######## instr_sequencer ########
==> src/rtl/instr_sequencer.sv <==
// instr_sequencer
// Multi-cycle fetch/decode sequencer in front of the register file. It fetches
// one 32-bit word at a time over a request/valid handshake, decodes the
// register fields, walks the instruction through fixed states and owns the PC.
// The PC is mirrored into the register file's PC slot at write-back.
//
// Ports:
//   clk, rst            clock; asynchronous active-high reset
//   instrReq/instrAddr  fetch request and address (instrAddr is the current PC)
//   instrIn/instrValid  fetched word and its valid, sampled only in FETCH
//   enable              register file write enable (WB only)
//   addressA/B/Result   ra / rb / rd fields of the latched instruction
//   rwA, rwB            tied 0 (operands are only ever read)
//   rwResult            destination write strobe (WB, writing opcodes only)
//   rwPc, dataInPc      PC slot write strobe and next-PC value (WB)
//   getPc               PC slot read strobe (READ)
//   Aout                operand A from the register file, used by BEQZ
//   aluOp, immOut       opcode and sign-extended immediate
//   halted              set once HALT is decoded; cleared only by reset
module instr_sequencer #(
    parameter logic [31:0] RESET_PC = 32'h0000_0000,
    parameter logic [31:0] PC_STEP  = 32'd4
) (
    input  logic        clk,
    input  logic        rst,
    output logic        instrReq,
    output logic [31:0] instrAddr,
    input  logic [31:0] instrIn,
    input  logic        instrValid,
    output logic        enable,
    output logic [3:0]  addressA,
    output logic [3:0]  addressB,
    output logic [3:0]  addressResult,
    output logic        rwA,
    output logic        rwB,
    output logic        rwResult,
    output logic        rwPc,
    output logic [31:0] dataInPc,
    output logic        getPc,
    input  logic [31:0] Aout,
    output logic [3:0]  aluOp,
    output logic [31:0] immOut,
    output logic        halted
);

    typedef enum logic [2:0] {
        IDLE, FETCH, DECODE, READ, EXEC, WB, HALT
    } state_t;

    localparam logic [3:0] OP_LAST_WRITE = 4'h8;
    localparam logic [3:0] OP_BEQZ       = 4'hC;
    localparam logic [3:0] OP_HALT       = 4'hF;

    state_t      state;
    logic [31:0] pc;
    logic [31:0] seq_pc;
    logic [31:0] next_pc;
    logic        writes_rd;

    assign rwA       = 1'b0;
    assign rwB       = 1'b0;
    assign instrAddr = pc;

    // The decoded field registers double as the instruction register: every
    // bit the sequencer ever uses lives in one of them. The branch offset is
    // the sign-extended immediate in words, hence the shift by 2.
    assign seq_pc    = pc + PC_STEP;
    assign next_pc   = (aluOp == OP_BEQZ && Aout == 32'd0) ? seq_pc + (immOut << 2) : seq_pc;
    assign writes_rd = (aluOp <= OP_LAST_WRITE);

    always_ff @(posedge clk or posedge rst) begin
        if (rst) begin
            state         <= IDLE;
            pc            <= RESET_PC;
            instrReq      <= 1'b0;
            enable        <= 1'b0;
            rwResult      <= 1'b0;
            rwPc          <= 1'b0;
            getPc         <= 1'b0;
            halted        <= 1'b0;
            dataInPc      <= 32'd0;
            addressA      <= 4'd0;
            addressB      <= 4'd0;
            addressResult <= 4'd0;
            aluOp         <= 4'd0;
            immOut        <= 32'd0;
        end else begin
            case (state)
                IDLE: begin
                    instrReq <= 1'b1;
                    state    <= FETCH;
                end
                FETCH: begin
                    // No timeout: memory may stall indefinitely.
                    if (instrValid) begin
                        aluOp         <= instrIn[31:28];
                        addressResult <= instrIn[27:24];
                        addressA      <= instrIn[23:20];
                        addressB      <= instrIn[19:16];
                        immOut        <= {{16{instrIn[15]}}, instrIn[15:0]};
                        instrReq      <= 1'b0;
                        state         <= DECODE;
                    end
                end
                DECODE: begin
                    if (aluOp == OP_HALT) begin
                        halted <= 1'b1;
                        state  <= HALT;
                    end else begin
                        getPc  <= 1'b1;
                        state  <= READ;
                    end
                end
                READ: begin
                    getPc <= 1'b0;
                    state <= EXEC;
                end
                EXEC: begin
                    // Aout is sampled here, at the edge closing EXEC.
                    enable   <= 1'b1;
                    rwPc     <= 1'b1;
                    rwResult <= writes_rd;
                    dataInPc <= next_pc;
                    state    <= WB;
                end
                WB: begin
                    enable   <= 1'b0;
                    rwPc     <= 1'b0;
                    rwResult <= 1'b0;
                    pc       <= dataInPc;
                    instrReq <= 1'b1;
                    state    <= FETCH;
                end
                HALT: begin
                    state <= HALT;
                end
                default: begin
                    state <= IDLE;
                end
            endcase
        end
    end

endmodule

==> config.mk <==
export PLATFORM = sky130hd
export DESIGN_NAME = instr_sequencer
export DESIGN_NICKNAME = d
export VERILOG_FILES = /design/src/rtl/instr_sequencer.sv
export SDC_FILE = /design/constraint.sdc
export NUM_CORES = 1
export LEC_CHECK = 0
export ABC_AREA = 1
export ABC_CLOCK_PERIOD_IN_PS = 3900
export CORE_MARGIN = 10
export CORE_UTILIZATION = 35
export DETAILED_ROUTE_END_ITERATION = 16
export PLACE_DENSITY = 0.64
export REMOVE_ABC_BUFFERS = 1
export SLEW_MARGIN = 20
export SYNTH_ARGS = -nofsm -noshare
export SYNTH_HDL_FRONTEND = slang
export SYNTH_SLANG_ARGS = --single-unit
==> constraint.sdc <==
create_clock -name clk -period 3.9 [get_ports clk]
set_clock_uncertainty 0.1 [all_clocks]
set_input_delay 0.78 -clock clk [delete_from_list [all_inputs] [get_ports clk]]
set_output_delay 0.78 -clock clk [all_outputs]
set_load 0.01 [all_outputs]
######## fetch_unit ########
**src/rtl/ctrl_pkg.sv**
```systemverilog
// Shared controller definitions: opcode map, next-PC select codes, fetch FSM states.
// Latency: n/a (constants and types only).
// Backpressure: n/a.
package ctrl_pkg;

  // Major opcodes, ir[15:12].
  localparam logic [3:0] OP_LW    = 4'b0000;
  localparam logic [3:0] OP_SW    = 4'b0001;
  localparam logic [3:0] OP_JMP   = 4'b0010;
  localparam logic [3:0] OP_BRZ   = 4'b0100;
  localparam logic [3:0] OP_RTYPE = 4'b1000;
  localparam logic [3:0] OP_ADDI  = 4'b1100;
  localparam logic [3:0] OP_SUBI  = 4'b1101;
  localparam logic [3:0] OP_ANDI  = 4'b1110;
  localparam logic [3:0] OP_ORI   = 4'b1111;

  // Next-PC select driven by the controller. PC_ILL is the unused code,
  // treated as sequential but flagged.
  typedef enum logic [1:0] {
    PC_SEQ = 2'd0,
    PC_BR  = 2'd1,
    PC_JMP = 2'd2,
    PC_ILL = 2'd3
  } pcsel_e;

  // Fetch FSM: FETCH waits for the instruction word, ISSUE holds it until retire.
  typedef enum logic [0:0] {
    FETCH = 1'b0,
    ISSUE = 1'b1
  } fetch_state_e;

endpackage

```
**src/rtl/npc_calc.sv**
```systemverilog
// Next-PC calculator: sequential, PC-relative branch, absolute jump, illegal select.
// Latency: purely combinational.
// Backpressure: none; the caller decides when npc is committed.
// Ports: pc (current PC), ir (low 12 bits of the held instruction),
//        pcsel (select code), npc (next PC, modulo 2^PC_W), err (illegal select).
module npc_calc
  import ctrl_pkg::*;
#(
  parameter int PC_W = 12
) (
  input  logic [PC_W-1:0] pc,
  input  logic [11:0]     ir,
  input  logic [1:0]      pcsel,
  output logic [PC_W-1:0] npc,
  output logic            err
);

  logic [PC_W-1:0] pc_inc;
  logic [PC_W-1:0] br_off;

  always_comb begin
    pc_inc = pc + PC_W'(1);
    // Branch offset is ir[7:0] as a signed byte, sign-extended to the PC width.
    br_off = PC_W'($signed(ir[7:0]));
    npc    = pc_inc;
    err    = 1'b0;
    case (pcsel)
      PC_SEQ:  npc = pc_inc;
      PC_BR:   npc = pc_inc + br_off;
      PC_JMP:  npc = PC_W'(ir);
      default: begin
        npc = pc_inc;
        err = 1'b1;
      end
    endcase
  end

endmodule

```
**src/rtl/fetch_unit.sv**
```systemverilog
// Instruction fetch: reads one word from imem, holds it for the controller, then advances the PC.
// Latency: ack edge -> instr_valid one cycle; retire edge -> next imem_req one cycle (2 cycles/instr min).
// Backpressure: stall holds the issued instruction, PC and state; imem wait states hold FETCH.
// Ports: clk/rst_n; imem_req/imem_addr/imem_ack/imem_rdata memory read port;
//        stall/pcsel from the controller; opcode/func/imm/instr_valid/pc to the
//        controller and datapath; pcsel_err sticky illegal-select flag.
module fetch_unit
  import ctrl_pkg::*;
#(
  parameter int              PC_W     = 12,
  parameter logic [PC_W-1:0] RESET_PC = '0
) (
  input  logic            clk,
  input  logic            rst_n,
  output logic            imem_req,
  output logic [PC_W-1:0] imem_addr,
  input  logic            imem_ack,
  input  logic [15:0]     imem_rdata,
  input  logic            stall,
  input  logic [1:0]      pcsel,
  output logic [3:0]      opcode,
  output logic [7:0]      func,
  output logic [11:0]     imm,
  output logic            instr_valid,
  output logic [PC_W-1:0] pc,
  output logic            pcsel_err
);

  fetch_state_e    state;
  logic [15:0]     ir;
  logic [PC_W-1:0] npc;
  logic            npc_err;

  npc_calc #(
    .PC_W (PC_W)
  ) u_npc_calc (
    .pc    (pc),
    .ir    (ir[11:0]),
    .pcsel (pcsel),
    .npc   (npc),
    .err   (npc_err)
  );

  // ir only loads in FETCH, so acks arriving in ISSUE are dropped and the
  // decode fields stay stable for the whole issue period.
  always_ff @(posedge clk or negedge rst_n) begin
    if (!rst_n) begin
      state     <= FETCH;
      pc        <= RESET_PC;
      ir        <= 16'h0000;
      pcsel_err <= 1'b0;
    end else begin
      case (state)
        FETCH: begin
          if (imem_ack) begin
            ir    <= imem_rdata;
            state <= ISSUE;
          end
        end
        ISSUE: begin
          if (!stall) begin
            pc    <= npc;
            state <= FETCH;
            if (npc_err) begin
              pcsel_err <= 1'b1;
            end
          end
        end
        default: state <= FETCH;
      endcase
    end
  end

  assign imem_req    = (state == FETCH);
  assign imem_addr   = pc;
  assign instr_valid = (state == ISSUE);
  assign opcode      = ir[15:12];
  assign func        = ir[7:0];
  assign imm         = ir[11:0];

endmodule

```
**config.mk**
```make
export PLATFORM = sky130hd
export DESIGN_NAME = fetch_unit
export DESIGN_NICKNAME = d
export VERILOG_FILES = /design/src/rtl/ctrl_pkg.sv /design/src/rtl/npc_calc.sv /design/src/rtl/fetch_unit.sv
export SDC_FILE = /design/constraint.sdc
export NUM_CORES = 1
export LEC_CHECK = 0
export ABC_CLOCK_PERIOD_IN_PS = 3500
export CORE_ASPECT_RATIO = 1.25
export CORE_MARGIN = 8
export CORE_UTILIZATION = 35
export CTS_CLUSTER_SIZE = 25
export DETAILED_ROUTE_END_ITERATION = 7
export MAX_ROUTING_LAYER = met4
export SLEW_MARGIN = 20
export SYNTH_ARGS = -nofsm -noshare
export SYNTH_HDL_FRONTEND = slang
export SYNTH_SLANG_ARGS = --single-unit
```
**constraint.sdc**
```tcl
create_clock -name clk -period 3.5 [get_ports clk]
set_input_delay 0.35 -clock clk [delete_from_list [all_inputs] [get_ports clk]]
set_output_delay 0.35 -clock clk [all_outputs]
set_load 0.02 [all_outputs]
```

## Gallery

Clock wires, drivers and flops.
Plate I
Drawn at 3 px/um.
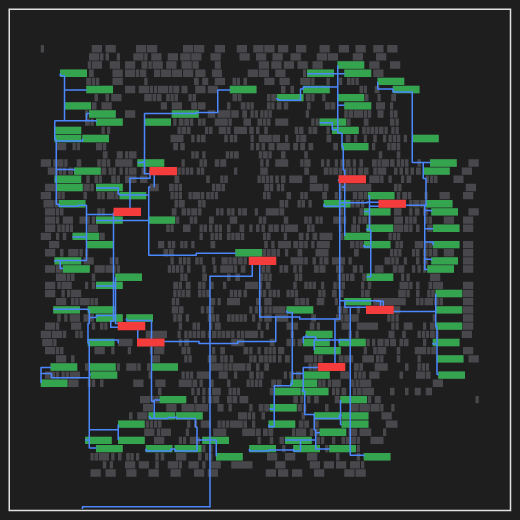
Plate II
Drawn at 6 px/um.
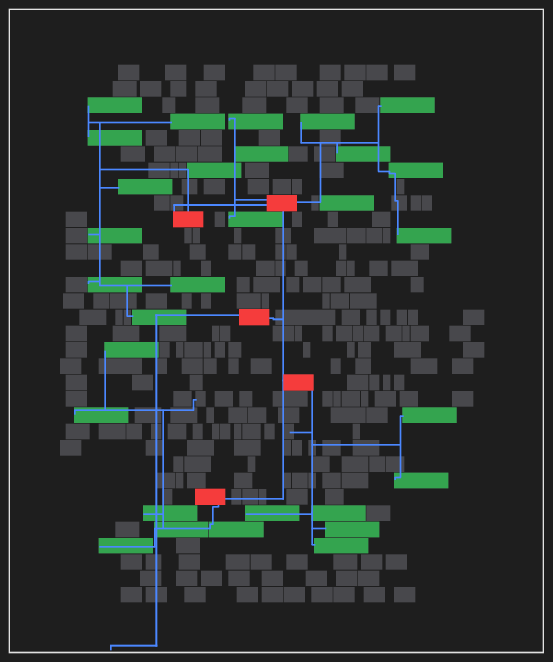
Plate II is fetch_unit.
Plate I is instr_sequencer.
Of these, largest die: Plate I
Of these, most sequential cells: Plate I

==> instr_sequencer/m2.png <==
Drawn at 2 px/um.
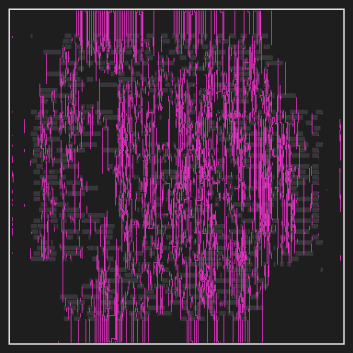
main direction	vertical
wire length on this layer	12,100 um
share of all routed wire	47%

==> reports/results.tsv, instr_sequencer <==
stage	metric	value	unit
final_layout	nNonClkBuffers	193	
grt	grtUsageTotal	17.9	%
final_layout	clock_buffers	10	
worst_hold_path	worst_hold_path.num_cells	2	
final_layout	final_layout_size_suffix_gt1_share	3.60	%
synth	synth.area.mux_share	0	%
final_timing	layout_setup_ws	0.375	ns
synth	aoi_share	8.75	%
floorplanning	taps	275	
synth	synthesis.area_per_instance	6.59	um^2
grt	grt_pass1_vias	7393	
final_timing	slew_headroom	32.8	%
synth	ys_cells	1142	
synth	ys_sh_adder	6.42	%
detailed_routing	avgViaCountPerCell	4.76	
grt	total_overflow_reported_by_the_global_router	0	
worst_setup_path	cell_class_contributing_the_biggest_share_of_worst_path_delay	simple AND/OR/NAND/NOR gates	
final_layout	largest_class	logic gates	
synth	xor_share	2.91	%
synth	post-synth-top-area-fraction	34.6	%
synth	yosysMostFrequentCell	sky130_fd_sc_hd__nand2_1	
grt	gr-usage-met3	3.84	%
worst_hold_path	worstHoldEndpoint	addressResult[0]	
final_layout	postLayoutCoreUtil	46.8	%
worst_setup_path	crit_buf_inv	1	
floorplanning	floorplan.core_util	35.7	%
detailed_routing	met1_length	11500	um
grt	met2_track_utilization_from_global_routing	29.8	%
synth	ys_top_logic_family	simple AND/OR/NAND/NOR gates	
grt	met1_usage	23.0	%
detailed_routing	met3WireLength	1620	um
final_timing	final.setup.tns	0	ns
detailed_routing	ant_nets	0	
grt	grt_antenna_before_repair	0	
clock_tree	clock_transition_time_at_the_flip_flop_clock_pins_of_the_worst_setup_and_hold_paths	0.07	ns
detailed_routing	drtPass1Iterations	5	
power_and_ir_drop	seq_power_share	27.4	%
final_layout	area.share.combinational	42.1	%
detailed_routing	routed.top_layer	met4	
detailed_routing	routed-via-count	7519	
clock_tree	clk_latency	0.36	ns
power_and_ir_drop	powerComb	4.45	mW
synth	netlist_instances	1142	
detailed_routing	drc	0	
clock_tree	tritoncts.num_buffers	9	
run_status	outcome	complete, no violations	
final_layout	layout_top_cell_excl_fill_tap	sky130_fd_sc_hd__nand2_1	
final_timing	setup_violations	0	
synth	register_share_after_synthesis	34.6	%
synth	yosys.cell_types.count	36	
final_timing	period_minus_slack	3.53	ns
final_layout	layout.cell_area.non_filler	9870	um^2
final_layout	post_layout_nonfiller_instances	1581	
detailed_routing	met2WireLength	12100	um
synth	netlist_area	7520	um^2
clock_tree	maximum_buffer_depth_of_the_clock_tree	2	
power_and_ir_drop	leakage	4.82	nW
final_layout	buffer_area_share	19.5	%
[instr_sequencer: worst max path at each step]
stage	slack [ns]	to	start	depth (start not counted)
finish	0.37	dataInPc[31]	instrAddr[2]	15
global route	0.16	dataInPc[31]	instrAddr[2]	15
CTS	0.45	dataInPc[28]	instrAddr[2]	14
detailed placement	0.47	dataInPc[28]	instrAddr[2]	14
global placement	0.45	dataInPc[28]	instrAddr[2]	14
floorplan	0.29	addressA[0]	rst	1
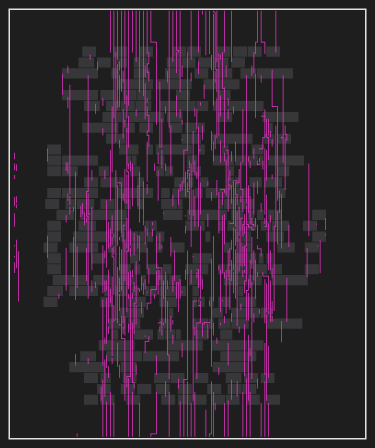
(fetch_unit/m2.png)
Drawn at 4 px/um.
nets with wire on the layer	295
share of all routed wire	52%
wire length on this layer	3,330 um
longest straight run	37.4 um
met2 track utilization from global routing: 24.0%
Final Routed Wirelength: 6450 um
overall via count from detail_route: 1,961

==> reports/results.tsv, fetch_unit <==
stage	metric	value	unit
power_and_ir_drop	seq_power_share	25.0	%
job	drv_cap	0	
final_layout	fraction_of_area_in_registers	24.5	%
synth	synthesis.area_per_instance	9.82	um^2
worst_setup_path	r2r-start	imem_addr[0]	
synth	synth.net_count	278	
synth	yosysTopAreaCell	sky130_fd_sc_hd__dfrtp_1	
synth	synth_async_sr_flop_share	100	%
synth	xor_share	6.80	%
final_layout	largest_class	logic gates	
final_layout	final_layout_size_suffix_gt1_share	12.7	%
power_and_ir_drop	internal-power	1.31	mW
worst_setup_path	crit_slowest_cell	sky130_fd_sc_hd__dfrtp_1	
synth	netlist_area	2320	um^2
clock_tree	clk_latency	0.28	ns
final_layout	area_overhead_vs_synth	32.1	%
worst_setup_path	crit_path_frequent_cell	sky130_fd_sc_hd__ha_1	
worst_setup_path	path_depth	11	
grt	global_route_wire_length_before_repair	10400	um
final_layout	nMultiInputCombCells	170	
final_layout	clockNetworkAreaShare	2.58	%
final_layout	n_sequential_cell	30	
floorplanning	floorplan.core_util	35.7	%
synth	postSynthRegisterBits	30	
final_layout	layout.cell_area.non_filler	3060	um^2
run_status	outcome	complete, no violations	
worst_setup_path	ordered_list_of_cells_on_the_worst_path	ha_1 -> nand3_1 -> nor2_1 -> xor2_1 -> ha_1 -> a21oi_4 -> a21oi_1 -> a2111oi_4 -> nor3_1 -> nand3b_1 -> a221oi_2	
grt	gr-usage-met3	2.14	%
grt	grt_pass1_vias	2018	
final_timing	holdWs	0.457	ns
worst_setup_path	worstRegToRegCells	11	
power_and_ir_drop	swShare	45.7	%
synth	netlist_instances	236	
synth	aoi_share	19.7	%
final_layout	nNonClkBuffers	76	
-- fetch_unit: synthesized netlist by cell type (all sizes together) (2+ instances only) --
master  number
a21o         4
nand2b       2
and3         2
dfrtp       30
nor3         3
inv          7
a31oi        2
o31ai        2
ha          19
and4         2
o21ai       13
a41oi        2
nand3        9
nor2        13
mux2        17
a21oi       14
nand4        3
nand2       16
clkbuf       3
a211oi       4
xor2         9
a221oi       7
a221o        2
buf         25
xnor2        9
mux2i        2
-- fetch_unit: registers in the layout, indices dropped and copies added, names as in the netlist --
name / cells
ir: 16
imem_addr: 12
instr_valid: 1
pcsel_err: 1

######## wb_arbiter ########
==> wb_arbiter/clock_nets.png <==
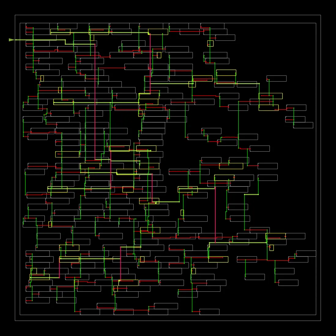

**config.mk**
```make
export PLATFORM = sky130hd
export DESIGN_NAME = wb_arbiter
export DESIGN_NICKNAME = d
export VERILOG_FILES = /design/src/rtl/wb_pkg.sv /design/src/rtl/wb_fifo.sv /design/src/rtl/wb_arbiter.sv
export SDC_FILE = /design/constraint.sdc
export NUM_CORES = 1
export LEC_CHECK = 0
export ABC_CLOCK_PERIOD_IN_PS = 7000
export CAP_MARGIN = 20
export CORE_MARGIN = 2
export CORE_UTILIZATION = 50
export CTS_CLUSTER_DIAMETER = 80
export DETAILED_ROUTE_END_ITERATION = 8
export GPL_TIMING_DRIVEN = 0
export PLACE_DENSITY = 0.73
export SYNTH_ARGS = -nofsm -noshare
export SYNTH_HDL_FRONTEND = slang
export SYNTH_SLANG_ARGS = --single-unit
```
**constraint.sdc**
```tcl
create_clock -name clk -period 7 [get_ports clk]
set_clock_uncertainty 0.15 [all_clocks]
set_input_delay 0.7 -clock clk [delete_from_list [all_inputs] [get_ports clk]]
set_output_delay 0.7 -clock clk [all_outputs]
set_load 0.1 [all_outputs]
```
**src/rtl/wb_pkg.sv**
```systemverilog
// wb_pkg: shared widths, register-zero constant and write-back entry type
package wb_pkg;
    localparam int DEF_DATA_W = 32;
    localparam int DEF_REG_AW = 5;
    localparam logic [DEF_REG_AW-1:0] REG_ZERO = 5'd0;
    typedef struct packed {
        logic [DEF_REG_AW-1:0] rd;
        logic [DEF_DATA_W-1:0] data;
    } wb_entry_t;
endpackage

```
**src/rtl/wb_fifo.sv**
```systemverilog
// wb_fifo: synchronous FIFO buffering long-latency write-back entries
// Ports: clk, reset (async, active-high); i_push/i_data write side,
//        i_pop/o_data read side (o_data is the current head);
//        o_full, o_empty, o_count status from the registered count.
module wb_fifo #(
    parameter int DEPTH = 4,
    parameter int W     = 37
) (
    input  logic                       clk,
    input  logic                       reset,
    input  logic                       i_push,
    input  logic [W-1:0]               i_data,
    input  logic                       i_pop,
    output logic [W-1:0]               o_data,
    output logic                       o_full,
    output logic                       o_empty,
    output logic [$clog2(DEPTH):0]     o_count
);
    localparam int AW = $clog2(DEPTH);
    localparam int CW = AW + 1;

    logic [W-1:0]  r_mem [DEPTH];
    logic [AW-1:0] r_wptr, r_rptr;
    logic [CW-1:0] r_count;
    logic          w_push, w_pop;

    assign o_full  = (r_count == CW'(DEPTH));
    assign o_empty = (r_count == '0);
    assign o_count = r_count;
    assign o_data  = r_mem[r_rptr];
    assign w_push  = i_push & ~o_full;
    assign w_pop   = i_pop & ~o_empty;

    // pointers wrap naturally because DEPTH is a power of two
    always_ff @(posedge clk or posedge reset) begin
        if (reset) begin
            r_wptr  <= '0;
            r_rptr  <= '0;
            r_count <= '0;
        end else begin
            if (w_push) r_wptr <= r_wptr + 1'b1;
            if (w_pop) r_rptr <= r_rptr + 1'b1;
            r_count <= r_count + CW'(w_push) - CW'(w_pop);
        end
    end

    always_ff @(posedge clk) begin
        if (w_push) r_mem[r_wptr] <= i_data;
    end
endmodule

```
**src/rtl/wb_arbiter.sv**
```systemverilog
// wb_arbiter: merges ALU and long-latency results onto the register file write port
// Ports: clk, reset (async, active-high)
//        i_alu_valid/i_alu_rd/i_alu_data   single-cycle results, always accepted
//        i_lat_valid/o_lat_ready/i_lat_rd/i_lat_data  buffered long-latency results
//        i_issue_valid/i_issue_rd          marks a destination pending
//        i_query_a/b, o_busy_a/b           pending lookup for decode
//        o_rf_we/o_rf_waddr/o_rf_wdata     registered write port
//        o_fwd_a/b_valid, o_fwd_a/b_data   only when WB_FWD_EN is defined
module wb_arbiter
    import wb_pkg::*;
#(
    parameter int FIFO_DEPTH = 4,
    parameter int DATA_W     = DEF_DATA_W,
    parameter int REG_AW     = DEF_REG_AW
) (
    input  logic              clk,
    input  logic              reset,
    input  logic              i_alu_valid,
    input  logic [REG_AW-1:0] i_alu_rd,
    input  logic [DATA_W-1:0] i_alu_data,
    input  logic              i_lat_valid,
    output logic              o_lat_ready,
    input  logic [REG_AW-1:0] i_lat_rd,
    input  logic [DATA_W-1:0] i_lat_data,
    input  logic              i_issue_valid,
    input  logic [REG_AW-1:0] i_issue_rd,
    input  logic [REG_AW-1:0] i_query_a,
    input  logic [REG_AW-1:0] i_query_b,
    output logic              o_busy_a,
    output logic              o_busy_b,
`ifdef WB_FWD_EN
    output logic              o_fwd_a_valid,
    output logic [DATA_W-1:0] o_fwd_a_data,
    output logic              o_fwd_b_valid,
    output logic [DATA_W-1:0] o_fwd_b_data,
`endif
    output logic              o_rf_we,
    output logic [REG_AW-1:0] o_rf_waddr,
    output logic [DATA_W-1:0] o_rf_wdata
);
    localparam int CW   = $clog2(FIFO_DEPTH) + 1;
    localparam int NREG = 1 << REG_AW;

    logic                     w_push, w_pop, w_full, w_empty, w_win, w_unused;
    logic [CW-1:0]            w_count;
    logic [REG_AW+DATA_W-1:0] w_head;
    logic [REG_AW-1:0]        w_head_rd, w_win_rd;
    logic [DATA_W-1:0]        w_head_data, w_win_data;
    logic [NREG-1:0]          w_set, w_clr, r_pending;
    logic                     r_rf_we;
    logic [REG_AW-1:0]        r_rf_waddr;
    logic [DATA_W-1:0]        r_rf_wdata;

    wb_fifo #(.DEPTH(FIFO_DEPTH), .W(REG_AW + DATA_W)) u_fifo (
        .clk     (clk),
        .reset   (reset),
        .i_push  (w_push),
        .i_data  ({i_lat_rd, i_lat_data}),
        .i_pop   (w_pop),
        .o_data  (w_head),
        .o_full  (w_full),
        .o_empty (w_empty),
        .o_count (w_count)
    );

    // ready comes from the registered count only, so a same-cycle pop never raises it
    assign o_lat_ready = (w_count != CW'(FIFO_DEPTH));
    assign w_unused    = w_full;
    assign w_push      = i_lat_valid & o_lat_ready;
    assign w_pop       = ~i_alu_valid & ~w_empty;
    assign {w_head_rd, w_head_data} = w_head;
    assign w_win       = i_alu_valid | ~w_empty;
    assign w_win_rd    = i_alu_valid ? i_alu_rd : w_head_rd;
    assign w_win_data  = i_alu_valid ? i_alu_data : w_head_data;
    assign w_set       = (i_issue_valid && i_issue_rd != REG_ZERO) ? NREG'(1) << i_issue_rd : '0;
    assign w_clr       = w_pop ? NREG'(1) << w_head_rd : '0;

    // a winner targeting r0 is still consumed but never writes
    always_ff @(posedge clk or posedge reset) begin
        if (reset) begin
            r_rf_we    <= 1'b0;
            r_rf_waddr <= '0;
            r_rf_wdata <= '0;
            r_pending  <= '0;
        end else begin
            r_rf_we <= w_win & (w_win_rd != REG_ZERO);
            if (w_win) begin
                r_rf_waddr <= w_win_rd;
                r_rf_wdata <= w_win_data;
            end
            r_pending <= (r_pending & ~w_clr) | w_set;
        end
    end

    assign o_rf_we    = r_rf_we;
    assign o_rf_waddr = r_rf_waddr;
    assign o_rf_wdata = r_rf_wdata;
    assign o_busy_a   = r_pending[i_query_a] & (i_query_a != REG_ZERO);
    assign o_busy_b   = r_pending[i_query_b] & (i_query_b != REG_ZERO);

`ifdef WB_FWD_EN
    assign o_fwd_a_valid = r_rf_we & (r_rf_waddr == i_query_a) & (i_query_a != REG_ZERO);
    assign o_fwd_b_valid = r_rf_we & (r_rf_waddr == i_query_b) & (i_query_b != REG_ZERO);
    assign o_fwd_a_data  = r_rf_wdata;
    assign o_fwd_b_data  = r_rf_wdata;
`endif
endmodule

```
######## sr_lock_arbiter ########
==> config.mk <==
export PLATFORM = sky130hd
export DESIGN_NAME = sr_lock_arbiter
export DESIGN_NICKNAME = d
export VERILOG_FILES = /design/src/rtl/sr_lock_pkg.sv /design/src/rtl/sr_lock_arbiter_rr_pick.sv /design/src/rtl/sr_lock_arbiter.sv
export SDC_FILE = /design/constraint.sdc
export NUM_CORES = 1
export LEC_CHECK = 0
export CAP_MARGIN = 40
export CORE_ASPECT_RATIO = 0.9
export CORE_UTILIZATION = 37
export CTS_BUF_LIST = sky130_fd_sc_hd__clkbuf_2 sky130_fd_sc_hd__clkbuf_4 sky130_fd_sc_hd__clkbuf_8
export DETAILED_ROUTE_END_ITERATION = 10
export HOLD_SLACK_MARGIN = 0.02
export PLACE_DENSITY_LB_ADDON = 0.25
export SLEW_MARGIN = 5
export SYNTH_ARGS = -nofsm -noshare
export SYNTH_HDL_FRONTEND = slang
export SYNTH_SLANG_ARGS = --single-unit
==> constraint.sdc <==
create_clock -name clk -period 3.8 [get_ports clk]
set_clock_uncertainty 0.2 [all_clocks]
set_input_delay 1.14 -clock clk [delete_from_list [all_inputs] [get_ports clk]]
set_output_delay 1.14 -clock clk [all_outputs]
set_load 0.01 [all_outputs]
==> src/rtl/sr_lock_pkg.sv <==
// ---------------------------------------------------------------------------
// sr_lock_pkg
// Shared definitions for the SR-flag lock arbiter:
//   - state_t   : arbiter FSM state encoding (IDLE, HOLD, REL)
//   - RST_*     : register values applied while rst is high
//   - onehot()  : index -> one-hot vector helper (caller truncates to N bits)
// ---------------------------------------------------------------------------
package sr_lock_pkg;

  typedef enum logic [1:0] {
    ST_IDLE = 2'd0,
    ST_HOLD = 2'd1,
    ST_REL  = 2'd2
  } state_t;

  // Reset values. r_out is high during reset so the external flag is
  // actively cleared rather than left in an unknown state.
  localparam state_t RST_STATE    = ST_IDLE;
  localparam logic   RST_S_OUT    = 1'b0;
  localparam logic   RST_R_OUT    = 1'b1;
  localparam logic   RST_BUSY     = 1'b0;
  localparam logic   RST_TO_PULSE = 1'b0;

  // Upper bound on requester count supported by onehot().
  localparam int MAX_N = 64;

  // Returns a vector with only bit idx set, provided idx < n.
  function automatic logic [MAX_N-1:0] onehot(input int idx, input int n);
    logic [MAX_N-1:0] v;
    v = '0;
    for (int i = 0; i < MAX_N; i++) begin
      v[i] = (i < n) && (i == idx);
    end
    return v;
  endfunction

endpackage

==> src/rtl/sr_lock_arbiter_rr_pick.sv <==
// ---------------------------------------------------------------------------
// rr_pick
// Combinational round-robin picker.
//   req   [N]  : request vector
//   ptr   [OW] : highest-priority index (must be < N)
//   valid      : at least one request is asserted
//   idx   [OW] : first asserted request scanning ptr, ptr+1, ... mod N
// The request vector is duplicated and shifted right by ptr so the winner
// is simply the lowest set bit of the low N bits; its offset is then added
// back to ptr with an explicit mod-N correction (N need not be 2^k).
// ---------------------------------------------------------------------------
module rr_pick #(
  parameter int N  = 4,
  parameter int OW = $clog2(N)
) (
  input  logic [N-1:0]  req,
  input  logic [OW-1:0] ptr,
  output logic          valid,
  output logic [OW-1:0] idx
);
  import sr_lock_pkg::*;

  logic [2*N-1:0] w_dbl;
  logic [N-1:0]   w_win;
  logic [OW:0]    w_off;
  logic [OW:0]    w_sum;

  assign w_dbl = {req, req};
  assign valid = |req;

  // Rotate so ptr lands at bit 0, then priority-encode the lowest set bit.
  always_comb begin
    w_win = N'(w_dbl >> ptr);
    w_off = '0;
    // Descending scan: the last hit written is the lowest index.
    for (int i = N - 1; i >= 0; i--) begin
      if (w_win[i]) begin
        w_off = (OW+1)'(i);
      end else begin
        w_off = w_off;
      end
    end
  end

  // Map the rotated offset back to an absolute requester index, mod N.
  always_comb begin
    w_sum = {1'b0, ptr} + w_off;
    if (w_sum >= (OW+1)'(N)) begin
      idx = OW'(w_sum - (OW+1)'(N));
    end else begin
      idx = OW'(w_sum);
    end
  end

endmodule

==> src/rtl/sr_lock_arbiter.sv <==
// ---------------------------------------------------------------------------
// sr_lock_arbiter
// Round-robin arbiter sharing one external SR lock flag among N requesters.
// Ports:
//   clk            : clock, rising edge
//   rst            : synchronous active-high reset
//   req   [N]      : per-requester lock request (level)
//   rel   [N]      : per-requester release pulse
//   gnt   [N]      : one-hot grant (registered)
//   busy           : lock held, equals |gnt (registered)
//   owner [OW]     : current owner index, 0 when idle (registered)
//   s_out          : one-cycle set pulse to the external flag
//   r_out          : one-cycle reset pulse to the external flag
//   timeout_pulse  : one-cycle flag, grant revoked by timeout
// s_out is only raised on IDLE->HOLD and r_out only on HOLD->REL or reset,
// so the two can never be high together.
// ---------------------------------------------------------------------------
module sr_lock_arbiter #(
  parameter int N       = 4,
  parameter int TIMEOUT = 15,
  parameter int OW      = $clog2(N)
) (
  input  logic          clk,
  input  logic          rst,
  input  logic [N-1:0]  req,
  input  logic [N-1:0]  rel,
  output logic [N-1:0]  gnt,
  output logic          busy,
  output logic [OW-1:0] owner,
  output logic          s_out,
  output logic          r_out,
  output logic          timeout_pulse
);
  import sr_lock_pkg::*;

  // Counter is at least one bit wide so TIMEOUT=0 still elaborates.
  localparam int CW = (TIMEOUT > 0) ? $clog2(TIMEOUT + 1) : 1;
  localparam logic [CW-1:0] CNT_LAST = CW'((TIMEOUT > 0) ? (TIMEOUT - 1) : 0);

  state_t        r_state;
  logic [OW-1:0] r_ptr;
  logic [CW-1:0] r_cnt;
  logic [N-1:0]  r_gnt;
  logic          r_busy;
  logic [OW-1:0] r_owner;
  logic          r_s_out;
  logic          r_r_out;
  logic          r_to_pulse;

  state_t        w_state_nxt;
  logic [OW-1:0] w_ptr_nxt;
  logic [CW-1:0] w_cnt_nxt;
  logic [N-1:0]  w_gnt_nxt;
  logic [OW-1:0] w_owner_nxt;
  logic          w_s_nxt;
  logic          w_r_nxt;
  logic          w_to_nxt;

  logic          w_pick_valid;
  logic [OW-1:0] w_pick_idx;
  logic [OW:0]   w_ptr_inc;
  logic          w_rel_hit;
  logic          w_to_hit;

  rr_pick #(.N(N), .OW(OW)) u_pick (
    .req   (req),
    .ptr   (r_ptr),
    .valid (w_pick_valid),
    .idx   (w_pick_idx)
  );

  assign w_ptr_inc = {1'b0, w_pick_idx} + (OW+1)'(1);
  assign w_rel_hit = rel[r_owner] | ~req[r_owner];
  assign w_to_hit  = (TIMEOUT != 0) && (r_cnt == CNT_LAST);

  // Next-state and next-output logic for the lock FSM.
  always_comb begin
    w_state_nxt = r_state;
    w_ptr_nxt   = r_ptr;
    w_cnt_nxt   = r_cnt;
    w_gnt_nxt   = r_gnt;
    w_owner_nxt = r_owner;
    w_s_nxt     = 1'b0;
    w_r_nxt     = 1'b0;
    w_to_nxt    = 1'b0;
    case (r_state)
      ST_IDLE: begin
        w_gnt_nxt   = '0;
        w_owner_nxt = '0;
        w_cnt_nxt   = '0;
        // r_out high in IDLE only happens on the edge right after reset:
        // that edge finishes clearing the flag and does not arbitrate.
        if (w_pick_valid && !r_r_out) begin
          w_state_nxt = ST_HOLD;
          w_gnt_nxt   = N'(onehot(int'(w_pick_idx), N));
          w_owner_nxt = w_pick_idx;
          w_s_nxt     = 1'b1;
          if (w_ptr_inc >= (OW+1)'(N)) begin
            w_ptr_nxt = '0;
          end else begin
            w_ptr_nxt = w_ptr_inc[OW-1:0];
          end
        end else begin
          w_state_nxt = ST_IDLE;
        end
      end
      ST_HOLD: begin
        if (TIMEOUT != 0) begin
          w_cnt_nxt = r_cnt + CW'(1);
        end else begin
          w_cnt_nxt = '0;
        end
        if (w_rel_hit || w_to_hit) begin
          w_state_nxt = ST_REL;
          w_gnt_nxt   = '0;
          w_owner_nxt = '0;
          w_cnt_nxt   = '0;
          w_r_nxt     = 1'b1;
          // A genuine release on the same edge takes precedence.
          w_to_nxt    = w_to_hit & ~w_rel_hit;
        end else begin
          w_state_nxt = ST_HOLD;
        end
      end
      ST_REL: begin
        w_state_nxt = ST_IDLE;
        w_gnt_nxt   = '0;
        w_owner_nxt = '0;
        w_cnt_nxt   = '0;
      end
      default: begin
        // Unreachable encoding: drop any grant and clear the flag.
        w_state_nxt = ST_IDLE;
        w_gnt_nxt   = '0;
        w_owner_nxt = '0;
        w_cnt_nxt   = '0;
        w_r_nxt     = 1'b1;
      end
    endcase
  end

  // State, counter, pointer and output registers with synchronous reset.
  always_ff @(posedge clk) begin
    if (rst) begin
      r_state    <= RST_STATE;
      r_ptr      <= '0;
      r_cnt      <= '0;
      r_gnt      <= '0;
      r_busy     <= RST_BUSY;
      r_owner    <= '0;
      r_s_out    <= RST_S_OUT;
      r_r_out    <= RST_R_OUT;
      r_to_pulse <= RST_TO_PULSE;
    end else begin
      r_state    <= w_state_nxt;
      r_ptr      <= w_ptr_nxt;
      r_cnt      <= w_cnt_nxt;
      r_gnt      <= w_gnt_nxt;
      r_busy     <= |w_gnt_nxt;
      r_owner    <= w_owner_nxt;
      r_s_out    <= w_s_nxt;
      r_r_out    <= w_r_nxt;
      r_to_pulse <= w_to_nxt;
    end
  end

  assign gnt           = r_gnt;
  assign busy          = r_busy;
  assign owner         = r_owner;
  assign s_out         = r_s_out;
  assign r_out         = r_r_out;
  assign timeout_pulse = r_to_pulse;

endmodule
==> sr_lock_arbiter/pinout.png <==
Drawn at 4 px/um. Pins as bars across the die edge, other pins in gray.
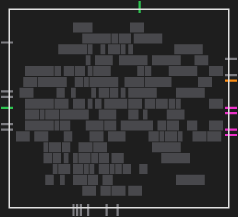
color	port	pins	direction	edge
green	`owner`	2	output	1 west, 1 north
orange	`s_out`	1	output	east
magenta	`gnt`	4	output	east
all pins by edge	7 east, 6 west, 6 south, 1 north

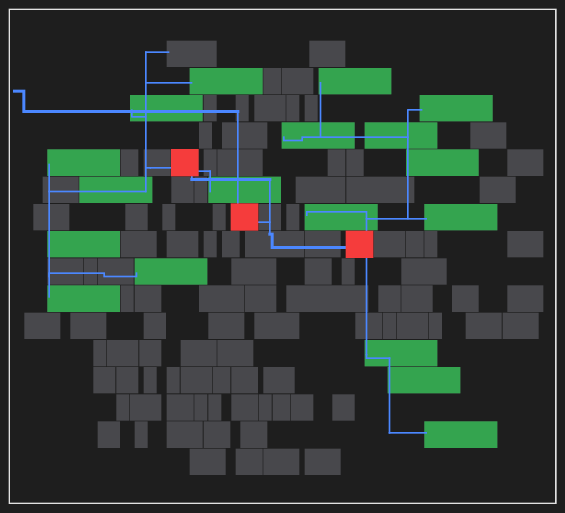
(sr_lock_arbiter/clock_wires.png)
Drawn at 10 px/um.
[blue] clock wires | length: 197 um
[red] clock-net drivers | count: 3
[green] flip-flops | count: 18
routed clock nets	4

==> reports/results.tsv, sr_lock_arbiter <==
stage	metric	value	unit
worst_setup_path	critPathArrivalTime	3.43	ns
final_layout	area_overhead_vs_synth	29.4	%
power_and_ir_drop	seq_power_share	41.4	%
final_layout	combGateArea	523	um^2
final_layout	clock_buffers	4	
worst_hold_path	worst_hold_path.num_cells	1	
final_timing	worstMarginPinSlew	0.523	ns
clock_tree	cts_tree	built	
detailed_routing	routed-via-count	757	
placement	gpl.final_weighted_congestion	0.801	
detailed_routing	ant_nets	0	
synth	yosysMostFrequentCell	sky130_fd_sc_hd__dfxtp_1	
worst_hold_path	hold_class	reg -> reg	
synth	post-synth-top-area-fraction	39.2	%
clock_tree	cts_hold_buf	0	
grt	gr-usage-met3	4.67	%
synth	netlist_instances	97	
worst_setup_path	r2r-start	r_ptr[0]	
detailed_routing	routed.top_layer	met3	
clock_tree	tritoncts.num_buffers	3	
placement	dp.cells	144	
synth	synth.net_count	112	
run_status	outcome	complete, no violations	
final_layout	nMultiInputCombCells	72	
synth	primary_flip_flop_cell_chosen_by_synthesis_mapping	sky130_fd_sc_hd__dfxtp_1	
floorplanning	die_height	49.3	um
synth	postSynthRegisterBits	18	
power_and_ir_drop	total_switching_power	189	uW
final_timing	fmax	290	MHz
power_and_ir_drop	pwr-share-clk	19.6	%
floorplanning	chip_area	2690	um^2
final_layout	fillerInstances	207	
worst_setup_path	critPathMaxStageDelay	0.57	ns
placement	io_buffer_count	19	
clock_tree	clk_latency	0.28	ns
worst_setup_path	end_kind	flip-flop	
detailed_routing	drc	0	
worst_setup_path	critical_path_required	3.78	ns
job	warning_count	28	
detailed_routing	routed_wl	1670	um
clock_tree	clock_tree.htree_level_count	1	
final_layout	layout.cell_area.non_filler	1190	um^2
synth	yosysTopAreaCell	sky130_fd_sc_hd__dfxtp_1	
final_layout	nNonClkBuffers	23	
detailed_routing	avgViaCountPerCell	5.11	
final_timing	timing_hold_violations_final	0	
grt	grt_pass1_vias	738	
[sr_lock_arbiter: how the worst max path moves through the flow]
stage,startpoint,to,slack (ns),cells past startpoint
finish,req[3],busy,0.36,11
global route,req[3],busy,0.22,11
CTS,req[3],busy,0.37,11
detailed placement,req[3],busy,0.05,11
global placement,req[3],busy,0.09,11
floorplan,req[0],busy,0.52,10
[sr_lock_arbiter: registers in the layout, summed over array words and instances, names as in the netlist]
signal	flops
r_state	2
gnt	4
timeout_pulse	1
busy	1
r_out	1
r_ptr	2
s_out	1
owner	2
r_cnt	4
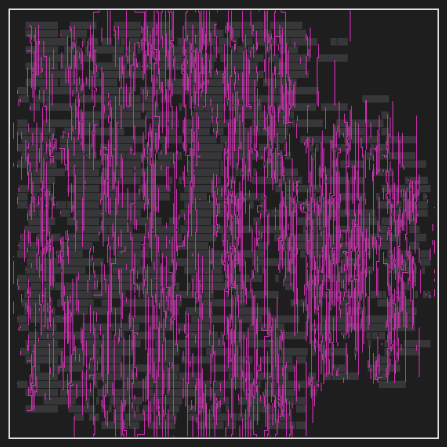
(wb_arbiter/m2.png)
Drawn at 3 px/um.
main direction	vertical
share of all routed wire	52%
longest straight run	63.2 um
nets with wire on the layer	789
Final Routed Wirelength: 22,900 um
met2 track utilization from global routing: 40.6%
overall via count from detail_route: 5,997

## Picture notes: wb_arbiter/clock_nets.png
number of sinks on the clock net: 224
clock latency (worst-skew pair): 0.51 ns
power drawn by the clock network: 1.28 mW
clock buffer count: 29
cts bufs inserted: 24

==> reports/results.tsv, wb_arbiter <==
stage	metric	value	unit
run_status	outcome	complete, no violations	
final_layout	final_layout_size_suffix_gt1_share	15.3	%
final_layout	register_area	6350	um^2
clock_tree	clk_root_buffer_cell	sky130_fd_sc_hd__clkbuf_16	
grt	grt_antenna_before_repair	1	
worst_setup_path	crit_buf_inv	2	
final_layout	nets	873	
clock_tree	clock_tree.htree_level_count	1	
worst_setup_path	critical_path.max_fanout	6	
final_timing	final.setup.tns	0	ns
detailed_routing	drt_first_iter_violations	334	
worst_setup_path	register_to_register_path_setup_slack	4.13	ns
final_layout	clockNetworkAreaShare	6.70	%
power_and_ir_drop	swShare	41.0	%
final_layout	fillerInstances	1332	
power_and_ir_drop	pwr-share-clk	22.1	%
power_and_ir_drop	total_switching_power	2.38	mW
==> wb_arbiter: power by group through the flow <==
stage	Sequential [mW]	Combinational [mW]	Clock, mW
after global routing	2.07	2.62	1.35
after detailed placement	2.06	2.48	0
after CTS	2.03	2.49	1.30
after global placement	2.04	2.41	0
final	2.03	2.47	1.28
after floorplan	2.79	1.02	0
==> wb_arbiter: logic make-up after synthesis <==
kind of cell	Yosys count	synth area share, %
XOR/XNOR	5	0.457
flip-flops	224	66.2
AND/OR/NAND/NOR	137	6.95
buffers and inverters	47	2.06
AND-OR/OR-AND	87	5.38
multiplexers	108	18.0
adder cells (fa/ha/maj)	7	0.992

==> notes/layouts.md <==
Pictures saved along the way, in no particular order.

Cell classes on the final placement.
picture 1
Drawn at 3 px/um. Fill, decap, tap and diode cells in gray.
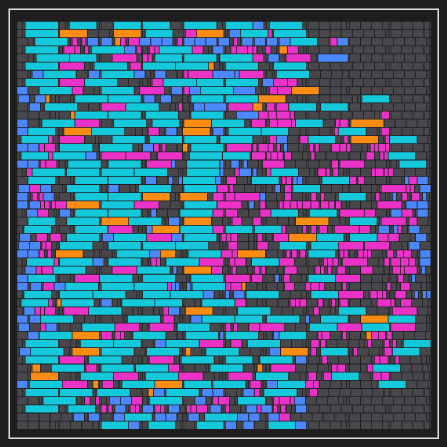
picture 2
Drawn at 6 px/um. Fill, decap, tap and diode cells in gray.
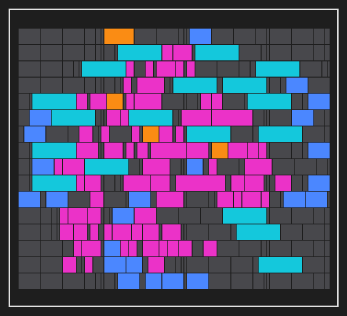
Picture 1 comes from wb_arbiter.
Picture 2 comes from sr_lock_arbiter.
The one with the highest utilization is picture 1.


######## control_unit ########
==> control_unit/pinout.png <==
Drawn at 6 px/um. Pins as bars across the die edge, other pins in gray.
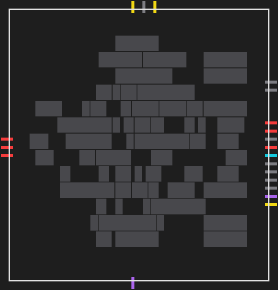

File: src/rtl/control_unit.sv
// rtl/control_unit.sv - decode-stage control unit: opcode to registered EX/M/WB bundles.
// Optional macro CTRL_ADDI_EN adds addi (001000) decode support.
`timescale 1ns/1ps

module control_unit (
    input  logic       clk,
    input  logic       rst_n,
    input  logic [5:0] opcode,
    input  logic       stall,
    input  logic       flush,
    output logic [3:0] EX,
    output logic [2:0] M,
    output logic [1:0] WB,
    output logic       illegal
);

    localparam logic [5:0] OP_RTYPE = 6'b000000;
    localparam logic [5:0] OP_LW    = 6'b100011;
    localparam logic [5:0] OP_SW    = 6'b101011;
    localparam logic [5:0] OP_BEQ   = 6'b000100;
`ifdef CTRL_ADDI_EN
    localparam logic [5:0] OP_ADDI  = 6'b001000;
`endif

    logic [3:0] ex_d, ex_q;
    logic [2:0] m_d, m_q;
    logic [1:0] wb_d, wb_q;
    logic       illegal_d, illegal_q;

    // Unsupported opcodes fall through to an all-zero NOP bundle with the flag set.
    always_comb begin
        ex_d      = 4'b0000;
        m_d       = 3'b000;
        wb_d      = 2'b00;
        illegal_d = 1'b1;
        case (opcode)
            OP_RTYPE: begin
                ex_d = 4'b1100; m_d = 3'b000; wb_d = 2'b10; illegal_d = 1'b0;
            end
            OP_LW: begin
                ex_d = 4'b0001; m_d = 3'b010; wb_d = 2'b11; illegal_d = 1'b0;
            end
            OP_SW: begin
                ex_d = 4'b0001; m_d = 3'b001; wb_d = 2'b00; illegal_d = 1'b0;
            end
            OP_BEQ: begin
                ex_d = 4'b0010; m_d = 3'b100; wb_d = 2'b00; illegal_d = 1'b0;
            end
`ifdef CTRL_ADDI_EN
            OP_ADDI: begin
                ex_d = 4'b0001; m_d = 3'b000; wb_d = 2'b10; illegal_d = 1'b0;
            end
`endif
            default: begin
                ex_d = 4'b0000; m_d = 3'b000; wb_d = 2'b00; illegal_d = 1'b1;
            end
        endcase
    end

    // Flush beats stall so a bubble can be forced into a held stage.
    always_ff @(posedge clk or negedge rst_n) begin
        if (!rst_n) begin
            ex_q      <= 4'b0000;
            m_q       <= 3'b000;
            wb_q      <= 2'b00;
            illegal_q <= 1'b0;
        end else if (flush) begin
            ex_q      <= 4'b0000;
            m_q       <= 3'b000;
            wb_q      <= 2'b00;
            illegal_q <= 1'b0;
        end else if (!stall) begin
            ex_q      <= ex_d;
            m_q       <= m_d;
            wb_q      <= wb_d;
            illegal_q <= illegal_d;
        end
    end

    assign EX      = ex_q;
    assign M       = m_q;
    assign WB      = wb_q;
    assign illegal = illegal_q;

endmodule

File: config.mk
export PLATFORM = sky130hd
export DESIGN_NAME = control_unit
export DESIGN_NICKNAME = d
export VERILOG_FILES = /design/src/rtl/control_unit.sv
export SDC_FILE = /design/constraint.sdc
export NUM_CORES = 1
export LEC_CHECK = 0
export CAP_MARGIN = 20
export CORE_AREA = 3 3 40 42
export CTS_CLUSTER_DIAMETER = 100
export CTS_CLUSTER_SIZE = 24
export DETAILED_ROUTE_END_ITERATION = 16
export DIE_AREA = 0 0 43 45
export GPL_ROUTABILITY_DRIVEN = 0
export HOLD_SLACK_MARGIN = 0.12
export RECOVER_POWER = 25
export SYNTH_ARGS = -nofsm -noshare
export SYNTH_HDL_FRONTEND = slang
export SYNTH_SLANG_ARGS = --single-unit
File: constraint.sdc
create_clock -name clk -period 1.15 [get_ports clk]
set_clock_uncertainty 0.1 [all_clocks]
set_input_delay 0.1725 -clock clk [delete_from_list [all_inputs] [get_ports clk]]
set_output_delay 0.1725 -clock clk [all_outputs]
set_load 0.05 [all_outputs]
######## input_vc_buffer_flat ########
[config.mk]
export PLATFORM = sky130hd
export DESIGN_NAME = input_vc_buffer_flat
export DESIGN_NICKNAME = d
export VERILOG_FILES = /design/src/rtl/input_vc_buffer_if.sv /design/src/rtl/input_vc_buffer.sv /design/src/flat_wrapper.sv
export SDC_FILE = /design/constraint.sdc
export NUM_CORES = 1
export LEC_CHECK = 0
export CAP_MARGIN = 20
export CORE_MARGIN = 10
export CORE_UTILIZATION = 50
export DETAILED_ROUTE_END_ITERATION = 10
export PLACE_DENSITY_LB_ADDON = 0.15
export SYNTH_ARGS = -nofsm -noshare
export SYNTH_HDL_FRONTEND = slang
export SYNTH_SLANG_ARGS = --single-unit
[constraint.sdc]
create_clock -name clk -period 5.97 [get_ports clk]
set_input_delay 1.4925 -clock clk [delete_from_list [all_inputs] [get_ports clk]]
set_output_delay 1.4925 -clock clk [all_outputs]
set_load 0.05 [all_outputs]
[src/rtl/input_vc_buffer_if.sv]
// input_vc_buffer_if: link write side, router read strobe
// and popped-flit return for one router input port.
interface input_vc_buffer_if #(
  parameter int NUM_VC     = 4,
  parameter int FLIT_WIDTH = 32,
  parameter int VC_BITS    = $clog2(NUM_VC)
);
  logic                  in_valid;
  logic [VC_BITS-1:0]    in_vc;
  logic                  in_head;
  logic                  in_tail;
  logic [FLIT_WIDTH-1:0] in_data;
  logic                  rd_valid;
  logic [VC_BITS-1:0]    rd_vc;
  logic                  out_valid;
  logic [VC_BITS-1:0]    out_vc;
  logic [FLIT_WIDTH-1:0] out_data;

  modport master (
    output in_valid,
    output in_vc,
    output in_head,
    output in_tail,
    output in_data,
    output rd_valid,
    output rd_vc,
    input  out_valid,
    input  out_vc,
    input  out_data
  );

  modport slave (
    input  in_valid,
    input  in_vc,
    input  in_head,
    input  in_tail,
    input  in_data,
    input  rd_valid,
    input  rd_vc,
    output out_valid,
    output out_vc,
    output out_data
  );
endinterface

[src/rtl/input_vc_buffer.sv]
// input_vc_buffer: per-port VC FIFOs feeding the buffer-read stage.
// Define CREDIT_RETURN_EN to drive credit_valid/credit_vc on pops.
`ifndef FLIT_DATA_WIDTH
`define FLIT_DATA_WIDTH 32
`endif

module input_vc_buffer #(
  parameter int NUM_VC     = 4,
  parameter int VC_DEPTH   = 4,
  parameter int FLIT_WIDTH = `FLIT_DATA_WIDTH,
  parameter int VC_BITS    = $clog2(NUM_VC),
  parameter int CNT_BITS   = $clog2(VC_DEPTH) + 1
) (
  input  logic                             clk,
  input  logic                             reset,
  input_vc_buffer_if.slave                 bus,
  output logic [NUM_VC-1:0][FLIT_WIDTH-1:0] head_data,
  output logic [NUM_VC-1:0]                vc_empty,
  output logic [NUM_VC-1:0]                vc_available,
  output logic                             credit_valid,
  output logic [VC_BITS-1:0]               credit_vc,
  output logic                             overflow_err
);

  localparam int PTR_BITS = $clog2(VC_DEPTH);

  typedef enum logic {
    IDLE   = 1'b0,
    ACTIVE = 1'b1
  } vc_state_t;

  vc_state_t           state  [NUM_VC];
  logic [PTR_BITS-1:0] wr_ptr [NUM_VC];
  logic [PTR_BITS-1:0] rd_ptr [NUM_VC];
  logic [CNT_BITS-1:0] cnt    [NUM_VC];

  // slot = {tail, data}
  logic [FLIT_WIDTH:0] mem [NUM_VC][VC_DEPTH];

  logic [NUM_VC-1:0] wr_sel;
  logic [NUM_VC-1:0] rd_sel;
  logic [NUM_VC-1:0] wr_go;
  logic [NUM_VC-1:0] rd_go;
  logic [NUM_VC-1:0] full;
  logic [FLIT_WIDTH:0] pop_word;
  logic drop;

  // Out-of-range VC indices shift the select bit off the top.
  always_comb begin
    wr_sel = bus.in_valid ?
      (NUM_VC'(1) << bus.in_vc) : '0;
    rd_sel = bus.rd_valid ?
      (NUM_VC'(1) << bus.rd_vc) : '0;
    full         = '0;
    vc_empty     = '0;
    vc_available = '0;
    rd_go        = '0;
    wr_go        = '0;
    head_data    = '0;
    pop_word     = '0;
    for (int v = 0; v < NUM_VC; v++) begin
      full[v]     = cnt[v] == CNT_BITS'(VC_DEPTH);
      vc_empty[v] = cnt[v] == '0;
      rd_go[v]    = rd_sel[v] && !vc_empty[v];
      wr_go[v]    = wr_sel[v] &&
                    (!full[v] || rd_go[v]);
      vc_available[v] = (state[v] == IDLE) &&
                        vc_empty[v];
      head_data[v] =
        mem[v][rd_ptr[v]][FLIT_WIDTH-1:0];
      if (rd_go[v])
        pop_word = mem[v][rd_ptr[v]];
    end
    drop = |(wr_sel & ~wr_go);
  end

  always_ff @(posedge clk) begin
    if (reset) begin
      for (int v = 0; v < NUM_VC; v++) begin
        state[v]  <= IDLE;
        wr_ptr[v] <= '0;
        rd_ptr[v] <= '0;
        cnt[v]    <= '0;
      end
      overflow_err  <= 1'b0;
      bus.out_valid <= 1'b0;
      bus.out_vc    <= '0;
      bus.out_data  <= '0;
    end else begin
      for (int v = 0; v < NUM_VC; v++) begin
        if (wr_go[v])
          wr_ptr[v] <= wr_ptr[v] + PTR_BITS'(1);
        if (rd_go[v])
          rd_ptr[v] <= rd_ptr[v] + PTR_BITS'(1);
        case ({wr_go[v], rd_go[v]})
          2'b10:   cnt[v] <= cnt[v] + CNT_BITS'(1);
          2'b01:   cnt[v] <= cnt[v] - CNT_BITS'(1);
          default: ;
        endcase
        unique case (state[v])
          IDLE:
            if (wr_go[v] && bus.in_head &&
                !bus.in_tail)
              state[v] <= ACTIVE;
          ACTIVE:
            if (rd_go[v] && pop_word[FLIT_WIDTH])
              state[v] <= IDLE;
        endcase
      end
      if (drop)
        overflow_err <= 1'b1;
      bus.out_valid <= |rd_go;
      if (|rd_go) begin
        bus.out_vc   <= bus.rd_vc;
        bus.out_data <= pop_word[FLIT_WIDTH-1:0];
      end
    end
  end

  // Storage is deliberately left uninitialised by reset.
  always_ff @(posedge clk) begin
    for (int v = 0; v < NUM_VC; v++) begin
      if (!reset && wr_go[v])
        mem[v][wr_ptr[v]] <=
          {bus.in_tail, bus.in_data};
    end
  end

`ifdef CREDIT_RETURN_EN
  always_ff @(posedge clk) begin
    if (reset) begin
      credit_valid <= 1'b0;
      credit_vc    <= '0;
    end else begin
      credit_valid <= |rd_go;
      if (|rd_go)
        credit_vc <= bus.rd_vc;
    end
  end
`else
  assign credit_valid = 1'b0;
  assign credit_vc    = '0;
`endif

endmodule

[src/flat_wrapper.sv]
// flat-port wrapper written by rule: the top's interface ports become plain ports
module input_vc_buffer_flat 
#(
  parameter int NUM_VC     = 4,
  parameter int VC_DEPTH   = 4,
  parameter int FLIT_WIDTH = `FLIT_DATA_WIDTH,
  parameter int VC_BITS    = $clog2(NUM_VC),
  parameter int CNT_BITS   = $clog2(VC_DEPTH) + 1
)
  (clk, reset, head_data, vc_empty, vc_available, credit_valid, credit_vc, overflow_err, bus_in_valid, bus_in_vc, bus_in_head, bus_in_tail, bus_in_data, bus_rd_valid, bus_rd_vc, bus_out_valid, bus_out_vc, bus_out_data);
  input_vc_buffer_if #(.NUM_VC(NUM_VC), .FLIT_WIDTH(FLIT_WIDTH), .VC_BITS(VC_BITS)) bus_i ();
  input  logic clk;
  input  logic reset;
  output logic [NUM_VC-1:0][FLIT_WIDTH-1:0] head_data;
  output logic [NUM_VC-1:0] vc_empty;
  output logic [NUM_VC-1:0] vc_available;
  output logic credit_valid;
  output logic [VC_BITS-1:0] credit_vc;
  output logic overflow_err;
  input wire logic [$bits(bus_i.in_valid)-1:0] bus_in_valid;
  input wire logic [$bits(bus_i.in_vc)-1:0] bus_in_vc;
  input wire logic [$bits(bus_i.in_head)-1:0] bus_in_head;
  input wire logic [$bits(bus_i.in_tail)-1:0] bus_in_tail;
  input wire logic [$bits(bus_i.in_data)-1:0] bus_in_data;
  input wire logic [$bits(bus_i.rd_valid)-1:0] bus_rd_valid;
  input wire logic [$bits(bus_i.rd_vc)-1:0] bus_rd_vc;
  output wire logic [$bits(bus_i.out_valid)-1:0] bus_out_valid;
  output wire logic [$bits(bus_i.out_vc)-1:0] bus_out_vc;
  output wire logic [$bits(bus_i.out_data)-1:0] bus_out_data;
  assign bus_i.in_valid = bus_in_valid;
  assign bus_i.in_vc = bus_in_vc;
  assign bus_i.in_head = bus_in_head;
  assign bus_i.in_tail = bus_in_tail;
  assign bus_i.in_data = bus_in_data;
  assign bus_i.rd_valid = bus_rd_valid;
  assign bus_i.rd_vc = bus_rd_vc;
  assign bus_out_valid = bus_i.out_valid;
  assign bus_out_vc = bus_i.out_vc;
  assign bus_out_data = bus_i.out_data;
  input_vc_buffer #(.NUM_VC(NUM_VC), .VC_DEPTH(VC_DEPTH), .FLIT_WIDTH(FLIT_WIDTH), .VC_BITS(VC_BITS), .CNT_BITS(CNT_BITS)) u_core (.clk(clk), .reset(reset), .bus(bus_i), .head_data(head_data), .vc_empty(vc_empty), .vc_available(vc_available), .credit_valid(credit_valid), .credit_vc(credit_vc), .overflow_err(overflow_err));
endmodule
######## key_bounce_gen ########
`config.mk`:
```
export PLATFORM = sky130hd
export DESIGN_NAME = key_bounce_gen
export DESIGN_NICKNAME = d
export VERILOG_FILES = /design/src/rtl/key_bounce_gen.sv
export SDC_FILE = /design/constraint.sdc
export NUM_CORES = 1
export LEC_CHECK = 0
export CORE_AREA = 2 2 49 51
export DETAILED_ROUTE_END_ITERATION = 16
export DIE_AREA = 0 0 51 53
export MAX_ROUTING_LAYER = met4
export PLACE_DENSITY = 0.74
export SYNTH_ARGS = -nofsm -noshare
export SYNTH_HDL_FRONTEND = slang
export SYNTH_SLANG_ARGS = --single-unit
```
`constraint.sdc`:
```
create_clock -name clk -period 3.85 [get_ports clk]
set_input_delay 0.77 -clock clk [delete_from_list [all_inputs] [get_ports clk]]
set_output_delay 0.77 -clock clk [all_outputs]
set_load 0.01 [all_outputs]
```
`src/rtl/key_bounce_gen.sv`:
```
// key_bounce_gen: emulates a mechanical push-button for self-test of the key
// debouncing path. On an accepted start it drives the target level, optionally
// chatters it with LFSR-spaced toggles for BOUNCE_LEN cycles, then holds the
// target for SETTLE cycles and pulses done. keyOut idles high (released).
module key_bounce_gen #(
  parameter int         BOUNCE_LEN = 16,
  parameter int         MAX_GAP    = 4,
  parameter int         SETTLE     = 8,
  parameter logic [7:0] SEED       = 8'hA5
) (
  input  logic clk,
  input  logic rst,
  input  logic start,
  input  logic level,
  input  logic bounce_en,
  output logic keyOut,
  output logic busy,
  output logic done
);

  localparam int BW = (BOUNCE_LEN > 1) ? $clog2(BOUNCE_LEN) : 1;
  localparam int SW = (SETTLE > 1) ? $clog2(SETTLE) : 1;
  localparam int GW = (MAX_GAP > 1) ? $clog2(MAX_GAP) : 1;

  localparam logic [BW-1:0] BOUNCE_LAST = BW'(BOUNCE_LEN - 1);
  localparam logic [SW-1:0] SETTLE_LAST = SW'(SETTLE - 1);
  localparam logic [7:0]    GAP_MASK    = 8'(MAX_GAP - 1);

  typedef enum logic [1:0] {
    ST_IDLE   = 2'd0,
    ST_BOUNCE = 2'd1,
    ST_SETTLE = 2'd2
  } state_t;

  state_t state;
  state_t stateNxt;

  logic [7:0]    lfsr;
  logic [BW-1:0] bounceCnt;
  logic [SW-1:0] settleCnt;
  logic [GW-1:0] gapCnt;
  logic          target;

  logic [7:0]    lfsrNxt;
  logic [BW-1:0] bounceNxt;
  logic [SW-1:0] settleNxt;
  logic [GW-1:0] gapNxt;
  logic          targetNxt;
  logic          keyNxt;
  logic          busyNxt;
  logic          doneNxt;

  // 8-bit Fibonacci LFSR step, taps 7,5,4,3, shifting left
  function automatic logic [7:0] lfsrStep(input logic [7:0] l);
    return {l[6:0], l[7] ^ l[5] ^ l[4] ^ l[3]};
  endfunction

  // Gap minus one: lfsr mod MAX_GAP, so the loaded counter spans 1..MAX_GAP cycles
  function automatic logic [GW-1:0] gapLess1(input logic [7:0] l);
    logic [7:0] m;
    m = l & GAP_MASK;
    return m[GW-1:0];
  endfunction

  // State register
  always_ff @(posedge clk or negedge rst) begin
    if (!rst) state <= ST_IDLE;
    else      state <= stateNxt;
  end

  // Next-state decision
  always_comb begin
    stateNxt = state;
    case (state)
      ST_IDLE: begin
        if (start) stateNxt = bounce_en ? ST_BOUNCE : ST_SETTLE;
      end
      ST_BOUNCE: begin
        if (bounceCnt == '0) stateNxt = ST_SETTLE;
      end
      ST_SETTLE: begin
        if (settleCnt == '0) stateNxt = ST_IDLE;
      end
      default: stateNxt = ST_IDLE;
    endcase
  end

  // Next values for the key line, status flags, counters and LFSR
  always_comb begin
    lfsrNxt   = lfsr;
    bounceNxt = bounceCnt;
    settleNxt = settleCnt;
    gapNxt    = gapCnt;
    targetNxt = target;
    keyNxt    = keyOut;
    busyNxt   = busy;
    doneNxt   = 1'b0;
    case (state)
      ST_IDLE: begin
        if (start) begin
          targetNxt = level;
          keyNxt    = level;
          busyNxt   = 1'b1;
          if (bounce_en) begin
            bounceNxt = BOUNCE_LAST;
            gapNxt    = gapLess1(lfsr);
          end else begin
            settleNxt = SETTLE_LAST;
          end
        end
      end
      ST_BOUNCE: begin
        lfsrNxt = lfsrStep(lfsr);
        if (bounceCnt == '0) begin
          // window over: snap to target, a toggle due this cycle is dropped
          keyNxt    = target;
          settleNxt = SETTLE_LAST;
        end else begin
          bounceNxt = bounceCnt - BW'(1);
          if (gapCnt == '0) begin
            keyNxt = ~keyOut;
            gapNxt = gapLess1(lfsr);
          end else begin
            gapNxt = gapCnt - GW'(1);
          end
        end
      end
      ST_SETTLE: begin
        keyNxt = target;
        if (settleCnt == '0) begin
          doneNxt = 1'b1;
          busyNxt = 1'b0;
        end else begin
          settleNxt = settleCnt - SW'(1);
        end
      end
      default: begin
        keyNxt  = 1'b1;
        busyNxt = 1'b0;
      end
    endcase
  end

  // Registered outputs and datapath; reset aborts any run and restarts the LFSR
  always_ff @(posedge clk or negedge rst) begin
    if (!rst) begin
      lfsr      <= SEED;
      bounceCnt <= '0;
      settleCnt <= '0;
      gapCnt    <= '0;
      target    <= 1'b1;
      keyOut    <= 1'b1;
      busy      <= 1'b0;
      done      <= 1'b0;
    end else begin
      lfsr      <= lfsrNxt;
      bounceCnt <= bounceNxt;
      settleCnt <= settleNxt;
      gapCnt    <= gapNxt;
      target    <= targetNxt;
      keyOut    <= keyNxt;
      busy      <= busyNxt;
      done      <= doneNxt;
    end
  end

  // The key line must sit at the target for the whole settle phase
  assert property (@(posedge clk) disable iff (!rst)
                   (state == ST_SETTLE) |-> (keyOut == target));

  // busy is a registered image of "not idle"
  assert property (@(posedge clk) disable iff (!rst)
                   busy == (state != ST_IDLE));

endmodule
```
==> control_unit/m2.png <==
Drawn at 8 px/um.
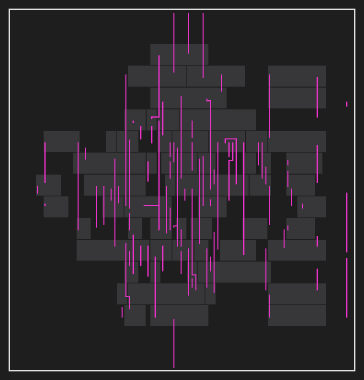
main direction	vertical
longest straight run	16.3 um
nets with wire on the layer	64
share of all routed wire	41%
wire length on this layer	388 um
overall via count from detail_route: 366
Final Routed Wirelength: 940 um
met2 track utilization from global routing: 16.2%

About control_unit/pinout.png:
color	port	pins	direction	edge
purple	`WB`	2	output	1 east, 1 south
cyan	`rst_n`	1	input	east
red	`opcode`	6	input	3 west, 3 east
yellow	`M`	3	output	2 north, 1 east

==> reports/results.tsv, control_unit <==
stage	metric	value	unit
run_status	outcome	complete, no violations	
grt	busiest_layer	met2	
placement	io_buffer_count	19	
synth	yosys.cell_types.count	19	
clock_tree	cts.sink_count	7	
floorplanning	floorplan.core_util	28.3	%
grt	gr-usage-met3	3.98	%
synth	xor_share	0	%
synth	postSynthRegisterBits	7	
final_layout	register_area	179	um^2
worst_setup_path	setup.worst_path.start	M[1]	
worst_setup_path	path_depth	1	
final_layout	insertedDiodeCount	0	
final_timing	final.setup.tns	0	ns
worst_setup_path	critical_path_required	0.88	ns
final_layout	layout.cell_area.non_filler	733	um^2
detailed_routing	drtPass1Iterations	2	
placement	dp.cells	72	
worst_setup_path	crit_buf_inv	1	
power_and_ir_drop	cellPowerDensity	814	nW/um^2
synth	ys_cells	37	
clock_tree	post_cts.resized_instances	3	
final_layout	final_layout_size_suffix_gt1_share	45.9	%
final_layout	area_overhead_vs_synth	101	%
synth	synth.area.mux_share	0	%
synth	yosys.stat.chipArea	364	um^2
final_timing	unrepaired_setup_endpoints_after_global_routing	yes	
detailed_routing	avgViaCountPerCell	4.82	
floorplanning	taps	15	
worst_setup_path	worstRegToRegCells	2	
==> control_unit: Yosys cell counts, drive strengths merged <==
cell,number,share of area (%)
and3,2,3.8
inv,1,1.0
nor2,3,3.1
a32oi,1,2.4
nor4,2,9.3
dfrtp,7,48
o31ai,1,3.4
nand3,1,1.4
nor3,2,2.7
nand2,5,5.2
a21oi,4,5.5
buf,4,7.6
nand3b,1,2.1
clkbuf,1,1.0
o21ai,1,1.4
a22oi,1,2.1
==> control_unit: cell families after synthesis <==
logic type	count (synthesis)
AND/OR/NAND/NOR	16
AND-OR/OR-AND	8
flip-flops	7
buffers and inverters	6
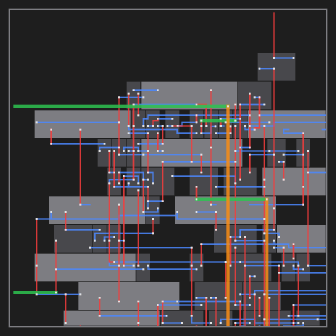
(key_bounce_gen/closeup.png)
Window x 0 to 30, y 23 to 53 um. Cells in gray, sequential cells in the stronger gray; small squares are vias.
color	layer
green	M3
blue	M1
red	M2
orange	M4
cells with their middle in the window	49
netlist names of flops here include	`lfsr` (8)
sequential cells in the window	11
most frequent	nand2_1 (22), dfstp_2 (6), dfrtp_1 (5)

==> reports/results.tsv, key_bounce_gen <==
stage	metric	value	unit
run_status	outcome	complete, no violations	
power_and_ir_drop	pwr-share-comb	36.5	%
worst_hold_path	worst_hold_path.num_cells	1	
final_layout	clockNetworkAreaShare	2.17	%
worst_setup_path	crit_end	keyOut	
power_and_ir_drop	fin_total_pwr	760	uW
detailed_routing	routed_wire_length_per_instance	13.0	um
floorplanning	chip_area	2700	um^2
final_timing	final.setup.tns	0	ns
worst_setup_path	critical_path.max_fanout	3	
power_and_ir_drop	maximum_resistive_drop_on_vdd	0.417	mV
synth	synthTopCellsByCount	sky130_fd_sc_hd__nand2_1 (22), sky130_fd_sc_hd__dfrtp_1 (17), sky130_fd_sc_hd__o21ai_0 (8)	
placement	detailed_place_hpwl	1390	um
grt	met2_track_utilization_from_global_routing	29.7	%
clock_tree	post_cts.resized_instances	0	
power_and_ir_drop	seq_power_share	49.2	%
final_timing	fin_crit_sh	56.4	%
synth	register_share_after_synthesis	50.4	%
grt	global_route_wire_length_before_repair	3510	um
power_and_ir_drop	total_switching_power	283	uW
synth	post-synth-top-area-fraction	36.8	%
power_and_ir_drop	leakage	0.580	nW
clock_tree	clk_root_buffer_cell	sky130_fd_sc_hd__clkbuf_4	
placement	dp.cells	146	
final_timing	worstMarginPinSlew	0.980	ns
placement	gpl.final_weighted_congestion	0.855	
detailed_routing	avgViaCountPerCell	5.51	
final_layout	max_flop_register	lfsr	
power_and_ir_drop	seq_cell_power	374	uW
final_timing	timing_hold_violations_final	0	
worst_setup_path	critPathArrivalTime	1.40	ns
floorplanning	top_level_ports	8	
final_layout	register_area	583	um^2
clock_tree	tritoncts.num_buffers	3	
==> key_bounce_gen: worst min path at each step <==
| stage | from | endpoint | slack (ns) |
|---|---|---|---|
| 6_report | settleCnt[2] | done | 0.47 |
| 4_1_cts | settleCnt[2] | done | 0.47 |
| 3_5_place_dp | settleCnt[2] | done | 0.45 |
| 5_1_grt | lfsr[2] | lfsr[2] | 0.50 |
| 2_1_floorplan | settleCnt[2] | done | 0.43 |
| 3_3_place_gp | lfsr[6] | lfsr[7] | 0.45 |
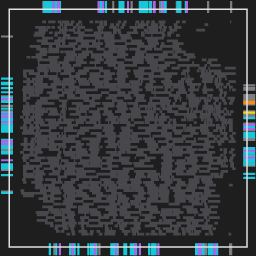
(input_vc_buffer_flat/pinout.png)
Drawn at 1 px/um. Pins as bars across the die edge, other pins in gray.
color	port	pins	direction	edge
purple	`bus_out_data`	32	output	11 south, 10 north, 7 west, 4 east
orange	`bus_in_vc`	2	input	east
cyan	`head_data`	128	output	41 south, 36 north, 33 west, 18 east
yellow	`bus_rd_valid`	1	input	east
Port-buffer cells: 213
Die X-Extent: 236 um
die outline height: 236 um

==> reports/results.tsv, input_vc_buffer_flat <==
stage	metric	value	unit
synth	yosys.stat.chipArea	23400	um^2
run_status	outcome	complete, no violations	
synth	ys_sh_adder	1.27	%
floorplanning	top_level_ports	217	
synth	netlist_area	23400	um^2
placement	detailed_place_hpwl	36200	um
synth	ys_cells	1172	
synth	post-synth-top-area-fraction	71.9	%
detailed_routing	drc	0	
final_timing	worstMarginPinSlew	1.14	ns
detailed_routing	ant_nets	0	
worst_setup_path	cp-start-kind	flip-flop	
synth	flip_flops_with_a_built_in_enable	560	
clock_tree	post_cts.resized_instances	0	
final_layout	layout_top_cell_excl_fill_tap	sky130_fd_sc_hd__edfxtp_1	
synth	synth.area.mux_share	12.8	%
final_layout	count_of_non_cts_inverters_in_the_layout	63	
detailed_routing	drt_first_iter_violations	1221	
input_vc_buffer_flat: worst max-delay path by stage:
stage / startpoint / to / cells after the start
2_1_floorplan: bus_in_vc[0] / u_core.mem[0][0] / 4
3_3_place_gp: bus_rd_vc[1] / u_core.mem[3][82] / 4
3_5_place_dp: bus_rd_vc[0] / u_core.mem[3][87] / 4
4_1_cts: u_core.rd_ptr[2][1] / head_data[75] / 3
5_1_grt: u_core.rd_ptr[2][1] / head_data[77] / 3
6_report: u_core.rd_ptr[2][1] / head_data[75] / 3

######## multicycle_rv_core_flat ########
==> multicycle_rv_core_flat/clock_wires.png <==
Drawn at 1.5 px/um.
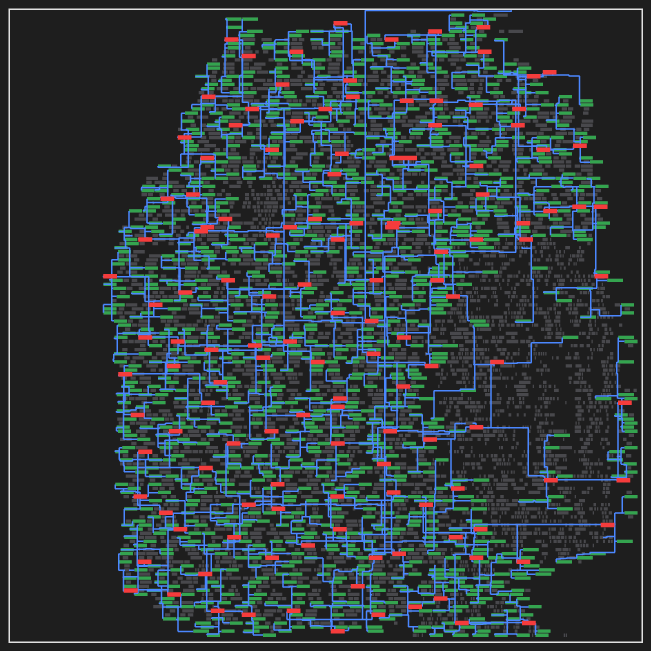

--- config.mk ---
export PLATFORM = sky130hd
export DESIGN_NAME = multicycle_rv_core_flat
export DESIGN_NICKNAME = d
export VERILOG_FILES = /design/src/rtl/multicycle_rv_core_pkg.sv /design/src/rtl/multicycle_rv_core_if.sv /design/src/rtl/multicycle_rv_core_regfile.sv /design/src/rtl/multicycle_rv_core.sv /design/src/flat_wrapper.sv
export SDC_FILE = /design/constraint.sdc
export NUM_CORES = 2
export LEC_CHECK = 0
export CAP_MARGIN = 40
export CORE_MARGIN = 2
export CORE_UTILIZATION = 40
export DETAILED_ROUTE_END_ITERATION = 6
export DONT_BUFFER_PORTS = 1
export PLACE_DENSITY = 0.63
export SKIP_CTS_REPAIR_TIMING = 1
export SLEW_MARGIN = 20
export SYNTH_ARGS = -nofsm -noshare
export SYNTH_HDL_FRONTEND = slang
export SYNTH_SLANG_ARGS = --single-unit
--- constraint.sdc ---
create_clock -name CLK -period 4.5 [get_ports CLK]
set_input_delay 0.9 -clock CLK [delete_from_list [all_inputs] [get_ports CLK]]
set_output_delay 0.9 -clock CLK [all_outputs]
set_load 0.02 [all_outputs]
--- src/rtl/multicycle_rv_core_pkg.sv ---
// Shared encodings, ALU-op/FSM enums and the instruction decoder for multicycle_rv_core.
// The decoder accepts mul only when MULTICYCLE_MUL_EN is defined.
package multicycle_rv_core_pkg;

    localparam logic [6:0] OP_R = 7'b0110011;
    localparam logic [6:0] OP_I = 7'b0010011;

    localparam logic [2:0] F3_ADD  = 3'b000;
    localparam logic [2:0] F3_SLL  = 3'b001;
    localparam logic [2:0] F3_SLT  = 3'b010;
    localparam logic [2:0] F3_SLTU = 3'b011;
    localparam logic [2:0] F3_XOR  = 3'b100;
    localparam logic [2:0] F3_SR   = 3'b101;
    localparam logic [2:0] F3_OR   = 3'b110;
    localparam logic [2:0] F3_AND  = 3'b111;

    localparam logic [6:0] F7_BASE   = 7'b0000000;
    localparam logic [6:0] F7_ALT    = 7'b0100000;
    localparam logic [6:0] F7_MULDIV = 7'b0000001;

    typedef enum logic [3:0] {
        ALU_ADD, ALU_SUB, ALU_SLL, ALU_SLT, ALU_SLTU, ALU_XOR,
        ALU_SRL, ALU_SRA, ALU_OR, ALU_AND, ALU_MUL
    } alu_op_e;

    typedef enum logic [1:0] {FETCH, DECODE, EXEC, WB} state_e;

    typedef struct packed {
        alu_op_e op;
        logic    use_imm;
        logic    use_rs2;
        logic    legal;
    } dec_t;

    function automatic dec_t decode_ir(input logic [31:0] ir, input logic rv64);
        dec_t       d;
        logic [6:0] f7;
        logic [6:0] sh_f7;
        d.op      = ALU_ADD;
        d.use_imm = 1'b0;
        d.use_rs2 = 1'b0;
        d.legal   = 1'b0;
        f7        = ir[31:25];
        // RV64 immediate shifts use a 6-bit shamt, so imm[5] is not part of funct7.
        sh_f7     = rv64 ? {ir[31:26], 1'b0} : ir[31:25];
        if (ir[6:0] == OP_R) begin
            d.use_rs2 = 1'b1;
            case (ir[14:12])
                F3_ADD: begin
                    if (f7 == F7_BASE) begin
                        d.op = ALU_ADD; d.legal = 1'b1;
                    end else if (f7 == F7_ALT) begin
                        d.op = ALU_SUB; d.legal = 1'b1;
                    end
`ifdef MULTICYCLE_MUL_EN
                    else if (f7 == F7_MULDIV) begin
                        d.op = ALU_MUL; d.legal = 1'b1;
                    end
`endif
                end
                F3_SLL:  begin d.op = ALU_SLL;  d.legal = (f7 == F7_BASE); end
                F3_SLT:  begin d.op = ALU_SLT;  d.legal = (f7 == F7_BASE); end
                F3_SLTU: begin d.op = ALU_SLTU; d.legal = (f7 == F7_BASE); end
                F3_XOR:  begin d.op = ALU_XOR;  d.legal = (f7 == F7_BASE); end
                F3_SR: begin
                    if (f7 == F7_BASE) begin
                        d.op = ALU_SRL; d.legal = 1'b1;
                    end else if (f7 == F7_ALT) begin
                        d.op = ALU_SRA; d.legal = 1'b1;
                    end
                end
                F3_OR:   begin d.op = ALU_OR;   d.legal = (f7 == F7_BASE); end
                default: begin d.op = ALU_AND;  d.legal = (f7 == F7_BASE); end
            endcase
        end else if (ir[6:0] == OP_I) begin
            d.use_imm = 1'b1;
            d.legal   = 1'b1;
            case (ir[14:12])
                F3_ADD:  d.op = ALU_ADD;
                F3_SLL:  begin d.op = ALU_SLL; d.legal = (sh_f7 == F7_BASE); end
                F3_SLT:  d.op = ALU_SLT;
                F3_SLTU: d.op = ALU_SLTU;
                F3_XOR:  d.op = ALU_XOR;
                F3_SR: begin
                    if (sh_f7 == F7_BASE) begin
                        d.op = ALU_SRL;
                    end else if (sh_f7 == F7_ALT) begin
                        d.op = ALU_SRA;
                    end else begin
                        d.legal = 1'b0;
                    end
                end
                F3_OR:   d.op = ALU_OR;
                default: d.op = ALU_AND;
            endcase
        end
        return d;
    endfunction

endpackage

--- src/rtl/multicycle_rv_core_if.sv ---
// Instruction-memory req/ack fetch interface; the core is the master.
interface multicycle_rv_core_if #(
    parameter int XLEN = 32
) ();
    logic [XLEN-1:0] IMEM_ADDR;
    logic            IMEM_REQ;
    logic            IMEM_ACK;
    logic [31:0]     IMEM_DATA;

    modport master (
        output IMEM_ADDR, IMEM_REQ,
        input  IMEM_ACK, IMEM_DATA
    );

    modport slave (
        input  IMEM_ADDR, IMEM_REQ,
        output IMEM_ACK, IMEM_DATA
    );
endinterface

--- src/rtl/multicycle_rv_core_regfile.sv ---
// Register file: two asynchronous read ports, one synchronous write port, x0 reads as zero.
module mc_regfile
    import multicycle_rv_core_pkg::*;
#(
    parameter int XLEN = 32,
    parameter int NREG = 32
) (
    input  logic                    clk,
    input  logic                    rst_n,
    input  logic [$clog2(NREG)-1:0] ra1,
    input  logic [$clog2(NREG)-1:0] ra2,
    output logic [XLEN-1:0]         rd1,
    output logic [XLEN-1:0]         rd2,
    input  logic                    we,
    input  logic [$clog2(NREG)-1:0] wa,
    input  logic [XLEN-1:0]         wd
);

    logic [XLEN-1:0] regs_q [NREG];
    logic [XLEN-1:0] regs_d [NREG];

    always_comb begin
        regs_d = regs_q;
        if (we && (wa != '0)) begin
            regs_d[wa] = wd;
        end
    end

    always_ff @(posedge clk or negedge rst_n) begin
        if (!rst_n) begin
            regs_q <= '{default: '0};
        end else begin
            regs_q <= regs_d;
        end
    end

    assign rd1 = (ra1 == '0) ? '0 : regs_q[ra1];
    assign rd2 = (ra2 == '0) ? '0 : regs_q[ra2];

endmodule

--- src/rtl/multicycle_rv_core.sv ---
// Multi-cycle RV32I/RV64I ALU core: FETCH -> DECODE -> EXEC -> WB over a req/ack fetch port.
// Define MULTICYCLE_MUL_EN to add the mul instruction (two-cycle EXEC).
module multicycle_rv_core
    import multicycle_rv_core_pkg::*;
#(
    parameter int              XLEN     = 32,
    parameter int              NREG     = 32,
    parameter logic [XLEN-1:0] PC_RESET = '0
) (
    input  logic                  CLK,
    input  logic                  RST,
    multicycle_rv_core_if.master  imem,
    output logic [XLEN-1:0]       OUT,
    output logic                  RETIRE,
    output logic                  ILLEGAL
);

    localparam int RW  = $clog2(NREG);
    localparam int SHW = $clog2(XLEN);

    state_e          state_q, state_d;
    logic [XLEN-1:0] pc_q, pc_d;
    logic [XLEN-1:0] out_q, out_d;
    logic            ill_q, ill_d;
    logic            req_q, req_d;
    logic [31:0]     ir_q, ir_d;
    alu_op_e         op_q, op_d;
    logic [XLEN-1:0] a_q, a_d;
    logic [XLEN-1:0] b_q, b_d;
    logic [XLEN-1:0] res_q, res_d;
`ifdef MULTICYCLE_MUL_EN
    logic            mul_wait_q, mul_wait_d;
`endif

    logic [RW-1:0]   ra1, ra2, wa;
    logic [XLEN-1:0] rd1, rd2;
    logic            we;
    dec_t            dec;
    logic            fields_ok;
    logic [XLEN-1:0] imm;

    function automatic logic [XLEN-1:0] alu(input alu_op_e op,
                                            input logic [XLEN-1:0] a,
                                            input logic [XLEN-1:0] b);
        logic signed [XLEN-1:0] sa;
        logic signed [XLEN-1:0] sb;
        logic [SHW-1:0]         sh;
        logic [XLEN-1:0]        r;
        sa = a;
        sb = b;
        sh = b[SHW-1:0];
        case (op)
            ALU_ADD:  r = a + b;
            ALU_SUB:  r = a - b;
            ALU_SLL:  r = a << sh;
            ALU_SLT:  r = {{(XLEN-1){1'b0}}, (sa < sb)};
            ALU_SLTU: r = {{(XLEN-1){1'b0}}, (a < b)};
            ALU_XOR:  r = a ^ b;
            ALU_SRL:  r = a >> sh;
            ALU_SRA:  r = sa >>> sh;
            ALU_OR:   r = a | b;
            ALU_AND:  r = a & b;
`ifdef MULTICYCLE_MUL_EN
            ALU_MUL:  r = a * b;
`endif
            default:  r = '0;
        endcase
        return r;
    endfunction

    mc_regfile #(.XLEN(XLEN), .NREG(NREG)) u_regfile (
        .clk   (CLK),
        .rst_n (RST),
        .ra1   (ra1),
        .ra2   (ra2),
        .rd1   (rd1),
        .rd2   (rd2),
        .we    (we),
        .wa    (wa),
        .wd    (res_q)
    );

    assign ra1 = ir_q[15 +: RW];
    assign ra2 = ir_q[20 +: RW];
    assign wa  = ir_q[7 +: RW];
    assign dec = decode_ir(ir_q, (XLEN == 64));
    assign imm = {{(XLEN-12){ir_q[31]}}, ir_q[31:20]};

    // A register field naming a register this configuration does not have makes the word illegal.
    assign fields_ok = (32'(ir_q[11:7]) < NREG) && (32'(ir_q[19:15]) < NREG) &&
                       (!dec.use_rs2 || (32'(ir_q[24:20]) < NREG));

    always_comb begin
        state_d = state_q;
        pc_d    = pc_q;
        out_d   = out_q;
        ill_d   = ill_q;
        ir_d    = ir_q;
        op_d    = op_q;
        a_d     = a_q;
        b_d     = b_q;
        res_d   = res_q;
        we      = 1'b0;
`ifdef MULTICYCLE_MUL_EN
        mul_wait_d = mul_wait_q;
`endif
        case (state_q)
            FETCH: begin
                if (req_q && imem.IMEM_ACK) begin
                    ir_d    = imem.IMEM_DATA;
                    state_d = DECODE;
                end
            end
            DECODE: begin
                op_d    = dec.op;
                ill_d   = !(dec.legal && fields_ok);
                a_d     = rd1;
                b_d     = dec.use_imm ? imm : rd2;
                state_d = EXEC;
            end
            EXEC: begin
`ifdef MULTICYCLE_MUL_EN
                if ((op_q == ALU_MUL) && !mul_wait_q) begin
                    mul_wait_d = 1'b1;
                end else begin
                    mul_wait_d = 1'b0;
                    res_d      = alu(op_q, a_q, b_q);
                    state_d    = WB;
                end
`else
                res_d   = alu(op_q, a_q, b_q);
                state_d = WB;
`endif
            end
            WB: begin
                if (!ill_q && (ir_q[11:7] != 5'd0)) begin
                    we    = 1'b1;
                    out_d = res_q;
                end
                pc_d    = pc_q + XLEN'(4);
                state_d = FETCH;
            end
            default: state_d = FETCH;
        endcase
        // Registered request: low out of reset, high on every cycle spent in FETCH thereafter.
        req_d = (state_d == FETCH);
    end

    always_ff @(posedge CLK or negedge RST) begin
        if (!RST) begin
            state_q <= FETCH;
            pc_q    <= PC_RESET;
            out_q   <= '0;
            ill_q   <= 1'b0;
            req_q   <= 1'b0;
`ifdef MULTICYCLE_MUL_EN
            mul_wait_q <= 1'b0;
`endif
        end else begin
            state_q <= state_d;
            pc_q    <= pc_d;
            out_q   <= out_d;
            ill_q   <= ill_d;
            req_q   <= req_d;
`ifdef MULTICYCLE_MUL_EN
            mul_wait_q <= mul_wait_d;
`endif
        end
    end

    always_ff @(posedge CLK) begin
        ir_q  <= ir_d;
        op_q  <= op_d;
        a_q   <= a_d;
        b_q   <= b_d;
        res_q <= res_d;
    end

    assign imem.IMEM_ADDR = pc_q;
    assign imem.IMEM_REQ  = req_q;
    assign OUT            = out_q;
    assign RETIRE         = (state_q == WB);
    assign ILLEGAL        = (state_q == WB) && ill_q;

endmodule

--- src/flat_wrapper.sv ---
// flat-port wrapper written by rule: the top's interface ports become plain ports
module multicycle_rv_core_flat import multicycle_rv_core_pkg::*;
#(
    parameter int              XLEN     = 32,
    parameter int              NREG     = 32,
    parameter logic [XLEN-1:0] PC_RESET = '0
)
  (CLK, RST, OUT, RETIRE, ILLEGAL, imem_IMEM_ADDR, imem_IMEM_REQ, imem_IMEM_ACK, imem_IMEM_DATA);
  multicycle_rv_core_if #(.XLEN(XLEN)) imem_i ();
  input  logic CLK;
  input  logic RST;
  output logic [XLEN-1:0] OUT;
  output logic RETIRE;
  output logic ILLEGAL;
  output wire logic [$bits(imem_i.IMEM_ADDR)-1:0] imem_IMEM_ADDR;
  output wire logic [$bits(imem_i.IMEM_REQ)-1:0] imem_IMEM_REQ;
  input wire logic [$bits(imem_i.IMEM_ACK)-1:0] imem_IMEM_ACK;
  input wire logic [$bits(imem_i.IMEM_DATA)-1:0] imem_IMEM_DATA;
  assign imem_IMEM_ADDR = imem_i.IMEM_ADDR;
  assign imem_IMEM_REQ = imem_i.IMEM_REQ;
  assign imem_i.IMEM_ACK = imem_IMEM_ACK;
  assign imem_i.IMEM_DATA = imem_IMEM_DATA;
  multicycle_rv_core #(.XLEN(XLEN), .NREG(NREG), .PC_RESET(PC_RESET)) u_core (.CLK(CLK), .RST(RST), .imem(imem_i), .OUT(OUT), .RETIRE(RETIRE), .ILLEGAL(ILLEGAL));
endmodule
######## key_conditioner ########
<file path="src/rtl/key_pkg.sv">
// Shared constants for the keypad conditioning path.
//   NUM_KEYS      : number of independent key channels
//   KEY_IDX_*     : bit position of each key on the key_* buses
//   key_can_repeat: which channels may auto-repeat (only meaningful with KEY_AUTOREPEAT_EN)
package key_pkg;

    localparam int unsigned NUM_KEYS     = 3;
    localparam int unsigned KEY_IDX_0    = 0;
    localparam int unsigned KEY_IDX_8    = 1;
    localparam int unsigned KEY_IDX_STAR = 2;

    // Navigation keys repeat when held; the star key is a one-shot command.
    function automatic bit key_can_repeat(input int unsigned idx);
        return (idx == KEY_IDX_0) || (idx == KEY_IDX_8);
    endfunction

endpackage

</file>
<file path="src/rtl/key_debounce.sv">
// One key channel: two-flop synchronizer, debounce counter, registered
// level plus one-cycle press/release pulses, optional auto-repeat.
// Optional feature macro: KEY_AUTOREPEAT_EN (adds REPEAT_* params and repeat logic).
// Ports:
//   clk       : system clock, rising edge
//   rst       : asynchronous active-high reset
//   i_raw     : raw key line, 1 = pressed
//   o_level   : debounced key level
//   o_press   : one-cycle pulse on accepted press (and on each repeat)
//   o_release : one-cycle pulse on accepted release
module key_debounce #(
    parameter int unsigned DEB_CNT       = 10000
`ifdef KEY_AUTOREPEAT_EN
    ,
    parameter int unsigned REPEAT_DELAY  = 500000,
    parameter int unsigned REPEAT_PERIOD = 100000,
    parameter bit          REPEAT_ALLOW  = 1'b1
`endif
) (
    input  logic clk,
    input  logic rst,
    input  logic i_raw,
    output logic o_level,
    output logic o_press,
    output logic o_release
);

    localparam int unsigned CNT_W = $clog2(DEB_CNT + 1);

    logic             r_s1;
    logic             r_s2;
    logic             r_stable;
    logic [CNT_W-1:0] r_cnt;
    logic             r_press;
    logic             r_release;

    logic w_accept;
    logic w_rise;
    logic w_fall;
    logic w_rep_pulse;

    // The new level is taken on the DEB_CNT-th consecutive disagreeing cycle.
    assign w_accept = (r_s2 != r_stable) && (r_cnt == CNT_W'(DEB_CNT - 1));
    assign w_rise   = w_accept &  r_s2;
    assign w_fall   = w_accept & ~r_s2;

    // Synchronizer, debounce counter and edge pulses.
    always_ff @(posedge clk or posedge rst) begin
        if (rst) begin
            r_s1      <= 1'b0;
            r_s2      <= 1'b0;
            r_stable  <= 1'b0;
            r_cnt     <= '0;
            r_press   <= 1'b0;
            r_release <= 1'b0;
        end else begin
            r_s1      <= i_raw;
            r_s2      <= r_s1;
            r_press   <= w_rise | w_rep_pulse;
            r_release <= w_fall;
            if (r_s2 == r_stable) begin
                r_cnt <= '0;
            end else if (w_accept) begin
                r_stable <= r_s2;
                r_cnt    <= '0;
            end else begin
                r_cnt <= r_cnt + CNT_W'(1);
            end
        end
    end

`ifdef KEY_AUTOREPEAT_EN
    if (REPEAT_ALLOW) begin : g_repeat
        localparam int unsigned REP_MAX = (REPEAT_DELAY > REPEAT_PERIOD) ? REPEAT_DELAY : REPEAT_PERIOD;
        localparam int unsigned REP_W   = $clog2(REP_MAX + 1);

        logic [REP_W-1:0] r_rep_cnt;
        logic             r_rep_first;
        logic [REP_W-1:0] w_rep_lim;
        logic             w_rep_hit;

        // First interval is the initial delay, later intervals the period.
        assign w_rep_lim   = r_rep_first ? REP_W'(REPEAT_DELAY) : REP_W'(REPEAT_PERIOD);
        // A release accepted this cycle wins over a repeat.
        assign w_rep_hit   = r_stable && !w_accept && ((r_rep_cnt + REP_W'(1)) == w_rep_lim);
        assign w_rep_pulse = w_rep_hit;

        // Counter measures cycles since the last press pulse while held.
        always_ff @(posedge clk or posedge rst) begin
            if (rst) begin
                r_rep_cnt   <= '0;
                r_rep_first <= 1'b1;
            end else if (!r_stable || w_accept) begin
                r_rep_cnt   <= '0;
                r_rep_first <= 1'b1;
            end else if (w_rep_hit) begin
                r_rep_cnt   <= '0;
                r_rep_first <= 1'b0;
            end else begin
                r_rep_cnt <= r_rep_cnt + REP_W'(1);
            end
        end
    end else begin : g_no_repeat
        assign w_rep_pulse = 1'b0;
    end
`else
    assign w_rep_pulse = 1'b0;
`endif

    assign o_level   = r_stable;
    assign o_press   = r_press;
    assign o_release = r_release;

endmodule

</file>
<file path="src/rtl/key_conditioner.sv">
// Keypad input conditioning for the avoid-it game: three independent
// synchronize/debounce/edge-detect channels (key 0, key 8, key *).
// Optional feature macro: KEY_AUTOREPEAT_EN (auto-repeat on key 0 and key 8).
// Ports:
//   clk         : system clock, rising edge
//   rst         : asynchronous active-high reset
//   key_raw     : raw key lines, bit0 = key 0, bit1 = key 8, bit2 = key *
//   key_level   : debounced key levels
//   key_press   : one-cycle press pulses (plus repeats when enabled)
//   key_release : one-cycle release pulses
module key_conditioner
    import key_pkg::*;
#(
    parameter int unsigned DEB_CNT       = 10000,
    parameter int unsigned REPEAT_DELAY  = 500000,
    parameter int unsigned REPEAT_PERIOD = 100000
) (
    input  logic                clk,
    input  logic                rst,
    input  logic [NUM_KEYS-1:0] key_raw,
    output logic [NUM_KEYS-1:0] key_level,
    output logic [NUM_KEYS-1:0] key_press,
    output logic [NUM_KEYS-1:0] key_release
);

    for (genvar g = 0; g < NUM_KEYS; g++) begin : g_key
        key_debounce #(
            .DEB_CNT       (DEB_CNT)
`ifdef KEY_AUTOREPEAT_EN
            ,
            .REPEAT_DELAY  (REPEAT_DELAY),
            .REPEAT_PERIOD (REPEAT_PERIOD),
            .REPEAT_ALLOW  (key_can_repeat(int unsigned'(g)))
`endif
        ) u_deb (
            .clk       (clk),
            .rst       (rst),
            .i_raw     (key_raw[g]),
            .o_level   (key_level[g]),
            .o_press   (key_press[g]),
            .o_release (key_release[g])
        );
    end

    // Configuration sanity; repeat settings are checked even when unused.
    a_cfg_ok: assert property (@(posedge clk) disable iff (rst)
        (DEB_CNT >= 1) && (REPEAT_DELAY >= 1) && (REPEAT_PERIOD >= 1));

endmodule

</file>
<file path="config.mk">
export PLATFORM = sky130hd
export DESIGN_NAME = key_conditioner
export DESIGN_NICKNAME = d
export VERILOG_FILES = /design/src/rtl/key_pkg.sv /design/src/rtl/key_debounce.sv /design/src/rtl/key_conditioner.sv
export SDC_FILE = /design/constraint.sdc
export NUM_CORES = 1
export LEC_CHECK = 0
export CAP_MARGIN = 20
export CORE_UTILIZATION = 47
export DETAILED_ROUTE_END_ITERATION = 12
export DONT_BUFFER_PORTS = 1
export GPL_TIMING_DRIVEN = 0
export SLEW_MARGIN = 20
export SYNTH_ARGS = -nofsm -noshare
export SYNTH_HDL_FRONTEND = slang
export SYNTH_SLANG_ARGS = --single-unit
</file>
<file path="constraint.sdc">
create_clock -name clk -period 2 [get_ports clk]
set_input_delay 0.4 -clock clk [delete_from_list [all_inputs] [get_ports clk]]
set_output_delay 0.4 -clock clk [all_outputs]
set_load 0.01 [all_outputs]
</file>
######## serial_subtractor_flat ########
## src/rtl/serial_subtractor_if.sv

```systemverilog
// Operand/result bundle for the bit-serial subtractor.
// The master drives the operands and start; the slave returns status and result.
interface serial_subtractor_if #(
  parameter int WIDTH = 8
);
  logic             start;
  logic [WIDTH-1:0] a;
  logic [WIDTH-1:0] b;
  logic             bin;
  logic             ready;
  logic             busy;
  logic             done;
  logic [WIDTH-1:0] diff;
  logic             bout;

  modport master (
    output start, a, b, bin,
    input  ready, busy, done, diff, bout
  );

  modport slave (
    input  start, a, b, bin,
    output ready, busy, done, diff, bout
  );
endinterface

```

## src/rtl/serial_subtractor.sv

```systemverilog
// Bit-serial LSB-first subtractor: diff = a - b - bin through one full-subtractor
// cell and a borrow flop, WIDTH bit-cycles per operation.
module serial_subtractor #(
  parameter int WIDTH = 8
) (
  input  logic                clk,
  input  logic                rst,
  serial_subtractor_if.slave  bus
);
  localparam int CW = $clog2(WIDTH + 1);
  localparam logic [CW-1:0] LAST = CW'(WIDTH - 1);

  typedef enum logic [1:0] {
    IDLE = 2'd0,
    RUN  = 2'd1,
    DONE = 2'd2
  } state_e;

  state_e           state_q;
  logic [WIDTH-1:0] a_sh_q;
  logic [WIDTH-1:0] b_sh_q;
  logic [WIDTH-1:0] res_q;
  logic [WIDTH-1:0] diff_q;
  logic [CW-1:0]    cnt_q;
  logic             br_q;
  logic             bout_q;
  logic             done_q;

  logic             d_d;
  logic             br_d;
  logic [WIDTH-1:0] res_d;

  // Full-subtractor cell on the current LSBs; the new bit enters the result MSB.
  always_comb begin
    d_d  = a_sh_q[0] ^ b_sh_q[0] ^ br_q;
    br_d = (~a_sh_q[0] & b_sh_q[0]) | (~a_sh_q[0] & br_q) | (b_sh_q[0] & br_q);
    res_d = res_q >> 1;
    res_d[WIDTH-1] = d_d;
  end

  always_ff @(posedge clk) begin
    if (rst) begin
      state_q <= IDLE;
      a_sh_q  <= '0;
      b_sh_q  <= '0;
      res_q   <= '0;
      diff_q  <= '0;
      cnt_q   <= '0;
      br_q    <= 1'b0;
      bout_q  <= 1'b0;
      done_q  <= 1'b0;
    end else begin
      case (state_q)
        RUN: begin
          a_sh_q <= a_sh_q >> 1;
          b_sh_q <= b_sh_q >> 1;
          res_q  <= res_d;
          br_q   <= br_d;
          cnt_q  <= cnt_q + 1'b1;
          if (cnt_q == LAST) begin
            // Published only here, so diff/bout stay stable through a following RUN.
            state_q <= DONE;
            diff_q  <= res_d;
            bout_q  <= br_d;
            done_q  <= 1'b1;
          end
        end
        default: begin
          done_q <= 1'b0;
          if (bus.start) begin
            state_q <= RUN;
            a_sh_q  <= bus.a;
            b_sh_q  <= bus.b;
            br_q    <= bus.bin;
            cnt_q   <= '0;
          end else begin
            state_q <= IDLE;
          end
        end
      endcase
    end
  end

  assign bus.ready = (state_q == IDLE) || (state_q == DONE);
  assign bus.busy  = (state_q == RUN);
  assign bus.done  = done_q;
  assign bus.diff  = diff_q;
  assign bus.bout  = bout_q;
endmodule

```

## src/flat_wrapper.sv

```systemverilog
// flat-port wrapper written by rule: the top's interface ports become plain ports
module serial_subtractor_flat 
#(
  parameter int WIDTH = 8
)
  (clk, rst, bus_start, bus_a, bus_b, bus_bin, bus_ready, bus_busy, bus_done, bus_diff, bus_bout);
  serial_subtractor_if #(.WIDTH(WIDTH)) bus_i ();
  input  logic clk;
  input  logic rst;
  input wire logic [$bits(bus_i.start)-1:0] bus_start;
  input wire logic [$bits(bus_i.a)-1:0] bus_a;
  input wire logic [$bits(bus_i.b)-1:0] bus_b;
  input wire logic [$bits(bus_i.bin)-1:0] bus_bin;
  output wire logic [$bits(bus_i.ready)-1:0] bus_ready;
  output wire logic [$bits(bus_i.busy)-1:0] bus_busy;
  output wire logic [$bits(bus_i.done)-1:0] bus_done;
  output wire logic [$bits(bus_i.diff)-1:0] bus_diff;
  output wire logic [$bits(bus_i.bout)-1:0] bus_bout;
  assign bus_i.start = bus_start;
  assign bus_i.a = bus_a;
  assign bus_i.b = bus_b;
  assign bus_i.bin = bus_bin;
  assign bus_ready = bus_i.ready;
  assign bus_busy = bus_i.busy;
  assign bus_done = bus_i.done;
  assign bus_diff = bus_i.diff;
  assign bus_bout = bus_i.bout;
  serial_subtractor #(.WIDTH(WIDTH)) u_core (.clk(clk), .rst(rst), .bus(bus_i));
endmodule
```

## config.mk

```make
export PLATFORM = sky130hd
export DESIGN_NAME = serial_subtractor_flat
export DESIGN_NICKNAME = d
export VERILOG_FILES = /design/src/rtl/serial_subtractor_if.sv /design/src/rtl/serial_subtractor.sv /design/src/flat_wrapper.sv
export SDC_FILE = /design/constraint.sdc
export NUM_CORES = 1
export LEC_CHECK = 0
export ABC_CLOCK_PERIOD_IN_PS = 2300
export CORE_MARGIN = 3
export CORE_UTILIZATION = 55
export DETAILED_ROUTE_END_ITERATION = 8
export GPL_ROUTABILITY_DRIVEN = 0
export PLACE_DENSITY_LB_ADDON = 0.3
export SYNTH_ARGS = -nofsm -noshare
export SYNTH_HDL_FRONTEND = slang
export SYNTH_SLANG_ARGS = --single-unit
```

## constraint.sdc

```tcl
create_clock -name clk -period 2.3 [get_ports clk]
set_input_delay 0.46 -clock clk [delete_from_list [all_inputs] [get_ports clk]]
set_output_delay 0.46 -clock clk [all_outputs]
set_load 0.1 [all_outputs]
```

######## vend_seq_ctrl ########
**config.mk**
```make
export PLATFORM = sky130hd
export DESIGN_NAME = vend_seq_ctrl
export DESIGN_NICKNAME = d
export VERILOG_FILES = /design/src/rtl/vend_pkg.sv /design/src/rtl/credit_acc.sv /design/src/rtl/vend_seq_ctrl.sv
export SDC_FILE = /design/constraint.sdc
export NUM_CORES = 1
export LEC_CHECK = 0
export ABC_AREA = 1
export CORE_ASPECT_RATIO = 1.75
export CORE_MARGIN = 2
export CORE_UTILIZATION = 48
export CTS_CLUSTER_DIAMETER = 120
export DETAILED_ROUTE_END_ITERATION = 10
export HOLD_SLACK_MARGIN = 0.08
export PLACE_DENSITY_LB_ADDON = 0.1
export RECOVER_POWER = 50
export SETUP_SLACK_MARGIN = 0.4
export SYNTH_ARGS = -nofsm -noshare
export SYNTH_HDL_FRONTEND = slang
export SYNTH_HIERARCHICAL = 1
export SYNTH_SLANG_ARGS = --single-unit
```
**constraint.sdc**
```tcl
create_clock -name clk -period 3 [get_ports clk]
set_input_delay 0.75 -clock clk [delete_from_list [all_inputs] [get_ports clk]]
set_output_delay 0.75 -clock clk [all_outputs]
set_load 0.02 [all_outputs]
```
**src/rtl/vend_pkg.sv**
```systemverilog
`default_nettype none
// -----------------------------------------------------------------------------
// vend_pkg -- controller states, coin values and coin-priority helpers.  Rev 1.0
// -----------------------------------------------------------------------------
package vend_pkg;

  typedef enum logic [1:0] {
    IDLE    = 2'd0,
    COLLECT = 2'd1,
    VEND    = 2'd2,
    PAYOUT  = 2'd3
  } vend_state_t;

  localparam logic [5:0] NICKEL_CENTS  = 6'd5;
  localparam logic [5:0] DIME_CENTS    = 6'd10;
  localparam logic [5:0] QUARTER_CENTS = 6'd25;

  // Only the most valuable coin of a cycle is credited.
  function automatic logic [5:0] coin_value(input logic nickel, input logic dime,
                                            input logic quarter);
    if (quarter)     return QUARTER_CENTS;
    else if (dime)   return DIME_CENTS;
    else if (nickel) return NICKEL_CENTS;
    else             return 6'd0;
  endfunction

  function automatic logic coin_overlap(input logic nickel, input logic dime,
                                        input logic quarter);
    return (quarter & (dime | nickel)) | (dime & nickel);
  endfunction

endpackage
`default_nettype wire

```
**src/rtl/credit_acc.sv**
```systemverilog
`default_nettype none
// -----------------------------------------------------------------------------
// credit_acc -- credit register with add/subtract datapath; clamps at zero.  Rev 1.0
// -----------------------------------------------------------------------------
module credit_acc (
  input  logic       clk,
  input  logic       rst_n,
  input  logic [5:0] add_amt,
  input  logic [5:0] sub_amt,
  output logic [5:0] credit,
  output logic [5:0] credit_nxt
);

  logic [6:0] sum;
  logic [6:0] diff;

  assign sum        = {1'b0, credit} + {1'b0, add_amt};
  assign diff       = sum - {1'b0, sub_amt};
  assign credit_nxt = (sum >= {1'b0, sub_amt}) ? diff[5:0] : 6'd0;

  always_ff @(posedge clk or negedge rst_n) begin
    if (!rst_n) credit <= 6'd0;
    else        credit <= credit_nxt;
  end

endmodule
`default_nettype wire

```
**src/rtl/vend_seq_ctrl.sv**
```systemverilog
`default_nettype none
// -----------------------------------------------------------------------------
// vend_seq_ctrl -- coin collection, soda vend handshake and change payout FSM.  Rev 1.0
// -----------------------------------------------------------------------------
module vend_seq_ctrl #(
  parameter int PRICE = 20
) (
  input  logic       clk,
  input  logic       rst_n,
  input  logic       nickel,
  input  logic       dime,
  input  logic       quarter,
  input  logic       disp_ack,
  input  logic       hop_ack,
  output logic       soda_req,
  output logic       nickel_out,
  output logic       dime_out,
  output logic [5:0] credit,
  output logic       busy,
  output logic       coin_rej
);
  import vend_pkg::*;

  localparam logic [5:0] PRICE_CENTS = 6'(PRICE);

  vend_state_t state, state_nxt;
  logic        gap, gap_nxt;
  logic        rej_nxt;
  logic        any_coin, collecting, paying, hop_take;
  logic [5:0]  coin_val, change_coin, add_amt, sub_amt, credit_nxt;

  assign coin_val    = coin_value(nickel, dime, quarter);
  assign any_coin    = nickel | dime | quarter;
  assign collecting  = (state == IDLE) || (state == COLLECT);
  // gap marks the mandatory idle cycle after each hopper handshake
  assign paying      = (state == PAYOUT) && !gap;
  assign change_coin = (credit >= DIME_CENTS) ? DIME_CENTS : NICKEL_CENTS;
  assign hop_take    = paying && hop_ack;
  assign add_amt     = collecting ? coin_val : 6'd0;
  assign sub_amt     = ((state == VEND) && disp_ack) ? PRICE_CENTS :
                       hop_take                      ? change_coin : 6'd0;

  credit_acc u_credit_acc (
    .clk        (clk),
    .rst_n      (rst_n),
    .add_amt    (add_amt),
    .sub_amt    (sub_amt),
    .credit     (credit),
    .credit_nxt (credit_nxt)
  );

  always_ff @(posedge clk or negedge rst_n) begin
    if (!rst_n) begin
      state    <= IDLE;
      gap      <= 1'b0;
      coin_rej <= 1'b0;
    end else begin
      state    <= state_nxt;
      gap      <= gap_nxt;
      coin_rej <= rej_nxt;
    end
  end

  always_comb begin
    state_nxt  = state;
    gap_nxt    = 1'b0;
    rej_nxt    = any_coin;
    soda_req   = 1'b0;
    dime_out   = 1'b0;
    nickel_out = 1'b0;
    busy       = 1'b0;
    case (state)
      IDLE, COLLECT: begin
        rej_nxt = coin_overlap(nickel, dime, quarter);
        if (credit_nxt >= PRICE_CENTS) state_nxt = VEND;
        else if (credit_nxt != 6'd0)   state_nxt = COLLECT;
      end
      VEND: begin
        soda_req = 1'b1;
        busy     = 1'b1;
        if (disp_ack) state_nxt = (credit_nxt != 6'd0) ? PAYOUT : IDLE;
      end
      PAYOUT: begin
        busy       = 1'b1;
        dime_out   = paying && (credit >= DIME_CENTS);
        nickel_out = paying && (credit < DIME_CENTS);
        if (hop_take) begin
          gap_nxt = 1'b1;
          if (credit_nxt == 6'd0) state_nxt = IDLE;
        end
      end
      default: state_nxt = IDLE;
    endcase
  end

endmodule
`default_nettype wire

```
==> key_conditioner/clock_nets.png <==
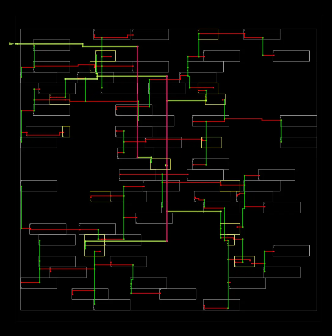
Seq Cell Count: 57
clock tree skew after final layout: 0.00539 ns
clock buffer count: 14

==> reports/results.tsv, key_conditioner <==
stage	metric	value	unit
synth	register_share_after_synthesis	54.0	%
floorplanning	design.core.area	5270	um^2
grt	global_route_wire_length_before_repair	7930	um
clock_tree	postCtsSetupBuffers	0	
grt	grtUsageTotal	17.3	%
clock_tree	cts.sink_count	57	
worst_setup_path	critical_path.max_fanout	10	
grt	total_overflow_reported_by_the_global_router	0	
worst_setup_path	setup.worst_path.start	g_key[0].u_deb.r_cnt[0]	
detailed_routing	drc	0	
synth	ys_cells	243	
synth	synth_async_sr_flop_share	100	%
final_timing	fmax	604	MHz
detailed_routing	routed_wl	4050	um
clock_tree	maximum_buffer_depth_of_the_clock_tree	2	
run_status	outcome	complete, no violations	
synth	synth.area.mux_share	1.28	%
grt	grt_antenna_before_repair	0	
job	warning_count	29	
worst_setup_path	register_to_register_path_setup_slack	0.35	ns
final_timing	unrepaired_setup_endpoints_after_global_routing	no	
final_timing	fin_crit_sh	82.7	%
job	drv_cap	0	
floorplanning	top_level_ports	14	
grt	grt_pass1_vias	1710	
worst_setup_path	cell_class_contributing_the_biggest_share_of_worst_path_delay	simple AND/OR/NAND/NOR gates	
placement	io_buffer_count	0	
synth	xor_share	12.6	%
final_layout	fraction_of_area_in_registers	48.8	%
final_layout	layout_top_cell_excl_fill_tap	sky130_fd_sc_hd__dfrtp_1	
final_timing	slew_headroom	55.5	%
synth	aoi_share	0.521	%
worst_setup_path	critical_path_required	2.22	ns
==> key_conditioner: registers in the layout, indices dropped and copies added, names as in the netlist <==
register,flops
g_key.u_deb.o_release,3
g_key.u_deb.r_cnt,42
g_key.u_deb.o_press,3
g_key.u_deb.r_s1,3
g_key.u_deb.r_s2,3
g_key.u_deb.o_level,3
==> key_conditioner: stage by stage <==
stage / utilization, %
after floorplan: -
after global placement: 51.8
after detailed placement: 51.8
after CTS: 55.5
after global routing: 55.5
final: 55.5
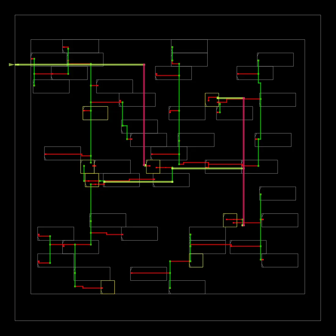
(serial_subtractor_flat/clock_nets.png)
clock latency (worst-skew pair): 0.35 ns
Seq Cell Count: 40
clock tree skew after final layout: 0.0141 ns
cts bufs inserted: 5

==> reports/results.tsv, serial_subtractor_flat <==
stage	metric	value	unit
placement	dp.cells	243	
detailed_routing	drt_first_iter_violations	78	
clock_tree	cts_tree	built	
final_timing	final.setup.tns	0	ns
detailed_routing	routed_wl	3240	um
final_timing	unrepaired_setup_endpoints_after_global_routing	no	
worst_setup_path	r2r-start	u_core.cnt_q[0]	
synth	postSynthRegisterBits	40	
clock_tree	clock_tree.htree_level_count	2	
final_timing	slew_headroom	64.4	%
run_status	outcome	complete, no violations	
floorplanning	die_height	62.1	um
detailed_routing	met3WireLength	146	um
final_timing	timing_hold_violations_final	0	
clock_tree	cts.sink_count	40	
synth	ys_sh_adder	1.88	%
final_timing	fmax	556	MHz
worst_hold_path	min-delay-start	u_core.bus.done	
worst_setup_path	setup.worst_path.class	reg -> out	
worst_setup_path	crit_buf_inv	2	
grt	met1_usage	19.9	%
clock_tree	postCtsSetupBuffers	0	
final_layout	buffer_area_share	16.6	%
final_layout	clock_buffers	6	
## serial_subtractor_flat: worst register-to-register path: stages (launching register included)
cell and delay, ns:
sky130_fd_sc_hd__dfxtp_1 0.39, sky130_fd_sc_hd__ha_1 0.21, sky130_fd_sc_hd__nand2_1 0.11, sky130_fd_sc_hd__nor3_4 0.32
sky130_fd_sc_hd__buf_4 0.24, sky130_fd_sc_hd__mux2i_1 0.19
## serial_subtractor_flat: logic make-up after synthesis
group           count (synthesis)
compound gates                 28
simple gates                   64
mux                            27
flops                          40
buf+inv                        18
fa+ha+maj                       2
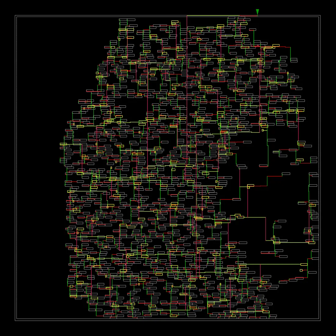
(multicycle_rv_core_flat/clock_nets.png)
clock latency (worst-skew pair): 0.82 ns
cts bufs inserted: 136
Seq Cell Count: 1,222

## Picture notes: multicycle_rv_core_flat/clock_wires.png
[red] clock-net drivers | count: 136
[green] flip-flops | count: 1,222
[blue] clock wires | length: 16,700 um
routed clock nets	137

==> reports/results.tsv, multicycle_rv_core_flat <==
stage	metric	value	unit
synth	synth.top_cells.by_area	sky130_fd_sc_hd__dfrtp_1 (39%), sky130_fd_sc_hd__mux4_2 (19%), sky130_fd_sc_hd__mux2_2 (18%)	
worst_setup_path	cp-start-kind	flip-flop	
detailed_routing	routed-via-count	46700	
final_timing	holdWs	-0.0174	ns
final_layout	nets	5038	
synth	synth_async_sr_flop_share	89.2	%
worst_setup_path	worstRegToRegCells	10	
final_timing	fin_crit_sh	87.5	%
worst_setup_path	register_to_register_path_setup_slack	0.56	ns
final_layout	postLayoutCoreUtil	44.7	%
synth	synth_warnings	0	
floorplanning	die_height	421	um
synth	flip_flops_with_a_built_in_enable	132	
run_status	violated_checks	hold timing	
detailed_routing	met2WireLength	109000	um
placement	detailed_place_hpwl	147000	um
synth	synth_area_in_simple_gates	3.80	%
run_status	outcome	complete, but fails checks	
clock_tree	maximum_buffer_depth_of_the_clock_tree	3	
final_timing	timing_hold_violations_final	4	
worst_setup_path	crit-reg2reg-capture	u_core.res_q[31]	
placement	io_buffer_count	0	
[multicycle_rv_core_flat: worst max path at each step]
stage / from / to / slack, ns / cells after the start
floorplan: u_core.b_q[2] / u_core.res_q[31] / 0.66 / 13
CTS: u_core.a_q[10] / u_core.res_q[31] / 0.60 / 10
global route: u_core.a_q[7] / u_core.res_q[0] / 0.43 / 12
detailed placement: u_core.a_q[10] / u_core.res_q[31] / 0.61 / 10
finish: u_core.a_q[6] / u_core.res_q[31] / 0.56 / 10
global placement: u_core.a_q[8] / u_core.res_q[31] / 0.68 / 10
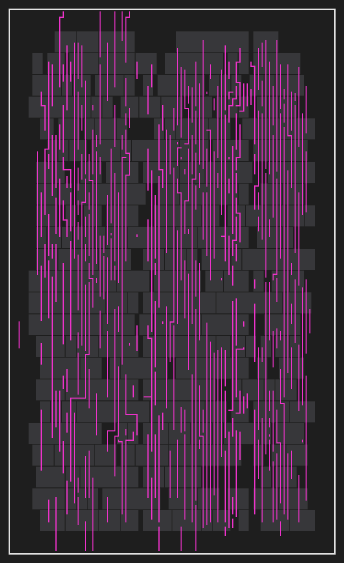
(vend_seq_ctrl/m2.png)
Drawn at 8 px/um.
share of all routed wire	57%
wire length on this layer	2,160 um
nets with wire on the layer	220

==> reports/results.tsv, vend_seq_ctrl <==
stage	metric	value	unit
run_status	outcome	complete, but fails checks	
run_status	violated_checks	setup timing	
floorplanning	floorplan.core_util	49.9	%
worst_setup_path	setup.worst_path.start	dime	
synth	synth_area_in_simple_gates	31.4	%
job	warning_count	29	
final_layout	buffer_area_share	25.8	%
synth	xor_share	5.47	%
synth	synth_async_sr_flop_share	100	%
final_layout	layout_top_cell_excl_fill_tap	sky130_fd_sc_hd__buf_4	
final_layout	combGateArea	962	um^2
worst_setup_path	crit_end	state[0]	
worst_setup_path	end_kind	flip-flop	
synth	synthTopCellsByCount	sky130_fd_sc_hd__nand2_1 (36), sky130_fd_sc_hd__inv_1 (33), sky130_fd_sc_hd__nor2_1 (16)	
final_timing	setup_violations	5	
synth	netlist_instances	163	
final_layout	clockNetworkAreaShare	2.83	%
synth	yosys.stat.chipArea	1120	um^2
clock_tree	clock_tree.htree_level_count	1	
clock_tree	cts_tree	built	
clock_tree	clk_latency	0.23	ns
synth	flip_flops_with_a_built_in_enable	0	
final_layout	n_sequential_cell	10	
final_layout	postLayoutCoreUtil	86.8	%
grt	global_route_wire_length_before_repair	4590	um
final_timing	layout_setup_ws	-0.381	ns
-- vend_seq_ctrl: registers in the layout (all words and copies together), names as in the netlist --
name and cells:
gap 1, coin_rej 1, u_credit_acc/credit 6, state 2
-- vend_seq_ctrl: per-layer routing --
metal | vias to the layer above | track usage (%) | part of all wire (%)
met5 | - | 0 | 0
met4 | 0 | 13.3 | 4.2
met3 | 16 | 3.90 | 3.6
met2 | 50 | 47.2 | 57
met1 | 624 | 20.4 | 36
li1 | 634 | - | -

## Gallery

Cell classes on the final placement.
(a)
Drawn at 8 px/um. Fill, decap, tap and diode cells in gray.
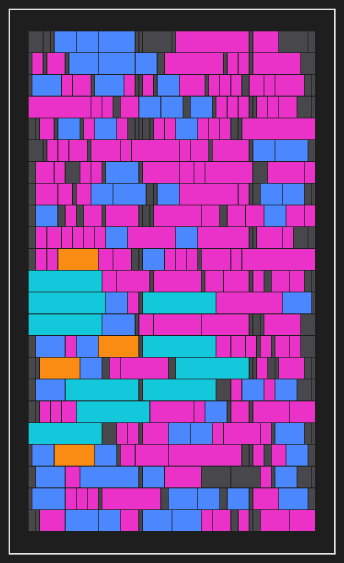
(b)
Drawn at 1 px/um. Fill, decap, tap and diode cells in gray.
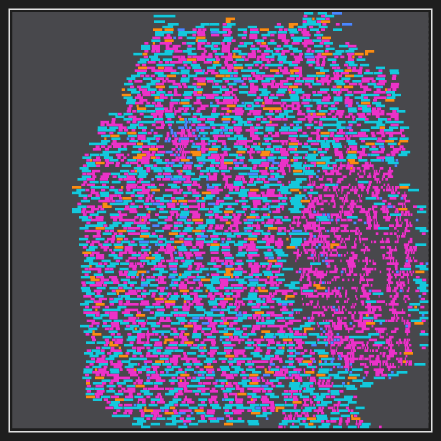
(c)
Drawn at 6 px/um. Fill, decap, tap and diode cells in gray.
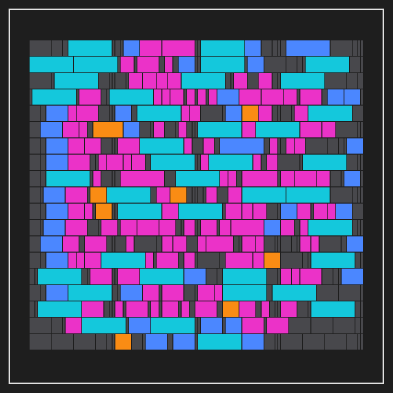
(d)
Drawn at 4 px/um. Fill, decap, tap and diode cells in gray.
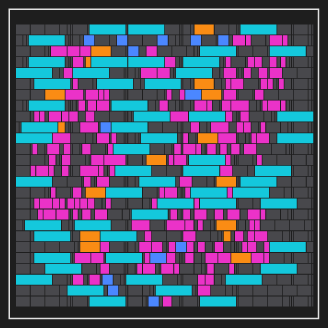
| from | picture |
|---|---|
| serial_subtractor_flat | (c) |
| multicycle_rv_core_flat | (b) |
| vend_seq_ctrl | (a) |
| key_conditioner | (d) |

Key to (c):
color	class	cells
blue	remaining buffers and delay cells	37
cyan	registers	40
orange	clock drivers and dummy loads	8
magenta	remaining logic cells	124



==> notes/layouts.md <==
Pictures saved along the way, in no particular order.

Signal wires on met2.
shot_01.png
Drawn at 1.5 px/um.
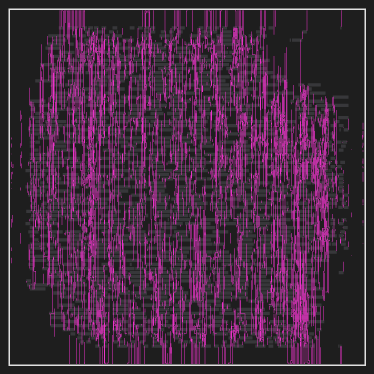
shot_02.png
Drawn at 4 px/um.
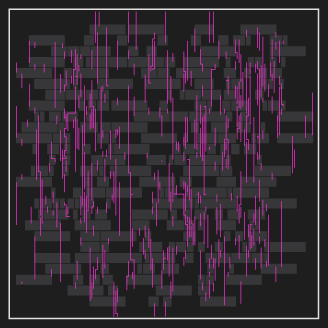
shot_03.png
Drawn at 1 px/um.
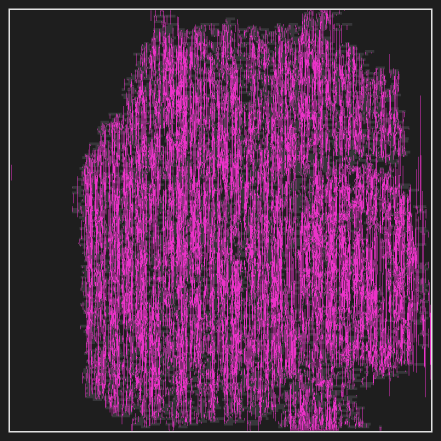
shot_04.png
Drawn at 6 px/um.
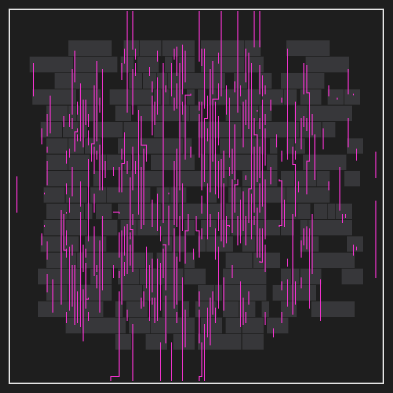
shot_05.png
Drawn at 8 px/um.
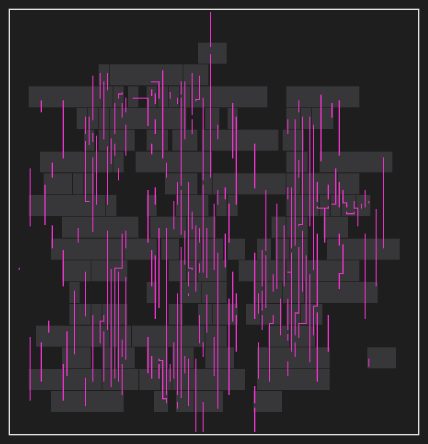
shot_06.png
Drawn at 6 px/um.
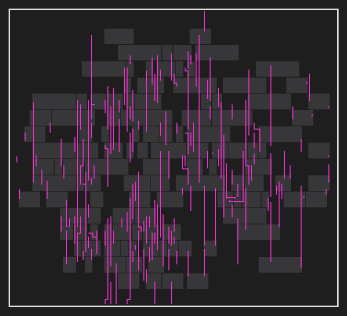
- largest die: shot_03.png
For sr_lock_arbiter, see shot_06.png.
For key_bounce_gen, see shot_05.png.
For key_conditioner, see shot_02.png.
For input_vc_buffer_flat, see shot_01.png.
For multicycle_rv_core_flat, see shot_03.png.
For serial_subtractor_flat, see shot_04.png.

Key to shot_05.png:
wire length on this layer	938 um
nets with wire on the layer	108


==> screenshots <==
Cell classes on the final placement.
panel A
Drawn at 1.5 px/um. Fill, decap, tap and diode cells in gray.
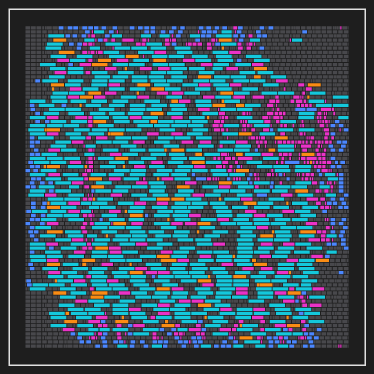
panel B
Drawn at 2 px/um. Fill, decap, tap and diode cells in gray.
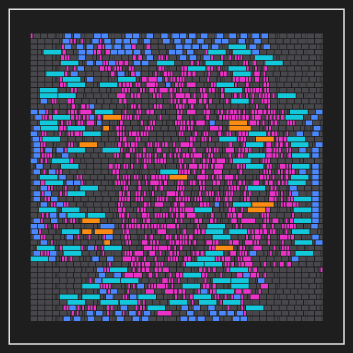
panel C
Drawn at 8 px/um. Fill, decap, tap and diode cells in gray.
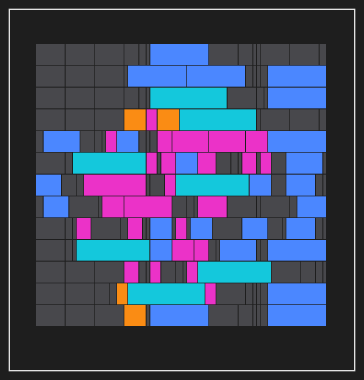
panel D
Drawn at 4 px/um. Fill, decap, tap and diode cells in gray.
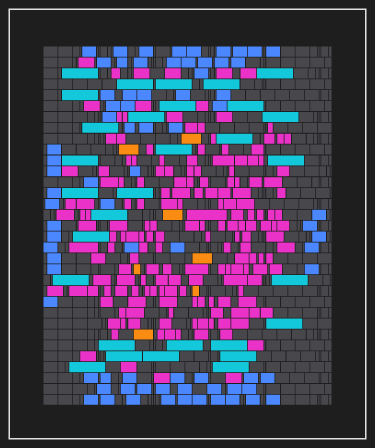
panel E
Drawn at 8 px/um. Fill, decap, tap and diode cells in gray.
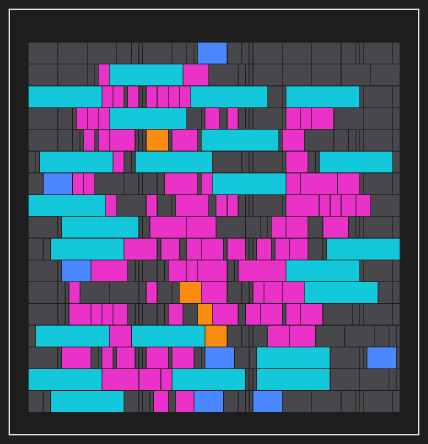
instr_sequencer is panel B.
input_vc_buffer_flat is panel A.
control_unit is panel C.
fetch_unit is panel D.
key_bounce_gen is panel E.
Of these, fewest sequential cells: panel C
Of these, fewest cells: panel C

Power is estimated from default activity; no workload was simulated.
